=== block 1 ===
Block 1, wires at chosen ports, followed through buffers:
Bar = 50 um.
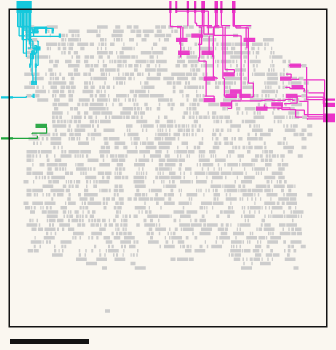

--- config.mk ---
export PLATFORM = sky130hd
export DESIGN_NAME = dwg_string_ctrl
export DESIGN_NICKNAME = d
export VERILOG_FILES = /design/src/rtl/dwg_string_ctrl.sv
export SDC_FILE = /design/constraint.sdc
export NUM_CORES = 1
export LEC_CHECK = 0
export CAP_MARGIN = 20
export CORE_MARGIN = 8
export CORE_UTILIZATION = 35
export DETAILED_ROUTE_END_ITERATION = 8
export PLACE_DENSITY_LB_ADDON = 0.2
export SLEW_MARGIN = 5
export SYNTH_ARGS = -nofsm -noshare
export SYNTH_HDL_FRONTEND = slang
export SYNTH_SLANG_ARGS = --single-unit
--- constraint.sdc ---
create_clock -name clk -period 8.17 [get_ports clk]
set_clock_uncertainty 0.1 [all_clocks]
set_input_delay 0.817 -clock clk [delete_from_list [all_inputs] [get_ports clk]]
set_output_delay 0.817 -clock clk [all_outputs]
set_load 0.01 [all_outputs]
--- src/rtl/dwg_string_ctrl.sv ---
// rtl/dwg_string_ctrl.sv - digital-waveguide string loop controller driving a circular delay-line RAM
module dwg_string_ctrl #(
    parameter int DW = 18,
    parameter int AW = 11
) (
    input  logic          clk,
    input  logic          rst_n,
    input  logic          sample_tick,
    input  logic          pluck,
    input  logic [AW-1:0] len,
    input  logic [7:0]    damp,
    output logic          ram_wrt,
    output logic [AW-1:0] ram_a,
    output logic [DW-1:0] ram_i,
    input  logic [DW-1:0] ram_o,
    output logic [DW-1:0] out_sample,
    output logic          out_valid,
    output logic          busy
);

    // Noise generator is fixed at 18 bits; the fill word maps it onto an 18-bit sample.
    localparam logic [17:0] LFSR_SEED = 18'h2AAAA;

    typedef enum logic [2:0] {
        IDLE  = 3'd0,
        READ  = 3'd1,
        CAPT  = 3'd2,
        WRITE = 3'd3,
        FILL  = 3'd4
    } state_t;

    state_t r_state, w_state_nxt;

    logic [AW-1:0] r_ptr, w_ptr_nxt;
    logic [AW-1:0] r_len_q, w_len_q_nxt;
    logic [AW-1:0] r_k, w_k_nxt;
    logic [DW-1:0] r_prev, w_prev_nxt;
    logic [DW-1:0] r_x, w_x_nxt;
    logic [17:0]   r_lfsr, w_lfsr_nxt;
    logic          r_pluck_pend, w_pluck_pend_nxt;
    logic          r_ram_wrt, w_ram_wrt_nxt;
    logic [AW-1:0] r_ram_a, w_ram_a_nxt;
    logic [DW-1:0] r_ram_i, w_ram_i_nxt;
    logic [DW-1:0] r_out_sample, w_out_sample_nxt;
    logic          r_out_valid, w_out_valid_nxt;
    logic          r_busy, w_busy_nxt;

    // Filter datapath: two-tap average of the oldest sample and the previous one, then damping.
    logic signed [DW:0]   w_sum;
    logic signed [DW-1:0] w_avg;
    logic signed [DW+8:0] w_prod;
    logic signed [DW-1:0] w_y;
    logic [AW-1:0]        w_len_clamp;

    assign w_sum       = $signed({ram_o[DW-1], ram_o}) + $signed({r_prev[DW-1], r_prev});
    assign w_avg       = DW'(w_sum >>> 1);
    assign w_prod      = w_avg * $signed({1'b0, damp});
    assign w_y         = DW'(w_prod >>> 8);
    assign w_len_clamp = (len < AW'(2)) ? AW'(2) : len;

    assign ram_wrt    = r_ram_wrt;
    assign ram_a      = r_ram_a;
    assign ram_i      = r_ram_i;
    assign out_sample = r_out_sample;
    assign out_valid  = r_out_valid;
    assign busy       = r_busy;

    // State and registered-output update with synchronous active-low reset.
    always_ff @(posedge clk) begin
        if (!rst_n) begin
            r_state      <= IDLE;
            r_ptr        <= '0;
            r_len_q      <= {AW{1'b1}};
            r_k          <= '0;
            r_prev       <= '0;
            r_x          <= '0;
            r_lfsr       <= LFSR_SEED;
            r_pluck_pend <= 1'b0;
            r_ram_wrt    <= 1'b0;
            r_ram_a      <= '0;
            r_ram_i      <= '0;
            r_out_sample <= '0;
            r_out_valid  <= 1'b0;
            r_busy       <= 1'b0;
        end else begin
            r_state      <= w_state_nxt;
            r_ptr        <= w_ptr_nxt;
            r_len_q      <= w_len_q_nxt;
            r_k          <= w_k_nxt;
            r_prev       <= w_prev_nxt;
            r_x          <= w_x_nxt;
            r_lfsr       <= w_lfsr_nxt;
            r_pluck_pend <= w_pluck_pend_nxt;
            r_ram_wrt    <= w_ram_wrt_nxt;
            r_ram_a      <= w_ram_a_nxt;
            r_ram_i      <= w_ram_i_nxt;
            r_out_sample <= w_out_sample_nxt;
            r_out_valid  <= w_out_valid_nxt;
            r_busy       <= w_busy_nxt;
        end
    end

    // Next-state and next-output decode; strobes default low, everything else holds.
    always_comb begin
        w_state_nxt      = r_state;
        w_ptr_nxt        = r_ptr;
        w_len_q_nxt      = r_len_q;
        w_k_nxt          = r_k;
        w_prev_nxt       = r_prev;
        w_x_nxt          = r_x;
        w_lfsr_nxt       = r_lfsr;
        w_pluck_pend_nxt = r_pluck_pend;
        w_ram_wrt_nxt    = 1'b0;
        w_ram_a_nxt      = r_ram_a;
        w_ram_i_nxt      = r_ram_i;
        w_out_sample_nxt = r_out_sample;
        w_out_valid_nxt  = 1'b0;

        case (r_state)
            IDLE: begin
                // A pluck (fresh or remembered) wins; a tick in the same cycle is lost.
                if (pluck || r_pluck_pend) begin
                    w_state_nxt      = FILL;
                    w_len_q_nxt      = w_len_clamp;
                    w_ptr_nxt        = '0;
                    w_prev_nxt       = '0;
                    w_k_nxt          = '0;
                    w_pluck_pend_nxt = 1'b0;
                end else if (sample_tick) begin
                    w_state_nxt = READ;
                    w_ram_a_nxt = r_ptr;
                end
            end
            READ: begin
                if (pluck) w_pluck_pend_nxt = 1'b1;
                w_state_nxt = CAPT;
            end
            CAPT: begin
                if (pluck) w_pluck_pend_nxt = 1'b1;
                w_x_nxt          = ram_o;
                w_ram_i_nxt      = w_y;
                w_ram_wrt_nxt    = 1'b1;
                w_out_sample_nxt = w_y;
                w_out_valid_nxt  = 1'b1;
                w_state_nxt      = WRITE;
            end
            WRITE: begin
                if (pluck) w_pluck_pend_nxt = 1'b1;
                w_prev_nxt  = r_x;
                w_ptr_nxt   = (r_ptr == r_len_q - AW'(1)) ? '0 : r_ptr + AW'(1);
                w_state_nxt = IDLE;
            end
            FILL: begin
                // k reaching len_q means the last noise word has just been written.
                if (r_k == r_len_q) begin
                    w_state_nxt = IDLE;
                end else begin
                    w_ram_a_nxt   = r_k;
                    w_ram_wrt_nxt = 1'b1;
                    w_ram_i_nxt   = {{2{r_lfsr[17]}}, r_lfsr[17:2]};
                    w_lfsr_nxt    = {r_lfsr[16:0], r_lfsr[17] ^ r_lfsr[10]};
                    w_k_nxt       = r_k + AW'(1);
                end
            end
            default: begin
                w_state_nxt = IDLE;
            end
        endcase

        w_busy_nxt = (w_state_nxt != IDLE);
    end

endmodule

=== block 2 ===
$ cat config.mk
export PLATFORM = sky130hd
export DESIGN_NAME = spi_segment_frame_rx_flat
export DESIGN_NICKNAME = d
export VERILOG_FILES = /design/src/rtl/spi_segment_frame_rx_if.sv /design/src/rtl/spi_segment_frame_rx.sv /design/src/flat_wrapper.sv
export SDC_FILE = /design/constraint.sdc
export NUM_CORES = 1
export LEC_CHECK = 0
export CAP_MARGIN = 40
export CORE_MARGIN = 2
export CORE_UTILIZATION = 25
export CTS_CLUSTER_DIAMETER = 40
export CTS_CLUSTER_SIZE = 8
export DETAILED_ROUTE_END_ITERATION = 10
export GPL_TIMING_DRIVEN = 0
export SLEW_MARGIN = 20
export SYNTH_ARGS = -nofsm -noshare
export SYNTH_HDL_FRONTEND = slang
export SYNTH_SLANG_ARGS = --single-unit
$ cat constraint.sdc
create_clock -name clk -period 2.2 [get_ports clk]
set_clock_uncertainty 0.15 [all_clocks]
set_input_delay 0.44 -clock clk [delete_from_list [all_inputs] [get_ports clk]]
set_output_delay 0.44 -clock clk [all_outputs]
set_load 0.005 [all_outputs]
$ cat src/rtl/spi_segment_frame_rx_if.sv
// SPI pin bundle between an external SPI master and the segment frame receiver.
interface spi_segment_frame_rx_if;
    logic spi_sclk;
    logic spi_mosi;
    logic spi_cs_n;
    logic spi_miso;

    modport master (
        output spi_sclk,
        output spi_mosi,
        output spi_cs_n,
        input  spi_miso
    );

    modport slave (
        input  spi_sclk,
        input  spi_mosi,
        input  spi_cs_n,
        output spi_miso
    );
endinterface

$ cat src/rtl/spi_segment_frame_rx.sv
// SPI mode-0 slave receiving 16-bit command frames that update a held segment pattern.
// Optional SPI_SEG_READBACK_EN returns the held display state on MISO during each frame.
module spi_segment_frame_rx #(
    parameter logic [6:0] SEG_RESET   = 7'b0000000,
    parameter logic       BLANK_RESET = 1'b1
) (
    input  logic                         clk,
    input  logic                         rst,
    input  logic                         ena,
    spi_segment_frame_rx_if.slave        spi,
    output logic [6:0]                   seg_o,
    output logic                         dp_o,
    output logic                         blank_o,
    output logic                         upd_o,
    output logic                         err_o
);

    localparam logic [1:0] ST_IDLE  = 2'd0;
    localparam logic [1:0] ST_SHIFT = 2'd1;
    localparam logic [1:0] ST_DONE  = 2'd2;

    // [0],[1] synchronize; [2] is the history flop for edge detection
    logic [2:0]  sclk_q;
    logic [2:0]  cs_q;
    logic [2:0]  mosi_q;
    logic [1:0]  state;
    logic [4:0]  bitcnt;
    logic [15:0] sr;
    logic        sclk_rise;
    logic        cs_fall;
    logic        cs_rise;
    logic        frame_start;

    always_ff @(posedge clk or posedge rst) begin
        if (rst) begin
            sclk_q <= 3'b000;
            cs_q   <= 3'b111;
            mosi_q <= 3'b000;
        end else begin
            sclk_q <= {sclk_q[1:0], spi.spi_sclk};
            cs_q   <= {cs_q[1:0],   spi.spi_cs_n};
            mosi_q <= {mosi_q[1:0], spi.spi_mosi};
        end
    end

    assign sclk_rise   = sclk_q[1] & ~sclk_q[2];
    assign cs_fall     = ~cs_q[1] & cs_q[2];
    assign cs_rise     = cs_q[1] & ~cs_q[2];
    assign frame_start = (state == ST_IDLE) && cs_fall && ena;

    always_ff @(posedge clk or posedge rst) begin
        if (rst) begin
            state   <= ST_IDLE;
            bitcnt  <= '0;
            sr      <= '0;
            seg_o   <= SEG_RESET;
            dp_o    <= 1'b0;
            blank_o <= BLANK_RESET;
            upd_o   <= 1'b0;
            err_o   <= 1'b0;
        end else begin
            upd_o <= 1'b0;
            err_o <= 1'b0;
            case (state)
                ST_IDLE: begin
                    if (frame_start) begin
                        bitcnt <= '0;
                        sr     <= '0;
                        state  <= ST_SHIFT;
                    end
                end
                ST_SHIFT: begin
                    if (!ena) begin
                        state <= ST_IDLE;
                    end else begin
                        // mosi_q[2] is the MOSI sample aligned with the sclk edge being acted on
                        if (sclk_rise) begin
                            sr <= {sr[14:0], mosi_q[2]};
                            if (bitcnt != 5'd17)
                                bitcnt <= bitcnt + 5'd1;
                        end
                        if (cs_rise)
                            state <= ST_DONE;
                    end
                end
                ST_DONE: begin
                    state <= ST_IDLE;
                    if (bitcnt == 5'd16) begin
                        case (sr[15:8])
                            8'h01: begin
                                seg_o <= sr[6:0];
                                dp_o  <= sr[7];
                                upd_o <= 1'b1;
                            end
                            8'h02: begin
                                blank_o <= sr[0];
                                upd_o   <= 1'b1;
                            end
                            8'h03: begin
                                seg_o   <= '0;
                                dp_o    <= 1'b0;
                                blank_o <= 1'b1;
                                upd_o   <= 1'b1;
                            end
                            default: err_o <= 1'b1;
                        endcase
                    end else begin
                        err_o <= 1'b1;
                    end
                end
                default: state <= ST_IDLE;
            endcase
        end
    end

`ifdef SPI_SEG_READBACK_EN
    logic [15:0] tx;
    logic        sclk_fall;

    assign sclk_fall = ~sclk_q[1] & sclk_q[2];

    always_ff @(posedge clk or posedge rst) begin
        if (rst)
            tx <= '0;
        else if (frame_start)
            tx <= {1'b0, blank_o, 6'b000000, dp_o, seg_o};
        else if ((state == ST_SHIFT) && sclk_fall)
            tx <= {tx[14:0], 1'b0};
    end

    // Gated by registered state and synced cs_n only, so no pin-to-output path
    assign spi.spi_miso = tx[15] & (state == ST_SHIFT) & ~cs_q[1];
`else
    assign spi.spi_miso = 1'b0;
`endif

endmodule

$ cat src/flat_wrapper.sv
// flat-port wrapper written by rule: the top's interface ports become plain ports
module spi_segment_frame_rx_flat 
#(
    parameter logic [6:0] SEG_RESET   = 7'b0000000,
    parameter logic       BLANK_RESET = 1'b1
)
  (clk, rst, ena, seg_o, dp_o, blank_o, upd_o, err_o, spi_spi_sclk, spi_spi_mosi, spi_spi_cs_n, spi_spi_miso);
  spi_segment_frame_rx_if spi_i ();
  input  logic clk;
  input  logic rst;
  input  logic ena;
  output logic [6:0] seg_o;
  output logic dp_o;
  output logic blank_o;
  output logic upd_o;
  output logic err_o;
  input wire logic [$bits(spi_i.spi_sclk)-1:0] spi_spi_sclk;
  input wire logic [$bits(spi_i.spi_mosi)-1:0] spi_spi_mosi;
  input wire logic [$bits(spi_i.spi_cs_n)-1:0] spi_spi_cs_n;
  output wire logic [$bits(spi_i.spi_miso)-1:0] spi_spi_miso;
  assign spi_i.spi_sclk = spi_spi_sclk;
  assign spi_i.spi_mosi = spi_spi_mosi;
  assign spi_i.spi_cs_n = spi_spi_cs_n;
  assign spi_spi_miso = spi_i.spi_miso;
  spi_segment_frame_rx #(.SEG_RESET(SEG_RESET), .BLANK_RESET(BLANK_RESET)) u_core (.clk(clk), .rst(rst), .ena(ena), .spi(spi_i), .seg_o(seg_o), .dp_o(dp_o), .blank_o(blank_o), .upd_o(upd_o), .err_o(err_o));
endmodule
=== block 3 ===
$ cat src/rtl/bcd_disp_pkg.sv
// Shared types and segment encodings for the multiplexed BCD display scanner.
package bcd_disp_pkg;

    localparam int unsigned DIGIT_W = 4;
    localparam int unsigned SEG_W   = 7;

    typedef enum logic {
        IDLE = 1'b0,
        SCAN = 1'b1
    } state_t;

    // Segment order {g,f,e,d,c,b,a}, active-high
    localparam logic [SEG_W-1:0] SEG_0     = 7'h3F;
    localparam logic [SEG_W-1:0] SEG_1     = 7'h06;
    localparam logic [SEG_W-1:0] SEG_2     = 7'h5B;
    localparam logic [SEG_W-1:0] SEG_3     = 7'h4F;
    localparam logic [SEG_W-1:0] SEG_4     = 7'h66;
    localparam logic [SEG_W-1:0] SEG_5     = 7'h6D;
    localparam logic [SEG_W-1:0] SEG_6     = 7'h7D;
    localparam logic [SEG_W-1:0] SEG_7     = 7'h07;
    localparam logic [SEG_W-1:0] SEG_8     = 7'h7F;
    localparam logic [SEG_W-1:0] SEG_9     = 7'h6F;
    localparam logic [SEG_W-1:0] SEG_DASH  = 7'h40;
    localparam logic [SEG_W-1:0] SEG_BLANK = 7'h00;

endpackage

$ cat src/rtl/bcd_display_scan_if.sv
// Capture-side and display-side signals of the BCD display scanner.
interface bcd_display_scan_if
    import bcd_disp_pkg::*;
#(
    parameter int unsigned DIGITS = 4
);
    logic                      enable;
    logic                      din_valid;
    logic [DIGIT_W*DIGITS-1:0] din;
    logic [DIGITS-1:0]         an;
    logic [SEG_W-1:0]          seg;
    logic                      frame_done;

    modport master (
        output enable, din_valid, din,
        input  an, seg, frame_done
    );

    modport slave (
        input  enable, din_valid, din,
        output an, seg, frame_done
    );
endinterface

$ cat src/rtl/bcd_to_seg.sv
// Combinational BCD digit to seven-segment decoder; codes 10..15 show a dash.
module bcd_to_seg
    import bcd_disp_pkg::*;
(
    input  logic [DIGIT_W-1:0] bcd,
    output logic [SEG_W-1:0]   seg_c
);

    always_comb begin
        seg_c = SEG_DASH;
        case (bcd)
            4'd0: seg_c = SEG_0;
            4'd1: seg_c = SEG_1;
            4'd2: seg_c = SEG_2;
            4'd3: seg_c = SEG_3;
            4'd4: seg_c = SEG_4;
            4'd5: seg_c = SEG_5;
            4'd6: seg_c = SEG_6;
            4'd7: seg_c = SEG_7;
            4'd8: seg_c = SEG_8;
            4'd9: seg_c = SEG_9;
            default: seg_c = SEG_DASH;
        endcase
    end

endmodule

$ cat src/rtl/bcd_display_scan.sv
// Multiplexed seven-segment scanner: tear-free BCD capture, per-digit dwell,
// leading-zero blanking and a frame-end pulse.
module bcd_display_scan
    import bcd_disp_pkg::*;
#(
    parameter int unsigned DIGITS   = 4,
    parameter int unsigned SCAN_DIV = 1000,
    parameter bit          BLANK_LZ = 1'b1
)(
    input  logic             clock,
    input  logic             reset_n,
    bcd_display_scan_if.slave bus
);

    localparam int unsigned DIV_W  = $clog2(SCAN_DIV);
    localparam int unsigned IDX_W  = (DIGITS > 1) ? $clog2(DIGITS) : 1;
    localparam int unsigned DATA_W = DIGIT_W * DIGITS;

    state_t              state_q, state_d;
    logic [DIV_W-1:0]    div_q, div_d;
    logic [IDX_W-1:0]    idx_q, idx_d;
    logic                wrap_c;
    logic [DATA_W-1:0]   shadow_q, disp_q;
    logic                pending_q;
    logic [DIGITS-1:0]   an_q;
    logic [SEG_W-1:0]    seg_q;
    logic                frame_done_q;
    logic [DIGIT_W-1:0]  digit_c;
    logic [SEG_W-1:0]    dec_c;
    logic                blank_c;
    logic                zero_run;

    // State, dwell counter and digit index
    always_ff @(posedge clock) begin
        if (!reset_n) begin
            state_q <= IDLE;
            div_q   <= '0;
            idx_q   <= '0;
        end else begin
            state_q <= state_d;
            div_q   <= div_d;
            idx_q   <= idx_d;
        end
    end

    always_comb begin
        state_d = state_q;
        div_d   = div_q;
        idx_d   = idx_q;
        wrap_c  = 1'b0;
        case (state_q)
            IDLE: begin
                if (bus.enable) begin
                    state_d = SCAN;
                    div_d   = '0;
                    idx_d   = '0;
                end
            end
            SCAN: begin
                if (!bus.enable) begin
                    state_d = IDLE;
                    div_d   = '0;
                    idx_d   = '0;
                end else if (div_q == DIV_W'(SCAN_DIV - 1)) begin
                    div_d = '0;
                    if (idx_q == IDX_W'(DIGITS - 1)) begin
                        idx_d  = '0;
                        wrap_c = 1'b1;
                    end else begin
                        idx_d = idx_q + IDX_W'(1);
                    end
                end else begin
                    div_d = div_q + DIV_W'(1);
                end
            end
            default: state_d = IDLE;
        endcase
    end

    // Capture: shadow buffers mid-frame writes, disp only changes at frame
    // boundaries (or when the scan is stopped) so a frame never tears.
    always_ff @(posedge clock) begin
        if (!reset_n) begin
            shadow_q  <= '0;
            disp_q    <= '0;
            pending_q <= 1'b0;
        end else if (state_q == IDLE) begin
            pending_q <= 1'b0;
            if (bus.din_valid) begin
                shadow_q <= bus.din;
                disp_q   <= bus.din;
            end
        end else begin
            if (bus.din_valid) begin
                shadow_q <= bus.din;
            end
            if (wrap_c || state_d == IDLE) begin
                pending_q <= 1'b0;
                if (bus.din_valid) begin
                    disp_q <= bus.din;
                end else if (pending_q) begin
                    disp_q <= shadow_q;
                end
            end else if (bus.din_valid) begin
                pending_q <= 1'b1;
            end
        end
    end

    assign digit_c = disp_q[DIGIT_W*idx_q +: DIGIT_W];

    bcd_to_seg u_dec (
        .bcd   (digit_c),
        .seg_c (dec_c)
    );

    // A digit above 0 is blanked when it and every more-significant digit is zero
    always_comb begin
        zero_run = 1'b1;
        blank_c  = 1'b0;
        for (int k = DIGITS - 1; k >= 1; k--) begin
            zero_run = zero_run && (disp_q[DIGIT_W*k +: DIGIT_W] == '0);
            if (BLANK_LZ && zero_run && (idx_q == IDX_W'(k))) begin
                blank_c = 1'b1;
            end
        end
    end

    always_ff @(posedge clock) begin
        if (!reset_n) begin
            an_q         <= '0;
            seg_q        <= SEG_BLANK;
            frame_done_q <= 1'b0;
        end else begin
            frame_done_q <= wrap_c;
            if (state_q == SCAN) begin
                an_q  <= DIGITS'(1) << idx_q;
                seg_q <= blank_c ? SEG_BLANK : dec_c;
            end else begin
                an_q  <= '0;
                seg_q <= SEG_BLANK;
            end
        end
    end

    assign bus.an         = an_q;
    assign bus.seg        = seg_q;
    assign bus.frame_done = frame_done_q;

endmodule
$ cat src/flat_wrapper.sv
// flat-port wrapper written by rule: the top's interface ports become plain ports
module bcd_display_scan_flat import bcd_disp_pkg::*;
#(
    parameter int unsigned DIGITS   = 4,
    parameter int unsigned SCAN_DIV = 1000,
    parameter bit          BLANK_LZ = 1'b1
)
  (clock, reset_n, bus_enable, bus_din_valid, bus_din, bus_an, bus_seg, bus_frame_done);
  bcd_display_scan_if #(.DIGITS(DIGITS)) bus_i ();
  input  logic clock;
  input  logic reset_n;
  input wire logic [$bits(bus_i.enable)-1:0] bus_enable;
  input wire logic [$bits(bus_i.din_valid)-1:0] bus_din_valid;
  input wire logic [$bits(bus_i.din)-1:0] bus_din;
  output wire logic [$bits(bus_i.an)-1:0] bus_an;
  output wire logic [$bits(bus_i.seg)-1:0] bus_seg;
  output wire logic [$bits(bus_i.frame_done)-1:0] bus_frame_done;
  assign bus_i.enable = bus_enable;
  assign bus_i.din_valid = bus_din_valid;
  assign bus_i.din = bus_din;
  assign bus_an = bus_i.an;
  assign bus_seg = bus_i.seg;
  assign bus_frame_done = bus_i.frame_done;
  bcd_display_scan #(.DIGITS(DIGITS), .SCAN_DIV(SCAN_DIV), .BLANK_LZ(BLANK_LZ)) u_core (.clock(clock), .reset_n(reset_n), .bus(bus_i));
endmodule
$ cat config.mk
export PLATFORM = sky130hd
export DESIGN_NAME = bcd_display_scan_flat
export DESIGN_NICKNAME = d
export VERILOG_FILES = /design/src/rtl/bcd_disp_pkg.sv /design/src/rtl/bcd_display_scan_if.sv /design/src/rtl/bcd_to_seg.sv /design/src/rtl/bcd_display_scan.sv /design/src/flat_wrapper.sv
export SDC_FILE = /design/constraint.sdc
export NUM_CORES = 1
export LEC_CHECK = 0
export CORE_MARGIN = 2
export CORE_UTILIZATION = 55
export DETAILED_ROUTE_END_ITERATION = 10
export GPL_TIMING_DRIVEN = 1
export PLACE_DENSITY_LB_ADDON = 0.05
export SKIP_CTS_REPAIR_TIMING = 1
export SLEW_MARGIN = 40
export SYNTH_ARGS = -nofsm -noshare
export SYNTH_HDL_FRONTEND = slang
export SYNTH_SLANG_ARGS = --single-unit
$ cat constraint.sdc
create_clock -name clock -period 5.3 [get_ports clock]
set_input_delay 0.795 -clock clock [delete_from_list [all_inputs] [get_ports clock]]
set_output_delay 0.795 -clock clock [all_outputs]
set_load 0.005 [all_outputs]
=== block 4 ===
$ cat config.mk
export PLATFORM = sky130hd
export DESIGN_NAME = bus_xfer_seq
export DESIGN_NICKNAME = d
export VERILOG_FILES = /design/src/rtl/bus_xfer_seq.sv
export SDC_FILE = /design/constraint.sdc
export NUM_CORES = 1
export LEC_CHECK = 0
export CORE_MARGIN = 3
export CORE_UTILIZATION = 37
export CTS_CLUSTER_SIZE = 10
export DETAILED_ROUTE_END_ITERATION = 8
export PLACE_DENSITY = 0.63
export SETUP_SLACK_MARGIN = 0.15
export SYNTH_ARGS = -nofsm -noshare
export SYNTH_HDL_FRONTEND = slang
export SYNTH_SLANG_ARGS = --single-unit
$ cat constraint.sdc
create_clock -name clk -period 1.85 [get_ports clk]
set_input_delay 0.37 -clock clk [delete_from_list [all_inputs] [get_ports clk]]
set_output_delay 0.37 -clock clk [all_outputs]
set_load 0.02 [all_outputs]
$ cat src/rtl/bus_xfer_seq.sv
// Relay-style bus transfer sequencer: select source, settle, pulse loads, release.
// Optional BUS_XFER_CONTENTION_CHK_EN aborts a transfer when ext_drive is seen.
module bus_xfer_seq #(
  parameter int unsigned NUM_SRC       = 14,
  parameter int unsigned NUM_DST       = 17,
  parameter int unsigned SETTLE_CYCLES = 2,
  parameter int unsigned HOLD_CYCLES   = 1,
  localparam int unsigned SW           = $clog2(NUM_SRC)
) (
  input  logic               clk,
  input  logic               rst_n,
  input  logic               req_valid,
  output logic               req_ready,
  input  logic [SW-1:0]      req_src,
  input  logic [NUM_DST-1:0] req_dst,
  input  logic               ext_drive,
  output logic [NUM_SRC-1:0] sel,
  output logic [NUM_DST-1:0] ld,
  output logic               busy,
  output logic               done,
  output logic               err
);

  localparam int unsigned CMAX = (SETTLE_CYCLES > HOLD_CYCLES) ? SETTLE_CYCLES : HOLD_CYCLES;
  localparam int unsigned CW   = $clog2(CMAX + 1);

`ifdef BUS_XFER_CONTENTION_CHK_EN
  localparam bit CHK_EN = 1'b1;
`else
  localparam bit CHK_EN = 1'b0;
`endif

  typedef enum logic [2:0] {
    IDLE    = 3'd0,
    SELECT  = 3'd1,
    LOAD    = 3'd2,
    RELEASE = 3'd3,
    ERR     = 3'd4
  } state_e;

  state_e               state_q, state_d;
  logic [CW-1:0]        cnt_q, cnt_d;
  logic [SW-1:0]        src_q, src_d;
  logic [NUM_DST-1:0]   dst_q, dst_d;
  logic [NUM_SRC-1:0]   sel_q, sel_d;
  logic [NUM_DST-1:0]   ld_q, ld_d;
  logic                 busy_q, busy_d;
  logic                 done_q, done_d;
  logic                 err_q, err_d;
  logic                 ready_q, ready_d;
  logic                 contention;
  logic                 bad_req;

  assign contention = CHK_EN & ext_drive;
  assign bad_req    = (32'(req_src) >= 32'(NUM_SRC)) || (req_dst == '0) || contention;

  always_comb begin
    state_d = state_q;
    cnt_d   = cnt_q;
    src_d   = src_q;
    dst_d   = dst_q;
    unique case (state_q)
      IDLE: begin
        if (req_valid) begin
          src_d = req_src;
          dst_d = req_dst;
          if (bad_req) begin
            state_d = ERR;
            cnt_d   = '0;
          end else begin
            state_d = SELECT;
            cnt_d   = CW'(SETTLE_CYCLES - 1);
          end
        end
      end
      SELECT: begin
        if (contention) begin
          state_d = ERR;
          cnt_d   = '0;
        end else if (cnt_q == '0) begin
          state_d = LOAD;
          cnt_d   = CW'(HOLD_CYCLES - 1);
        end else begin
          cnt_d = cnt_q - 1'b1;
        end
      end
      LOAD: begin
        if (contention) begin
          state_d = ERR;
          cnt_d   = '0;
        end else if (cnt_q == '0) begin
          state_d = RELEASE;
          cnt_d   = '0;
        end else begin
          cnt_d = cnt_q - 1'b1;
        end
      end
      RELEASE: begin
        state_d = IDLE;
        cnt_d   = '0;
      end
      ERR: begin
        state_d = IDLE;
        cnt_d   = '0;
      end
      default: begin
        state_d = IDLE;
        cnt_d   = '0;
      end
    endcase
  end

  // Outputs are decoded from the next state so they can be registered
  // without adding a cycle of latency to the strobes.
  always_comb begin
    sel_d   = '0;
    ld_d    = '0;
    done_d  = 1'b0;
    err_d   = 1'b0;
    busy_d  = (state_d != IDLE);
    ready_d = (state_d == IDLE);
    if (state_d == SELECT || state_d == LOAD) begin
      for (int unsigned i = 0; i < NUM_SRC; i++) begin
        sel_d[i] = (src_d == SW'(i));
      end
    end
    if (state_d == LOAD)    ld_d   = dst_d;
    if (state_d == RELEASE) done_d = 1'b1;
    if (state_d == ERR)     err_d  = 1'b1;
  end

  always_ff @(posedge clk or negedge rst_n) begin
    if (!rst_n) begin
      state_q <= IDLE;
      cnt_q   <= '0;
      src_q   <= '0;
      dst_q   <= '0;
      sel_q   <= '0;
      ld_q    <= '0;
      busy_q  <= 1'b0;
      done_q  <= 1'b0;
      err_q   <= 1'b0;
      ready_q <= 1'b1;
    end else begin
      state_q <= state_d;
      cnt_q   <= cnt_d;
      src_q   <= src_d;
      dst_q   <= dst_d;
      sel_q   <= sel_d;
      ld_q    <= ld_d;
      busy_q  <= busy_d;
      done_q  <= done_d;
      err_q   <= err_d;
      ready_q <= ready_d;
    end
  end

  assign sel       = sel_q;
  assign ld        = ld_q;
  assign busy      = busy_q;
  assign done      = done_q;
  assign err       = err_q;
  assign req_ready = ready_q;

endmodule

Block 4, cell outlines without signal wires:
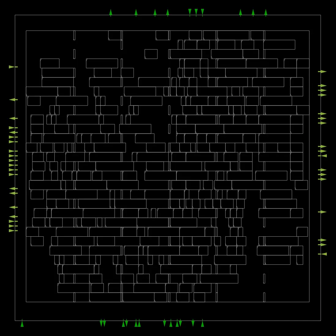
sequential share of cell area: 38.8%
n_taps: 77
Post-Layout Cell Count: 389

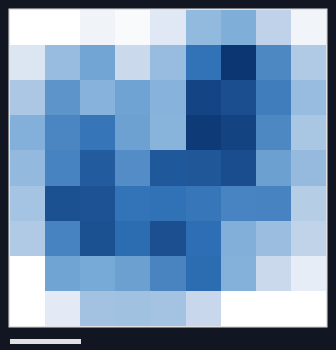
Block 4: local utilization
Bar = 20 um. The die is cut into 9 by 9 equal tiles; white is low, dark blue is high, 0 to 100% covered.
- mean over tiles: 49%
- emptiest ninth of the die: south-east
- tiles over 75% full: 20%
- fullest tile: 98%

==> reports/metrics.csv, block 4 <==
metric;value;unit
outcome;finished with violations;
failing checks;setup timing;
Logic power comb;3.25;mW
drt wl/cell;15.0;um
DR top layer;met4;
Flop area;1530;um2
fin crit share;105;%
Max Clk Rate;0.515;GHz
Total Negative Setup Slacks;-1.80;ns
first-pass GRT wire length;9270;um
Hold WS;0.0442;ns
worst min path class;in2async;
root buf cell;clkbuf_8;
Post-Route WL;5830;um
setup ws final;-0.0921;ns
tool warnings;30;
mi-comb count;134;
syn nets;235;
Setup violations, final;30;
WP buf/inv;3;
Top power group;combinational logic;
met3 wire len;317;um
H-tree depth;3;
synthesized chip area reported by yosys;2540;um2
## block 4: flip-flops by register name, indices dropped and copies added (netlist names)
register	cells
src_q	4
req_ready	1
ld	17
sel	14
state_q	3
done	1
dst_q	17
busy	1
err	1
cnt_q	2
## block 4: per-stage QoR
step	setup WS [ns]	utilization (%)	cells	cell area [um2]
after global routing	-0.175	60.6	389	3940
after detailed placement	-0.443	52.5	364	3410
final	-0.0921	60.6	389	3940
after global placement	-0.464	52.5	364	3410
after CTS	-0.0658	59.0	386	3830
after floorplan	-0.0462	-	210	2560
## block 4: Yosys cell counts, types with 3 or more instances
cell type  number
dfrtp_1        60
nand2_1        28
nor2_1         25
mux2_2         18
nor3_1          9
nor4_1          8
inv_1           5
nand2b_1        5
buf_2           4
o21ai_0         4
mux2i_4         3
nor4b_1         3
## block 4: per-layer routing
| metal | vias to the layer above | track usage [%] |
|---|---|---|
| met4 | 0 | 7.01 |
| met2 | 50 | 25.0 |
| met3 | 7 | 4.66 |
| met5 | - | 0 |
| li1 | 927 | - |
| met1 | 915 | 19.9 |
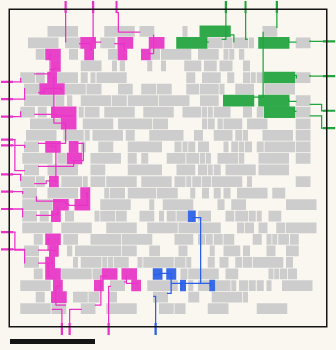
Block 3: wires at chosen ports, followed through buffers
Bar = 20 um.
- magenta: `bus_din` (bits 16; direction input; end cells 32; wire 260 um)
- blue: `bus_enable` (bits 1; direction input; end cells 5; wire 45.3 um)
- green: `bus_seg` (bits 7; direction output; end cells 7; wire 65.8 um)
I/O Buffers: 31
IO Pins: 32

==> reports/metrics.csv, block 3 <==
metric;value;unit
outcome;complete, no violations;
mux share;10.0;%
dpl cells;369;
Hold Path End;u_core.disp_q[3];
Post-Route WL;5410;um
Post-Layout Cell Count;386;
die footprint;5530;um2
Syn. warnings;0;
Worst setup SP type;input port;
Post-Syn Instances;286;
Setup violations, final;0;
Reg2Reg Depth;6;
num rows;25;
most frequent cells in the layout;dfxtp_1, clkdlybuf4s50_1, nand2_1, nor2b_1, o22ai_1;
logic gate share of total power;11.3;%
layout cells sized above 1;8.78;%
DR iter-0 viols;103;
# DRC;0;
Pre-Place Util;57.3;%
initial antenna violation count;0;
pin count of the biggest net entering global routing;47;
clk buf depth;2;
Adders+Majority by Area;4.59;%
worst setup path endpoint;u_core.div_q[4];
synthesized chip area reported by yosys;2720;um2
Synth Cell Area;2720;um2
Placeable Area;4750;um2
Total Negative Setup Slacks;0;ns
Syn Area/Cell;9.52;um2
DRT antenna net count;0;
first-pass GRT wire length;9400;um
DIE HEIGHT;74.4;um
VDD IR max;237;uV
Max Clk Rate;0.390;GHz
tool warnings;33;
RSZ-0062 raised after global routing;false;
block 3: layer usage:
layer  up-vias  GRT usage, %
met5         -             0
met4         0          13.9
met3        16          5.96
met2        41          33.3
met1      1026          29.1
li1       1098             -
block 3: registers in the layout (all words and copies together), names as in the netlist, 2 cells and up:
name / count
u_core.idx_q: 2
u_core.disp_q: 16
u_core.div_q: 10
u_core.bus.an: 4
u_core.shadow_q: 16
u_core.bus.seg: 7
block 3: power groups by stage:
stage | logic (mW) | registers (mW) | clock network (mW)
after floorplan | 0.0731 | 0.479 | 0
after global placement | 0.111 | 0.482 | 0
after detailed placement | 0.112 | 0.483 | 0
after CTS | 0.114 | 0.473 | 0.426
after global routing | 0.127 | 0.476 | 0.439
final | 0.114 | 0.474 | 0.417
block 3: cell type report:
cell class | count | area, um2
repair buffers | 34 | 333
clock buffers | 11 | 151
flip-flops and latches | 58 | 1160
well taps | 67 | 83.8
inverters | 10 | 37.5
multi-input cells | 201 | 1450
fillers | 425 | 1490
clock inverters | 5 | 52.6
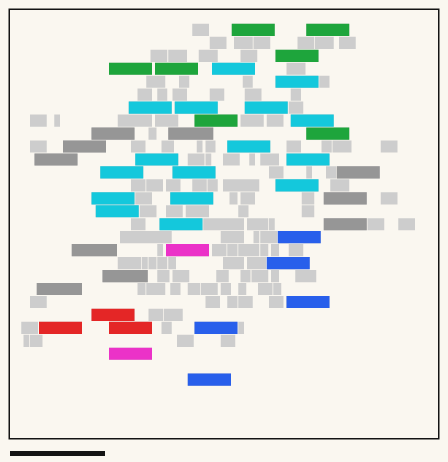
Block 2: register map, names as in the netlist
Bar = 20 um. Other sequential cells in the stronger gray, the rest of the logic in the fainter gray.
- cyan: `u_core.sr` (placed flops 16)
- magenta: `u_core.state` (placed flops 2)
- red: `u_core.sclk_q` (placed flops 3)
- green: `u_core.seg_o` (placed flops 7)
- blue: `u_core.bitcnt` (placed flops 5)
- not colored: 10
sequential share of cell area: 47.8%
utilization after layout: 31.3%
Flop area: 1080 um2
total sequential power: 0.862 mW

==> reports/metrics.csv, block 2 <==
metric;value;unit
Flop pwr share;51.7;%
Top power group;registers;
mux share;5.43;%
# Max-Cap Violations;0;
most instantiated logic cell after routing;dfrtp_1;
n_diodes;0;
Metal-1 WL;1570;um
Post-Layout Cell Count;260;
#FFs+latches synth;43;
met3 wire len;134;um
fin crit share;87.1;%
outcome;complete, no violations;
RSZ-0062 raised after global routing;false;
final net count;169;
logic gate share of total power;11.8;%
Layout fillers;753;
clock network power;0.610;mW
global route hottest layer;met2;
Slowest-stage cell, CP;dfstp_2;
crit-path cells;clkdlybuf4s50_1;
Post-synth seq share;58.7;%
Post-Route WL;3220;um
Largest register FFs;16;
# DRC;0;
clk tree area frac;4.98;%
Logic cell area;702;um2
==> block 2: Yosys cell counts (2+ instances only) <==
| master | n | area (um2) |
|---|---|---|
| nand4_1 | 2 | 12.5 |
| nor4bb_1 | 2 | 20.0 |
| dfstp_2 | 4 | 105 |
| a22o_1 | 10 | 87.6 |
| mux2_2 | 8 | 90.1 |
| nand3_1 | 2 | 10.0 |
| a22o_2 | 6 | 60.1 |
| o22a_1 | 2 | 17.5 |
| ha_1 | 3 | 37.5 |
| inv_1 | 5 | 18.8 |
| nor2_1 | 2 | 7.51 |
| nand2b_1 | 3 | 18.8 |
| buf_6 | 2 | 22.5 |
| dfrtp_1 | 39 | 976 |
| o21ai_0 | 3 | 15.0 |
| a211o_1 | 2 | 17.5 |
| buf_4 | 2 | 15.0 |
| nor3_1 | 3 | 15.0 |
| and3b_1 | 3 | 26.3 |
| nor4_1 | 2 | 12.5 |
| nor3b_1 | 2 | 15.0 |
| nor2b_1 | 9 | 56.3 |
| nand2_1 | 2 | 7.51 |
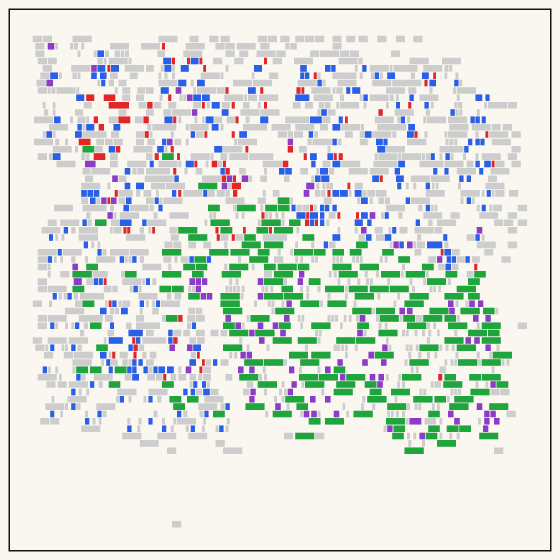
Block 1: selected gate families
- blue: aoi and oai cells (cells 232)
- green: fa/ha/maj cells (cells 181)
- purple: and/or cells (cells 98)
- red: nor cells (cells 94)
logic share of the area: 58.8%
Post-Layout Cell Count: 1,967

Notes on 'wires at chosen ports, followed through buffers' of block 1 above:
- green: `busy` (bits 1; direction output; end cells 1; wire 31.9 um)
- cyan: `len` (bits 11; direction input; end cells 14; wire 370 um)
- magenta: `ram_i` (bits 18; direction output; end cells 18; wire 903 um)

==> reports/metrics.csv, block 1 <==
metric;value;unit
final worst path period need;7.49;ns
pwr/cell area;268;nW/um2
outcome;complete, no violations;
RR Startpoint;r_prev[0];
top cells by count;nand2_1, inv_1, dfxtp_1;
share of synthesized registers carrying an async set or reset;0;%
Hold WS;0.341;ns
Final Hold Fails;0;
Metal-1 WL;15600;um
Hold Path End;r_prev[2];
initial antenna violation count;2;
Die X;200;um
Post-Route WL;32700;um
DP Worst Slack;0.113;ns
IO Pins;91;
tool warnings;28;
Pre-Place Util;35.4;%
Slowest-stage cell, CP;fa_1;
critical hold path startpoint;r_x[2];
Worst setup SP type;input port;
DR iter-0 viols;632;
biggest area consumer among synthesized cells;dfxtp_1;
P_leak;5.86;nW
n_diodes;0;
setup ws final;0.680;ns
Worst EP required;8.41;ns
critical path's top delay family;AND-OR/OR-AND gates;
main flop type;dfxtp_1;
Setup violations, final;0;
Max-slew headroom;33.1;%
Total Negative Setup Slacks;0;ns
final net count;1729;
Final GP Congestion;0.833;
root buf cell;clkbuf_16;
DRT antenna net count;0;
Post-synth seq share;23.9;%
dpl cells;1934;
DIE HEIGHT;200;um
met1 GRT Util;22.8;%
Syn Area/Cell;8.18;um2
xor/xnor share;6.21;%
die footprint;39900;um2
[block 1: placed cells by master (no fill, tap or decap), drive strengths merged, types with 5 or more instances in the layout]
cell type,n
clkinv,6
o211ai,20
o21ai,45
xnor2,44
o221ai,5
a211oi,8
xor2,39
buf,28
nand2,259
nor3,16
clkdlybuf4s50,89
and2,75
fa,107
inv,163
nor4,9
a31oi,16
nand3,64
and3,11
nand2b,12
dfxtp,141
a21o,10
a2111oi,7
a21oi,94
ha,74
nand3b,6
clkbuf,17
a311oi,10
nor2,66
nand4,8
[block 1: sequential cells by signal, summed over array words and instances, names as in the netlist, 3 cells and up]
name,cells
r_state,3
r_k,11
ram_a,11
out_sample,18
r_len_q,11
r_lfsr,18
ram_i,18
r_x,18
r_prev,18
r_ptr,11
[block 1: final cells by class]
type                       instances  area, um2  share of cell area [%]
sequential                       141       2820                    20.4
tap                              448        561                    4.06
clock inverter                    14        168                    1.21
timing repair buffer             117       1110                    8.07
inverter                         161        604                    4.38
clock buffer                      17        425                    3.08
multi-input combinational       1069       8110                    58.8
[block 1: power breakdown]
part           internal (mW)  leakage (nW)  switching, mW
registers              0.765          1.15         0.0658
logic                  0.856          4.42           1.22
clock network          0.478         0.285          0.319
total                   2.10          5.86           1.60

=== block 5 ===
[src/rtl/lc_1252_odd_ctrl.sv]
// Job controller for the odd-cell count: folds [row,col] beats into parity bitmaps,
// scans the bitmaps, computes the odd-cell count and hands it off on a valid/ready port.
module lc_1252_odd_ctrl #(
   parameter int MAX_M       = 50,
   parameter int MAX_N       = 50,
   parameter int MAX_IND_LEN = 100,
   parameter int CNT_W       = $clog2(MAX_M * MAX_N + 1)
) (
   input  logic                 i_clk,
   input  logic                 i_rst,
   input  logic [7:0]           i_m,
   input  logic [7:0]           i_n,
   input  logic [1:0][7:0]      i_ind_tdata,
   input  logic                 i_ind_tvalid,
   input  logic                 i_ind_tlast,
   output logic                 o_ind_tready,
   output logic [CNT_W-1:0]     o_odd_tdata,
   output logic                 o_odd_terr,
   output logic                 o_odd_tvalid,
   input  logic                 i_odd_tready,
   output logic                 o_busy
);

   localparam int RIW = (MAX_M > 1) ? $clog2(MAX_M) : 1;
   localparam int CIW = (MAX_N > 1) ? $clog2(MAX_N) : 1;
   localparam int BW  = $clog2(MAX_IND_LEN + 2);
   localparam int PW  = CNT_W + 2;
   localparam logic [7:0]    MaxM8  = 8'(MAX_M);
   localparam logic [7:0]    MaxN8  = 8'(MAX_N);
   localparam logic [BW-1:0] LenMax = BW'(MAX_IND_LEN);
   localparam logic [BW-1:0] LenSat = BW'(MAX_IND_LEN + 1);

   typedef enum logic [1:0] {StLoad, StScan, StCalc, StOut} state_e;

   state_e             r_state, w_state_nxt;
   logic [MAX_M-1:0]   r_row_par;
   logic [MAX_N-1:0]   r_col_par;
   logic [BW-1:0]      r_cnt;
   logic               r_err;
   logic [7:0]         r_max_row, r_max_col;
   logic [7:0]         r_m, r_n, r_k;
   logic [7:0]         r_r_odd, r_c_odd;
   logic [CNT_W-1:0]   r_odd_tdata;
   logic               r_odd_terr;

   logic [7:0]         w_row, w_col, w_max_row, w_max_col, w_scan_len;
   logic               w_acc, w_bad_idx, w_over, w_job_err, w_scan_done;
   logic               w_row_bit, w_col_bit;
   logic [PW-1:0]      w_prod;

   assign w_row       = i_ind_tdata[0];
   assign w_col       = i_ind_tdata[1];
   assign w_acc       = i_ind_tvalid && o_ind_tready;
   assign w_bad_idx   = (w_row >= MaxM8) || (w_col >= MaxN8);
   assign w_over      = (r_cnt >= LenMax);
   assign w_max_row   = (w_row > r_max_row) ? w_row : r_max_row;
   assign w_max_col   = (w_col > r_max_col) ? w_col : r_max_col;
   // Maxima include the tlast beat itself, hence the combinational versions.
   assign w_job_err   = r_err || w_bad_idx || w_over || (i_m == 8'd0) || (i_n == 8'd0) ||
                        (i_m > MaxM8) || (i_n > MaxN8) || (w_max_row >= i_m) ||
                        (w_max_col >= i_n);
   assign w_scan_len  = (r_m > r_n) ? r_m : r_n;
   assign w_scan_done = (r_k == w_scan_len - 8'd1);
   assign w_row_bit   = (r_k < MaxM8) ? r_row_par[r_k[RIW-1:0]] : 1'b0;
   assign w_col_bit   = (r_k < MaxN8) ? r_col_par[r_k[CIW-1:0]] : 1'b0;
   assign w_prod      = PW'(r_r_odd) * PW'(r_n - r_c_odd) + PW'(r_m - r_r_odd) * PW'(r_c_odd);

   always_ff @(posedge i_clk) begin
      if (i_rst) r_state <= StLoad;
      else       r_state <= w_state_nxt;
   end

   always_comb begin
      w_state_nxt  = r_state;
      o_ind_tready = !i_rst && (r_state == StLoad);
      o_odd_tvalid = (r_state == StOut);
      o_busy       = (r_state != StLoad);
      o_odd_tdata  = r_odd_tdata;
      o_odd_terr   = r_odd_terr;
      case (r_state)
         StLoad: if (w_acc && i_ind_tlast) w_state_nxt = w_job_err ? StCalc : StScan;
         StScan: if (w_scan_done) w_state_nxt = StCalc;
         StCalc: w_state_nxt = StOut;
         StOut:  if (i_odd_tready) w_state_nxt = StLoad;
         default: w_state_nxt = StLoad;
      endcase
   end

   always_ff @(posedge i_clk) begin
      if (i_rst) begin
         r_row_par   <= '0;
         r_col_par   <= '0;
         r_cnt       <= '0;
         r_err       <= 1'b0;
         r_max_row   <= '0;
         r_max_col   <= '0;
         r_m         <= '0;
         r_n         <= '0;
         r_k         <= '0;
         r_r_odd     <= '0;
         r_c_odd     <= '0;
         r_odd_tdata <= '0;
         r_odd_terr  <= 1'b0;
      end else begin
         case (r_state)
            StLoad: if (w_acc) begin
               if (!w_bad_idx && !w_over) begin
                  r_row_par[w_row[RIW-1:0]] <= ~r_row_par[w_row[RIW-1:0]];
                  r_col_par[w_col[CIW-1:0]] <= ~r_col_par[w_col[CIW-1:0]];
               end
               if (r_cnt != LenSat) r_cnt <= r_cnt + BW'(1);
               r_max_row <= w_max_row;
               r_max_col <= w_max_col;
               if (i_ind_tlast) begin
                  r_m   <= i_m;
                  r_n   <= i_n;
                  r_err <= w_job_err;
                  r_k   <= '0;
               end else if (w_bad_idx || w_over) begin
                  r_err <= 1'b1;
               end
            end
            StScan: begin
               if (r_k < r_m) r_r_odd <= r_r_odd + {7'd0, w_row_bit};
               if (r_k < r_n) r_c_odd <= r_c_odd + {7'd0, w_col_bit};
               r_k <= r_k + 8'd1;
            end
            StCalc: begin
               r_odd_tdata <= r_err ? '0 : w_prod[CNT_W-1:0];
               r_odd_terr  <= r_err;
            end
            StOut: if (i_odd_tready) begin
               r_row_par <= '0;
               r_col_par <= '0;
               r_cnt     <= '0;
               r_err     <= 1'b0;
               r_max_row <= '0;
               r_max_col <= '0;
               r_k       <= '0;
               r_r_odd   <= '0;
               r_c_odd   <= '0;
            end
            default: ;
         endcase
      end
   end

endmodule
[config.mk]
export PLATFORM = sky130hd
export DESIGN_NAME = lc_1252_odd_ctrl
export DESIGN_NICKNAME = d
export VERILOG_FILES = /design/src/rtl/lc_1252_odd_ctrl.sv
export SDC_FILE = /design/constraint.sdc
export NUM_CORES = 1
export LEC_CHECK = 0
export ABC_AREA = 1
export CAP_MARGIN = 10
export CORE_UTILIZATION = 35
export DETAILED_ROUTE_END_ITERATION = 8
export HOLD_SLACK_MARGIN = 0.08
export PLACE_DENSITY = 0.49
export REMOVE_ABC_BUFFERS = 1
export SYNTH_ARGS = -nofsm -noshare
export SYNTH_HDL_FRONTEND = slang
export SYNTH_SLANG_ARGS = --single-unit
[constraint.sdc]
create_clock -name i_clk -period 20.5 [get_ports i_clk]
set_input_delay 6.15 -clock i_clk [delete_from_list [all_inputs] [get_ports i_clk]]
set_output_delay 6.15 -clock i_clk [all_outputs]
set_load 0.02 [all_outputs]
=== block 6 ===
==> src/rtl/mmu_tlb.sv <==
// mmu_tlb: fully associative TLB with a single outstanding request,
// an external page-walk refill handshake and a captured fault register.
// Addresses on the ports omit the low RV/16 bits (naturally aligned accesses).
module mmu_tlb #(
    parameter int RV    = 16,
    parameter int VA    = RV,
    parameter int PA    = RV,
    parameter int VPNW  = 3,
    parameter int NENT  = 4,
    parameter int ASIDW = 4
) (
    input  logic                          clk,
    input  logic                          reset,
    input  logic                          mmu_enable,
    input  logic                          supmode,
    input  logic [ASIDW-1:0]              asid,
    input  logic                          req_valid,
    output logic                          req_ready,
    input  logic                          req_is_pc,
    input  logic                          req_is_write,
    input  logic [VA-1:RV/16]             req_va,
    output logic                          rsp_valid,
    output logic [PA-1:RV/16]             rsp_pa,
    output logic                          rsp_miss_fault,
    output logic                          rsp_prot_fault,
    output logic                          refill_req,
    output logic [ASIDW+VPNW:0]           refill_tag,
    input  logic                          refill_ack,
    input  logic [PA-(VA-VPNW)+2:0]       refill_data,
    input  logic                          inv_all,
    input  logic                          inv_asid,
    input  logic [ASIDW-1:0]              inv_asid_val,
    output logic [RV-1:0]                 reg_read
);
    localparam int UNTOUCHED = VA - VPNW;
    localparam int PPNW      = PA - UNTOUCHED;
    localparam int AL        = RV / 16;
    localparam int IDXW      = (NENT > 1) ? $clog2(NENT) : 1;

    localparam logic [1:0] S_IDLE   = 2'd0;
    localparam logic [1:0] S_REFILL = 2'd1;
    localparam logic [1:0] S_RESP   = 2'd2;

    // Entry storage
    logic [NENT-1:0]  r_valid;
    logic [NENT-1:0]  r_sup;
    logic [NENT-1:0]  r_wr;
    logic [NENT-1:0]  r_ex;
    logic [ASIDW-1:0] r_asid [NENT];
    logic [VPNW-1:0]  r_vpn  [NENT];
    logic [PPNW-1:0]  r_ppn  [NENT];
    logic [IDXW-1:0]  r_rr;

    // Control and the registered (outstanding) request
    logic [1:0]             r_state;
    logic [VA-1:AL]         r_req_va;
    logic                   r_req_pc;
    logic                   r_req_wr;
    logic                   r_req_sup;
    logic [ASIDW-1:0]       r_req_asid;

    // Response registers
    logic                   r_rsp_valid;
    logic [PA-1:AL]         r_rsp_pa;
    logic                   r_rsp_miss;
    logic                   r_rsp_prot;

    // Fault capture register
    logic [VPNW-1:0]        r_fault_vpn;
    logic                   r_fault_ins;
    logic                   r_fault_sup;
    logic                   r_fault_type;

    logic                   w_accept;
    logic [VPNW-1:0]        w_req_vpn;
    logic [UNTOUCHED-1:AL]  w_req_off;
    logic [PA-1:AL]         w_bypass_pa;
    logic [NENT-1:0]        w_hit_vec;
    logic                   w_hit;
    logic [IDXW-1:0]        w_hit_idx;
    logic [PPNW-1:0]        w_hit_ppn;
    logic                   w_hit_prot;
    logic [IDXW-1:0]        w_victim;
    logic [PPNW-1:0]        w_rf_ppn;
    logic                   w_rf_valid;
    logic                   w_rf_wr;
    logic                   w_rf_ex;
    logic                   w_rf_prot;
    logic                   w_install;

    assign req_ready   = (r_state == S_IDLE) & ~inv_all & ~inv_asid;
    assign w_accept    = req_valid & req_ready;
    assign w_req_vpn   = req_va[VA-1:UNTOUCHED];
    assign w_req_off   = req_va[UNTOUCHED-1:AL];
    // Untranslated path: the virtual address is passed through, zero-extended
    assign w_bypass_pa = (PA-AL)'(req_va);

    // Per-entry tag compare: {sup, asid, vpn} must all match a valid entry
    for (genvar gi = 0; gi < NENT; gi++) begin : g_cmp
        assign w_hit_vec[gi] = r_valid[gi] && (r_sup[gi] == supmode) &&
                               (r_asid[gi] == asid) && (r_vpn[gi] == w_req_vpn);
    end
    assign w_hit = |w_hit_vec;

    // Select the lowest-index matching entry
    always_comb begin
        w_hit_idx = '0;
        for (int i = NENT - 1; i >= 0; i--) begin
            if (w_hit_vec[i]) w_hit_idx = IDXW'(i);
        end
    end

    assign w_hit_ppn  = r_ppn[w_hit_idx];
    assign w_hit_prot = (req_is_write & ~r_wr[w_hit_idx]) | (req_is_pc & ~r_ex[w_hit_idx]);

    // Victim: lowest-index free slot, otherwise the round-robin slot
    always_comb begin
        w_victim = r_rr;
        for (int i = NENT - 1; i >= 0; i--) begin
            if (!r_valid[i]) w_victim = IDXW'(i);
        end
    end

    assign w_rf_ppn   = refill_data[PPNW+2:3];
    assign w_rf_valid = refill_data[2];
    assign w_rf_wr    = refill_data[1];
    assign w_rf_ex    = refill_data[0];
    assign w_rf_prot  = (r_req_wr & ~w_rf_wr) | (r_req_pc & ~w_rf_ex);
    // refill_ack is only meaningful while a walk is outstanding
    assign w_install  = (r_state == S_REFILL) & refill_ack & w_rf_valid;

    // Valid bits and replacement pointer; an install in the same edge as an
    // invalidation wins for the installed slot so the walk is never lost
    always_ff @(posedge clk) begin
        if (reset) begin
            r_valid <= '0;
            r_rr    <= '0;
        end else begin
            for (int i = 0; i < NENT; i++) begin
                if (inv_all || (inv_asid && !r_sup[i] && (r_asid[i] == inv_asid_val)))
                    r_valid[i] <= 1'b0;
            end
            if (w_install) begin
                r_valid[w_victim] <= 1'b1;
                r_rr              <= r_rr + IDXW'(1);
            end
        end
    end

    // Entry payload written on install; meaningless while the slot is invalid
    always_ff @(posedge clk) begin
        if (w_install) begin
            r_sup[w_victim]  <= r_req_sup;
            r_asid[w_victim] <= r_req_asid;
            r_vpn[w_victim]  <= r_req_va[VA-1:UNTOUCHED];
            r_ppn[w_victim]  <= w_rf_ppn;
            r_wr[w_victim]   <= w_rf_wr;
            r_ex[w_victim]   <= w_rf_ex;
        end
    end

    // Request FSM, response generation and fault capture
    always_ff @(posedge clk) begin
        if (reset) begin
            r_state      <= S_IDLE;
            r_req_va     <= '0;
            r_req_pc     <= 1'b0;
            r_req_wr     <= 1'b0;
            r_req_sup    <= 1'b0;
            r_req_asid   <= '0;
            r_rsp_valid  <= 1'b0;
            r_rsp_pa     <= '0;
            r_rsp_miss   <= 1'b0;
            r_rsp_prot   <= 1'b0;
            r_fault_vpn  <= '0;
            r_fault_ins  <= 1'b0;
            r_fault_sup  <= 1'b0;
            r_fault_type <= 1'b0;
        end else begin
            r_rsp_valid <= 1'b0;
            r_rsp_miss  <= 1'b0;
            r_rsp_prot  <= 1'b0;
            case (r_state)
                S_IDLE: begin
                    if (w_accept) begin
                        r_req_va   <= req_va;
                        r_req_pc   <= req_is_pc;
                        r_req_wr   <= req_is_write;
                        r_req_sup  <= supmode;
                        r_req_asid <= asid;
                        if (!mmu_enable) begin
                            r_rsp_valid <= 1'b1;
                            r_rsp_pa    <= w_bypass_pa;
                        end else if (w_hit) begin
                            r_rsp_valid <= 1'b1;
                            r_rsp_pa    <= {w_hit_ppn, w_req_off};
                            r_rsp_prot  <= w_hit_prot;
                            if (w_hit_prot) begin
                                r_fault_vpn  <= w_req_vpn;
                                r_fault_ins  <= req_is_pc;
                                r_fault_sup  <= supmode;
                                r_fault_type <= 1'b0;
                            end
                        end else begin
                            r_state <= S_REFILL;
                        end
                    end
                end
                S_REFILL: begin
                    if (refill_ack) begin
                        r_state     <= S_RESP;
                        r_rsp_valid <= 1'b1;
                        if (w_rf_valid) begin
                            r_rsp_pa   <= {w_rf_ppn, r_req_va[UNTOUCHED-1:AL]};
                            r_rsp_prot <= w_rf_prot;
                            if (w_rf_prot) begin
                                r_fault_vpn  <= r_req_va[VA-1:UNTOUCHED];
                                r_fault_ins  <= r_req_pc;
                                r_fault_sup  <= r_req_sup;
                                r_fault_type <= 1'b0;
                            end
                        end else begin
                            r_rsp_miss   <= 1'b1;
                            r_fault_vpn  <= r_req_va[VA-1:UNTOUCHED];
                            r_fault_ins  <= r_req_pc;
                            r_fault_sup  <= r_req_sup;
                            r_fault_type <= 1'b1;
                        end
                    end
                end
                S_RESP: begin
                    r_state <= S_IDLE;
                end
                default: begin
                    r_state <= S_IDLE;
                end
            endcase
        end
    end

    assign rsp_valid      = r_rsp_valid;
    assign rsp_pa         = r_rsp_pa;
    assign rsp_miss_fault = r_rsp_miss;
    assign rsp_prot_fault = r_rsp_prot;
    assign refill_req     = (r_state == S_REFILL);
    assign refill_tag     = {r_req_sup, r_req_asid, r_req_va[VA-1:UNTOUCHED]};
    assign reg_read       = {r_fault_vpn, {(RV-VPNW-4){1'b0}},
                             r_fault_ins, r_fault_sup, r_fault_type, 1'b0};

endmodule

==> config.mk <==
export PLATFORM = sky130hd
export DESIGN_NAME = mmu_tlb
export DESIGN_NICKNAME = d
export VERILOG_FILES = /design/src/rtl/mmu_tlb.sv
export SDC_FILE = /design/constraint.sdc
export NUM_CORES = 1
export LEC_CHECK = 0
export CORE_MARGIN = 10
export CORE_UTILIZATION = 57
export DETAILED_ROUTE_END_ITERATION = 6
export DONT_BUFFER_PORTS = 1
export PLACE_DENSITY_LB_ADDON = 0.3
export SLEW_MARGIN = 40
export SYNTH_ARGS = -nofsm -noshare
export SYNTH_HDL_FRONTEND = slang
export SYNTH_SLANG_ARGS = --single-unit
==> constraint.sdc <==
create_clock -name clk -period 3.2 [get_ports clk]
set_input_delay 0.64 -clock clk [delete_from_list [all_inputs] [get_ports clk]]
set_output_delay 0.64 -clock clk [all_outputs]
set_load 0.05 [all_outputs]
=== block 7 ===
==> config.mk <==
export PLATFORM = sky130hd
export DESIGN_NAME = alu_seq_n
export DESIGN_NICKNAME = d
export VERILOG_FILES = /design/src/rtl/alu_seq_n.sv
export SDC_FILE = /design/constraint.sdc
export NUM_CORES = 1
export LEC_CHECK = 0
export ABC_AREA = 1
export ABC_CLOCK_PERIOD_IN_PS = 4380
export CORE_UTILIZATION = 35
export CTS_CLUSTER_SIZE = 40
export DETAILED_ROUTE_END_ITERATION = 16
export GPL_TIMING_DRIVEN = 0
export HOLD_SLACK_MARGIN = 0.05
export PLACE_DENSITY = 0.56
export SLEW_MARGIN = 15
export SYNTH_ARGS = -nofsm -noshare
export SYNTH_HDL_FRONTEND = slang
export SYNTH_SLANG_ARGS = --single-unit
==> constraint.sdc <==
create_clock -name clk -period 4.38 [get_ports clk]
set_clock_uncertainty 0.15 [all_clocks]
set_input_delay 0.876 -clock clk [delete_from_list [all_inputs] [get_ports clk]]
set_output_delay 0.876 -clock clk [all_outputs]
set_load 0.02 [all_outputs]
==> src/rtl/alu_seq_n.sv <==
// Multi-cycle ALU with valid/ready handshakes. Shifts run one bit per cycle and MUL
// is an iterative shift-add. A non-one-hot OpCode completes at once with err set.
`timescale 1ns/1ps
module alu_seq_n #(
  parameter int WIDTH = 32,
  parameter int SHW   = 5
) (
  input  logic             clk,
  input  logic             rst,
  input  logic             in_valid,
  output logic             in_ready,
  input  logic [WIDTH-1:0] x,
  input  logic [WIDTH-1:0] y,
  input  logic [12:0]      OpCode,
  output logic             out_valid,
  input  logic             out_ready,
  output logic [WIDTH-1:0] z,
  output logic [3:0]       Flags,
  output logic             err
);

  localparam logic [1:0] S_IDLE = 2'd0;
  localparam logic [1:0] S_EXEC = 2'd1;
  localparam logic [1:0] S_DONE = 2'd2;

  localparam logic [1:0] K_SHL = 2'd0;
  localparam logic [1:0] K_SHR = 2'd1;
  localparam logic [1:0] K_SRA = 2'd2;
  localparam logic [1:0] K_MUL = 2'd3;

  // One extra counter bit so a full WIDTH-step multiply fits.
  localparam int CW = SHW + 1;

  function automatic logic [3:0] mk_flags(input logic cf, input logic ovf,
                                          input logic [WIDTH-1:0] r);
    mk_flags = {cf, ovf, r[WIDTH-1], (r == {WIDTH{1'b0}})};
  endfunction

  logic [1:0]         state_q, state_d, kind_q, kind_d;
  logic [CW-1:0]      cnt_q, cnt_d;
  logic [WIDTH-1:0]   work_q, work_d, z_q, z_d;
  logic [2*WIDTH-1:0] acc_q, acc_d;
  logic [3:0]         flags_q, flags_d;
  logic               err_q, err_d;

  logic [WIDTH-1:0]   opb_s, r_s, work_nx_s;
  logic [WIDTH:0]     add_s, sub_s, msum_s;
  logic [2*WIDTH:0]   mwide_s;
  logic [2*WIDTH-1:0] acc_nx_s;
  logic [CW-1:0]      amt_s;
  logic [3:0]         f_s;
  logic [1:0]         kind_s;
  logic               e_s, go_exec_s, ovf_add_s, ovf_sub_s, out_bit_s;

  // INX/DCX reuse the add/sub paths with a constant 1 operand.
  assign opb_s     = (OpCode[2] | OpCode[3]) ? {{(WIDTH-1){1'b0}}, 1'b1} : y;
  assign add_s     = {1'b0, x} + {1'b0, opb_s};
  assign sub_s     = {1'b0, x} - {1'b0, opb_s};
  assign ovf_add_s = (x[WIDTH-1] == opb_s[WIDTH-1]) && (add_s[WIDTH-1] != x[WIDTH-1]);
  assign ovf_sub_s = (x[WIDTH-1] != opb_s[WIDTH-1]) && (sub_s[WIDTH-1] != x[WIDTH-1]);
  assign amt_s     = {1'b0, y[SHW-1:0]};

  // Decode the incoming operation: single-cycle result or launch of an iterative op.
  always_comb begin
    r_s       = {WIDTH{1'b0}};
    f_s       = 4'b0001;
    e_s       = 1'b0;
    go_exec_s = 1'b0;
    kind_s    = K_MUL;
    case (OpCode)
      13'h0001, 13'h0004: begin
        r_s = add_s[WIDTH-1:0];
        f_s = mk_flags(add_s[WIDTH], ovf_add_s, add_s[WIDTH-1:0]);
      end
      13'h0002, 13'h0008: begin
        r_s = sub_s[WIDTH-1:0];
        f_s = mk_flags(sub_s[WIDTH], ovf_sub_s, sub_s[WIDTH-1:0]);
      end
      13'h0010: begin
        r_s = x;
        f_s = mk_flags(sub_s[WIDTH], ovf_sub_s, sub_s[WIDTH-1:0]);
      end
      13'h0020, 13'h0040, 13'h0080: begin
        r_s       = x;
        f_s       = mk_flags(1'b0, 1'b0, x);
        go_exec_s = (amt_s != {CW{1'b0}});
        kind_s    = OpCode[5] ? K_SHL : (OpCode[6] ? K_SHR : K_SRA);
      end
      13'h0100: begin r_s = x & y; f_s = mk_flags(1'b0, 1'b0, x & y); end
      13'h0200: begin r_s = x | y; f_s = mk_flags(1'b0, 1'b0, x | y); end
      13'h0400: begin r_s = x ^ y; f_s = mk_flags(1'b0, 1'b0, x ^ y); end
      13'h0800: begin r_s = ~x;    f_s = mk_flags(1'b0, 1'b0, ~x);    end
      13'h1000: begin
        go_exec_s = 1'b1;
        kind_s    = K_MUL;
      end
      default: begin
        r_s = {WIDTH{1'b0}};
        f_s = 4'b0001;
        e_s = 1'b1;
      end
    endcase
  end

  // One iteration step: single-bit shift of work_q, or one shift-add of the accumulator.
  always_comb begin
    msum_s   = {1'b0, acc_q[2*WIDTH-1:WIDTH]} + (acc_q[0] ? {1'b0, work_q} : {(WIDTH+1){1'b0}});
    mwide_s  = {msum_s, acc_q[WIDTH-1:0]};
    acc_nx_s = mwide_s[2*WIDTH:1];
    case (kind_q)
      K_SHL: begin work_nx_s = {work_q[WIDTH-2:0], 1'b0};         out_bit_s = work_q[WIDTH-1]; end
      K_SHR: begin work_nx_s = {1'b0, work_q[WIDTH-1:1]};         out_bit_s = work_q[0];       end
      K_SRA: begin work_nx_s = {work_q[WIDTH-1], work_q[WIDTH-1:1]}; out_bit_s = work_q[0];    end
      default: begin work_nx_s = work_q;                          out_bit_s = 1'b0;            end
    endcase
  end

  // Next-state logic for the IDLE/EXEC/DONE sequencer and result registers.
  always_comb begin
    state_d = state_q;
    kind_d  = kind_q;
    cnt_d   = cnt_q;
    work_d  = work_q;
    acc_d   = acc_q;
    z_d     = z_q;
    flags_d = flags_q;
    err_d   = err_q;
    case (state_q)
      S_IDLE: begin
        if (in_valid) begin
          if (go_exec_s) begin
            state_d = S_EXEC;
            kind_d  = kind_s;
            work_d  = x;
            cnt_d   = (kind_s == K_MUL) ? CW'(WIDTH) : amt_s;
            acc_d   = (kind_s == K_MUL) ? {{WIDTH{1'b0}}, y} : {(2*WIDTH){1'b0}};
          end else begin
            state_d = S_DONE;
            z_d     = r_s;
            flags_d = f_s;
            err_d   = e_s;
          end
        end else begin
          state_d = S_IDLE;
        end
      end
      S_EXEC: begin
        cnt_d = cnt_q - CW'(1);
        if (kind_q == K_MUL) begin
          acc_d = acc_nx_s;
        end else begin
          work_d = work_nx_s;
        end
        if (cnt_q == CW'(1)) begin
          state_d = S_DONE;
          err_d   = 1'b0;
          if (kind_q == K_MUL) begin
            z_d     = acc_nx_s[WIDTH-1:0];
            flags_d = mk_flags(acc_nx_s[2*WIDTH-1:WIDTH] != {WIDTH{1'b0}},
                               acc_nx_s[2*WIDTH-1:WIDTH] != {WIDTH{1'b0}},
                               acc_nx_s[WIDTH-1:0]);
          end else begin
            z_d     = work_nx_s;
            flags_d = mk_flags(out_bit_s, 1'b0, work_nx_s);
          end
        end else begin
          state_d = S_EXEC;
        end
      end
      S_DONE: begin
        if (out_ready) begin
          state_d = S_IDLE;
        end else begin
          state_d = S_DONE;
        end
      end
      default: begin
        state_d = S_IDLE;
      end
    endcase
  end

  // State registers with synchronous reset taking priority.
  always_ff @(posedge clk) begin
    if (rst) begin
      state_q <= S_IDLE;
      kind_q  <= K_SHL;
      cnt_q   <= {CW{1'b0}};
      work_q  <= {WIDTH{1'b0}};
      acc_q   <= {(2*WIDTH){1'b0}};
      z_q     <= {WIDTH{1'b0}};
      flags_q <= 4'b0000;
      err_q   <= 1'b0;
    end else begin
      state_q <= state_d;
      kind_q  <= kind_d;
      cnt_q   <= cnt_d;
      work_q  <= work_d;
      acc_q   <= acc_d;
      z_q     <= z_d;
      flags_q <= flags_d;
      err_q   <= err_d;
    end
  end

  assign in_ready  = (state_q == S_IDLE);
  assign out_valid = (state_q == S_DONE);
  assign z         = z_q;
  assign Flags     = flags_q;
  assign err       = err_q;

endmodule


==> layout pictures side by side <==
Power grid.
image #1
Bar = 50 um. Pins as bars on the die edge. Tap cells in gray.
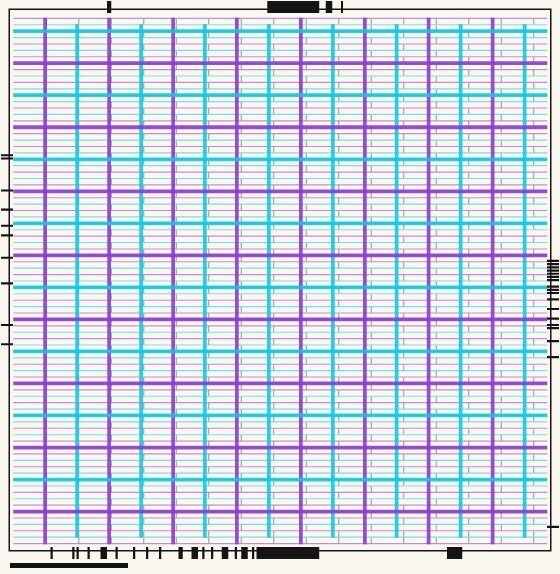
image #2
Bar = 20 um. Pins as bars on the die edge. Tap cells in gray.
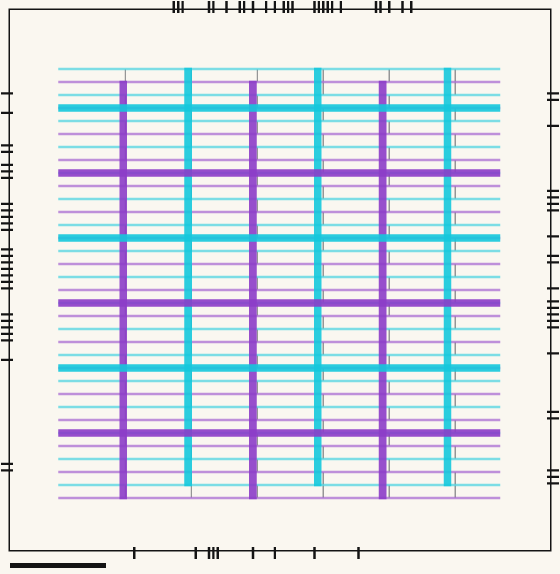
image #3
Bar = 50 um. Pins as bars on the die edge. Tap cells in gray.
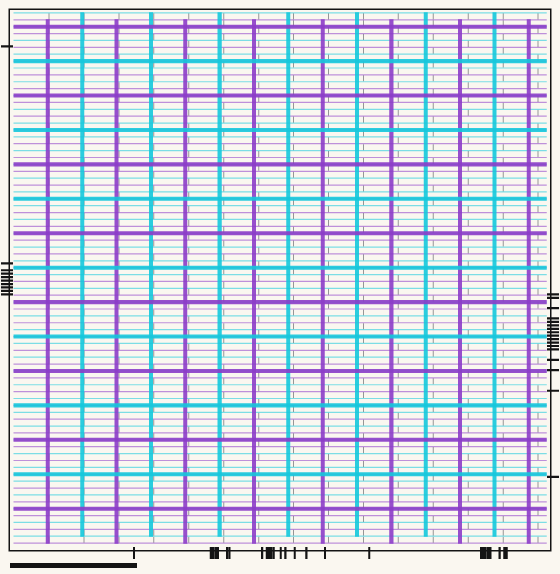
Of these, smallest die: image #2
Of these, largest die: image #1
block 7 -> image #1
block 5 -> image #3
block 6 -> image #2

Block 6, wires at chosen ports, followed through buffers:
Bar = 20 um.
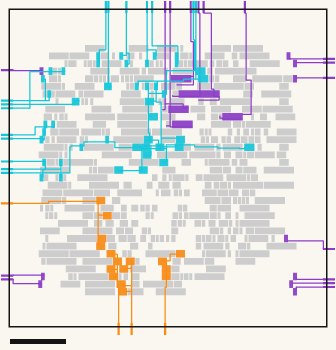
- orange: `inv_asid_val` (bits 4; direction input; end cells 16; wire 149 um)
- cyan: `req_va` (bits 15; direction input; end cells 45; wire 589 um)
- purple: `reg_read` (bits 16; direction output; end cells 16; wire 388 um)

==> reports/metrics.csv, block 6 <==
metric;value;unit
Pre-Place Util;59.4;%
root buf cell;clkbuf_8;
Seq cells;106;
outcome;complete, no violations;
pwr/cell area;490;nW/um2
Skew-Pair Late Insertion Delay;0.37;ns
Unique cell types;44;
worst min path class;in2reg;
CP dominant cell by count;mux2_4;
Syn Area/Cell;10.4;um2
tool warnings;26;
Layout Skew;0.0132;ns
WP depth;10;
top cell category;sequential cells;
P_leak;1.79;nW
final worst path period need;3.08;ns
buffer share of cell area;2.67;%
Critical Path Max Stage Delay;0.53;ns
layout cells sized above 1;12.1;%
block 6: stage by stage:
| step | cell area, um2 | utilization (%) | cells | setup TNS, ns | power, mW |
|---|---|---|---|---|---|
| after CTS | 5220 | 62.9 | 577 | 0 | 2.59 |
| after global routing | 5240 | 63.1 | 577 | 0 | 2.67 |
| after floorplan | 4990 | - | 485 | 0 | 1.68 |
| final | 5240 | 63.1 | 577 | 0 | 2.57 |
| after global placement | 4970 | 59.9 | 561 | -0.221 | 1.67 |
| after detailed placement | 4970 | 59.9 | 561 | -0.493 | 1.68 |
block 6: state kept, by name (all words and copies together) (netlist names), 2 cells and up:
name         flops
r_asid          16
r_ex             4
r_fault_vpn      3
r_ppn           12
r_req_asid       4
r_req_va        15
r_rr             2
r_state          2
r_sup            4
r_valid          4
r_vpn           12
r_wr             4
rsp_pa          15
block 6: power by group:
| part | switching (mW) | internal (mW) | total (mW) |
|---|---|---|---|
| sequential | 0.0603 | 1.44 | 1.50 |
| combinational | 0.0917 | 0.0564 | 0.148 |
| clock | 0.480 | 0.442 | 0.922 |
| total | 0.632 | 1.94 | 2.57 |
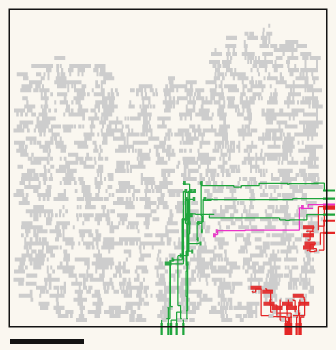
Block 5: wires at chosen ports, followed through buffers
Bar = 50 um.
- magenta: `i_ind_tlast` (bits 1; direction input; end cells 3; wire 98.2 um)
- green: `i_n` (bits 8; direction input; end cells 22; wire 922 um)
- red: `o_odd_tdata` (bits 12; direction output; end cells 12; wire 338 um)
I/O Buffers: 52
IO Pins: 53

==> reports/metrics.csv, block 5 <==
metric;value;unit
Hold Path End;o_odd_tdata[1];
drt wl/cell;17.9;um
top cells by count;nand2_1, inv_1, nor2_1;
number of enable flip-flop cells;0;
layout cells sized above 1;5.58;%
most instantiated logic cell after routing;nand2_1;
Max Clk Rate;0.0725;GHz
DIE HEIGHT;213;um
Area growth, synth to finish;10.2;%
clock share of power;19.4;%
# Max-Cap Violations;0;
logic gate share of total power;57.6;%
Hold Buf Count CTS;0;
DR iter-0 viols;1079;
Setup Fix Bufs, Post-CTS;0;
dpl cells;2818;
Synth Cell Area;15600;um2
RR Startpoint;r_r_odd[1];
P_int;0.895;mW
Syn. warnings;0;
Top power group;combinational logic;
DP Area;16600;um2
Setup violations, final;0;
Psw;0.909;mW
WS Path Type;in2out;
AND-OR/OR-AND Cells, Area Fraction;19.4;%
P_leak;7.41;nW
Clock transition at path regs;0.07;ns
GRT overflow;0;
outcome;complete, no violations;
Top logic family;simple AND/OR/NAND/NOR gates;
initial antenna violation count;2;
Via density;5.19;
design area;17200;um2
Reg2Reg Depth;29;
root buf cell;clkbuf_16;
mux share;0;%
[block 5: layout make-up]
cell class              instances  area (um2)  share of cell area (%)
repair buffers                 62         596                    3.46
inverters                     359        1350                    7.84
flip-flops and latches        179        3580                    20.8
clock buffers                  20         457                    2.65
well taps                     592         741                    4.30
multi-input cells            1626       10300                    60.1
clock inverters                12         144                   0.836
diodes                          1        2.50                  0.0145
[block 5: how the worst max path moves through the flow]
stage                               to  slack (ns)
final                     o_ind_tready        6.70
after global routing      o_ind_tready        6.63
after CTS                 o_ind_tready        6.69
after detailed placement  o_ind_tready        6.69
after global placement    o_ind_tready        6.69
after floorplan           o_ind_tready        7.88
[block 5: registers in the layout, summed over array words and instances, names as in the netlist]
register and flops:
o_odd_tdata 12, o_odd_terr 1, r_c_odd 8, r_cnt 7
r_col_par 50, r_err 1, r_k 8, r_m 8
r_max_col 8, r_max_row 8, r_n 8, r_r_odd 8
r_row_par 50, r_state 2
[block 5: metal layers]
metal / vias up / track usage [%] / share of wire, %
met1: 7019 / 29.9 / 45
met2: 327 / 39.5 / 48
met5: - / 0 / 0.018
met4: 2 / 6.72 / 2.1
li1: 7381 / - / -
met3: 58 / 3.49 / 4.6
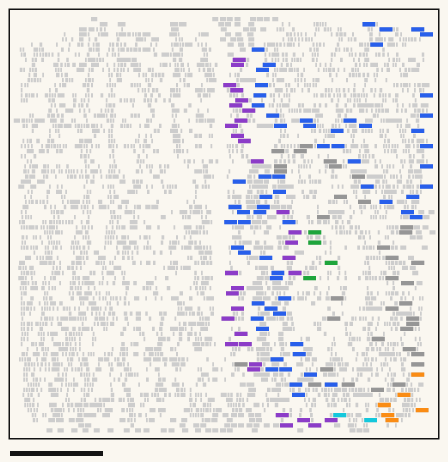
Block 7: register map, names as in the netlist
Bar = 50 um. Other sequential cells in the stronger gray, the rest of the logic in the fainter gray.
- cyan: `state_q` (placed flops 2)
- orange: `cnt_q` (placed flops 6; where south-east)
- green: `Flags` (placed flops 4)
- blue: `acc_q` (placed flops 64)
- purple: `z` (placed flops 32; where a column down the middle)
sequential share of cell area: 13.6%
utilization after layout: 41.6%
Flop area: 2860 um2
total sequential power: 1.42 mW

==> reports/metrics.csv, block 7 <==
metric;value;unit
outcome;complete, no violations;
layout cells sized above 1;8.87;%
Cell area leaders;nand2_1, dfxtp_1, ha_1;
Final GP Congestion;1.02;
most instantiated logic cell after routing;nand2_1;
DR top layer;met4;
HPWL after DPL;80000;um
TritonCTS buffer count;17;
Hold WS;0.313;ns
reg-to-reg endpoint;Flags[2];
DRT antenna net count;0;
Post-Route WL;93900;um
# clock sinks;143;
Logic cell area;13100;um2
met2 global-route usage;61.1;%
root buf cell;clkbuf_16;
DIE HEIGHT;229;um
Clock transition at path regs;0.07;ns
Adders+Majority by Area;12.1;%
-- block 7: report_power, final --
part / leakage, nW / total (mW) / internal (mW) / switching [mW]
Clock: 0.289 / 1.55 / 0.921 / 0.625
Sequential: 1.17 / 1.42 / 1.36 / 0.0624
Combinational: 8.50 / 1.44 / 0.456 / 0.988
-- block 7: sequential cells by signal (all words and copies together), names as in the netlist --
name and flops:
acc_q 64, work_q 32, z 32, cnt_q 6, Flags 4, kind_q 2, state_q 2, err 1
-- block 7: cell type report --
cell class / count / area share [%]
buffer: 125 / 3.12
tap: 672 / 4.00
clock inverter: 10 / 0.655
sequential: 143 / 13.6
clock buffer: 21 / 2.19
inverter: 484 / 8.65
timing repair buffer: 118 / 5.62
multi-input combinational: 2333 / 62.2
-- block 7: per-stage QoR --
| step | worst slack (ns) | cells | cell area, um2 |
|---|---|---|---|
| CTS | 0.0134 | 3907 | 20700 |
| global route | -0.0424 | 3906 | 21000 |
| detailed placement | -0.823 | 3876 | 20100 |
| global placement | -0.791 | 3876 | 20100 |
| floorplan | 1.04 | 3086 | 18100 |
| finish | 0.0366 | 3906 | 21000 |


==> notes/layouts.md <==
Pictures saved along the way, in no particular order.

Wires at chosen ports, followed through buffers.
(a)
Bar = 50 um.
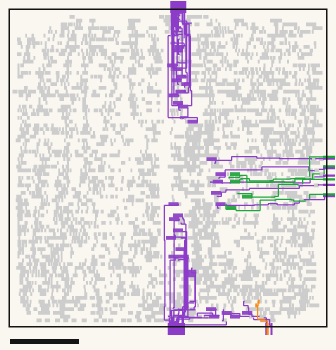
(b)
Bar = 20 um.
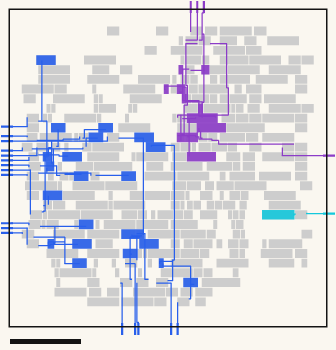
(c)
Bar = 20 um.
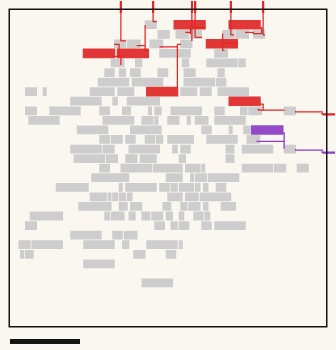
(b) comes from block 4.
(c) comes from block 2.
(a) comes from block 7.
Of these, largest die: (a)
Of these, fewest cells: (c)

Key to (c):
- red: `seg_o` (bits 7; direction output; end cells 7; wire 127 um)
- purple: `dp_o` (bits 1; direction output; end cells 1; wire 22.1 um)


## Gallery

Cell outlines without signal wires.
Plate I
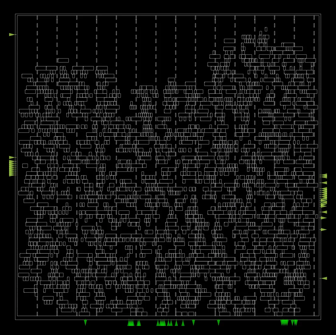
Plate II
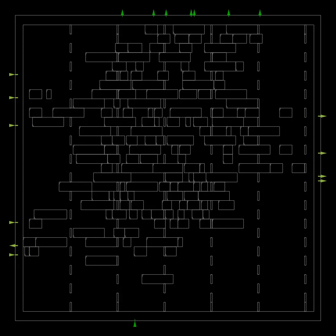
Plate III
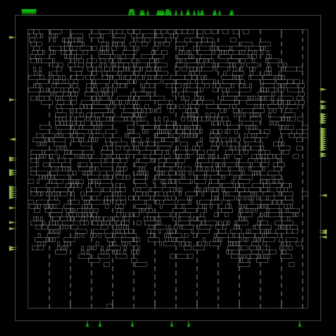
Plate IV
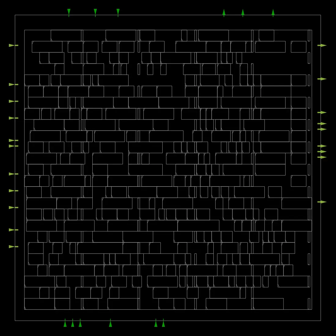
Plate V
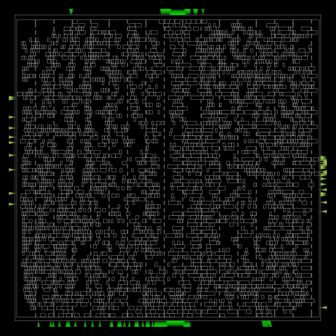
Plate VI
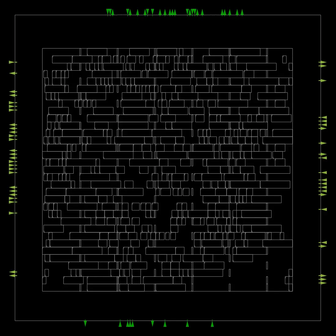
Block 3 is Plate IV.
Block 7 is Plate V.
Block 5 is Plate I.
Block 1 is Plate III.
Block 6 is Plate VI.
Block 2 is Plate II.

No activity file was given, so power comes from the tool's default toggle rates.
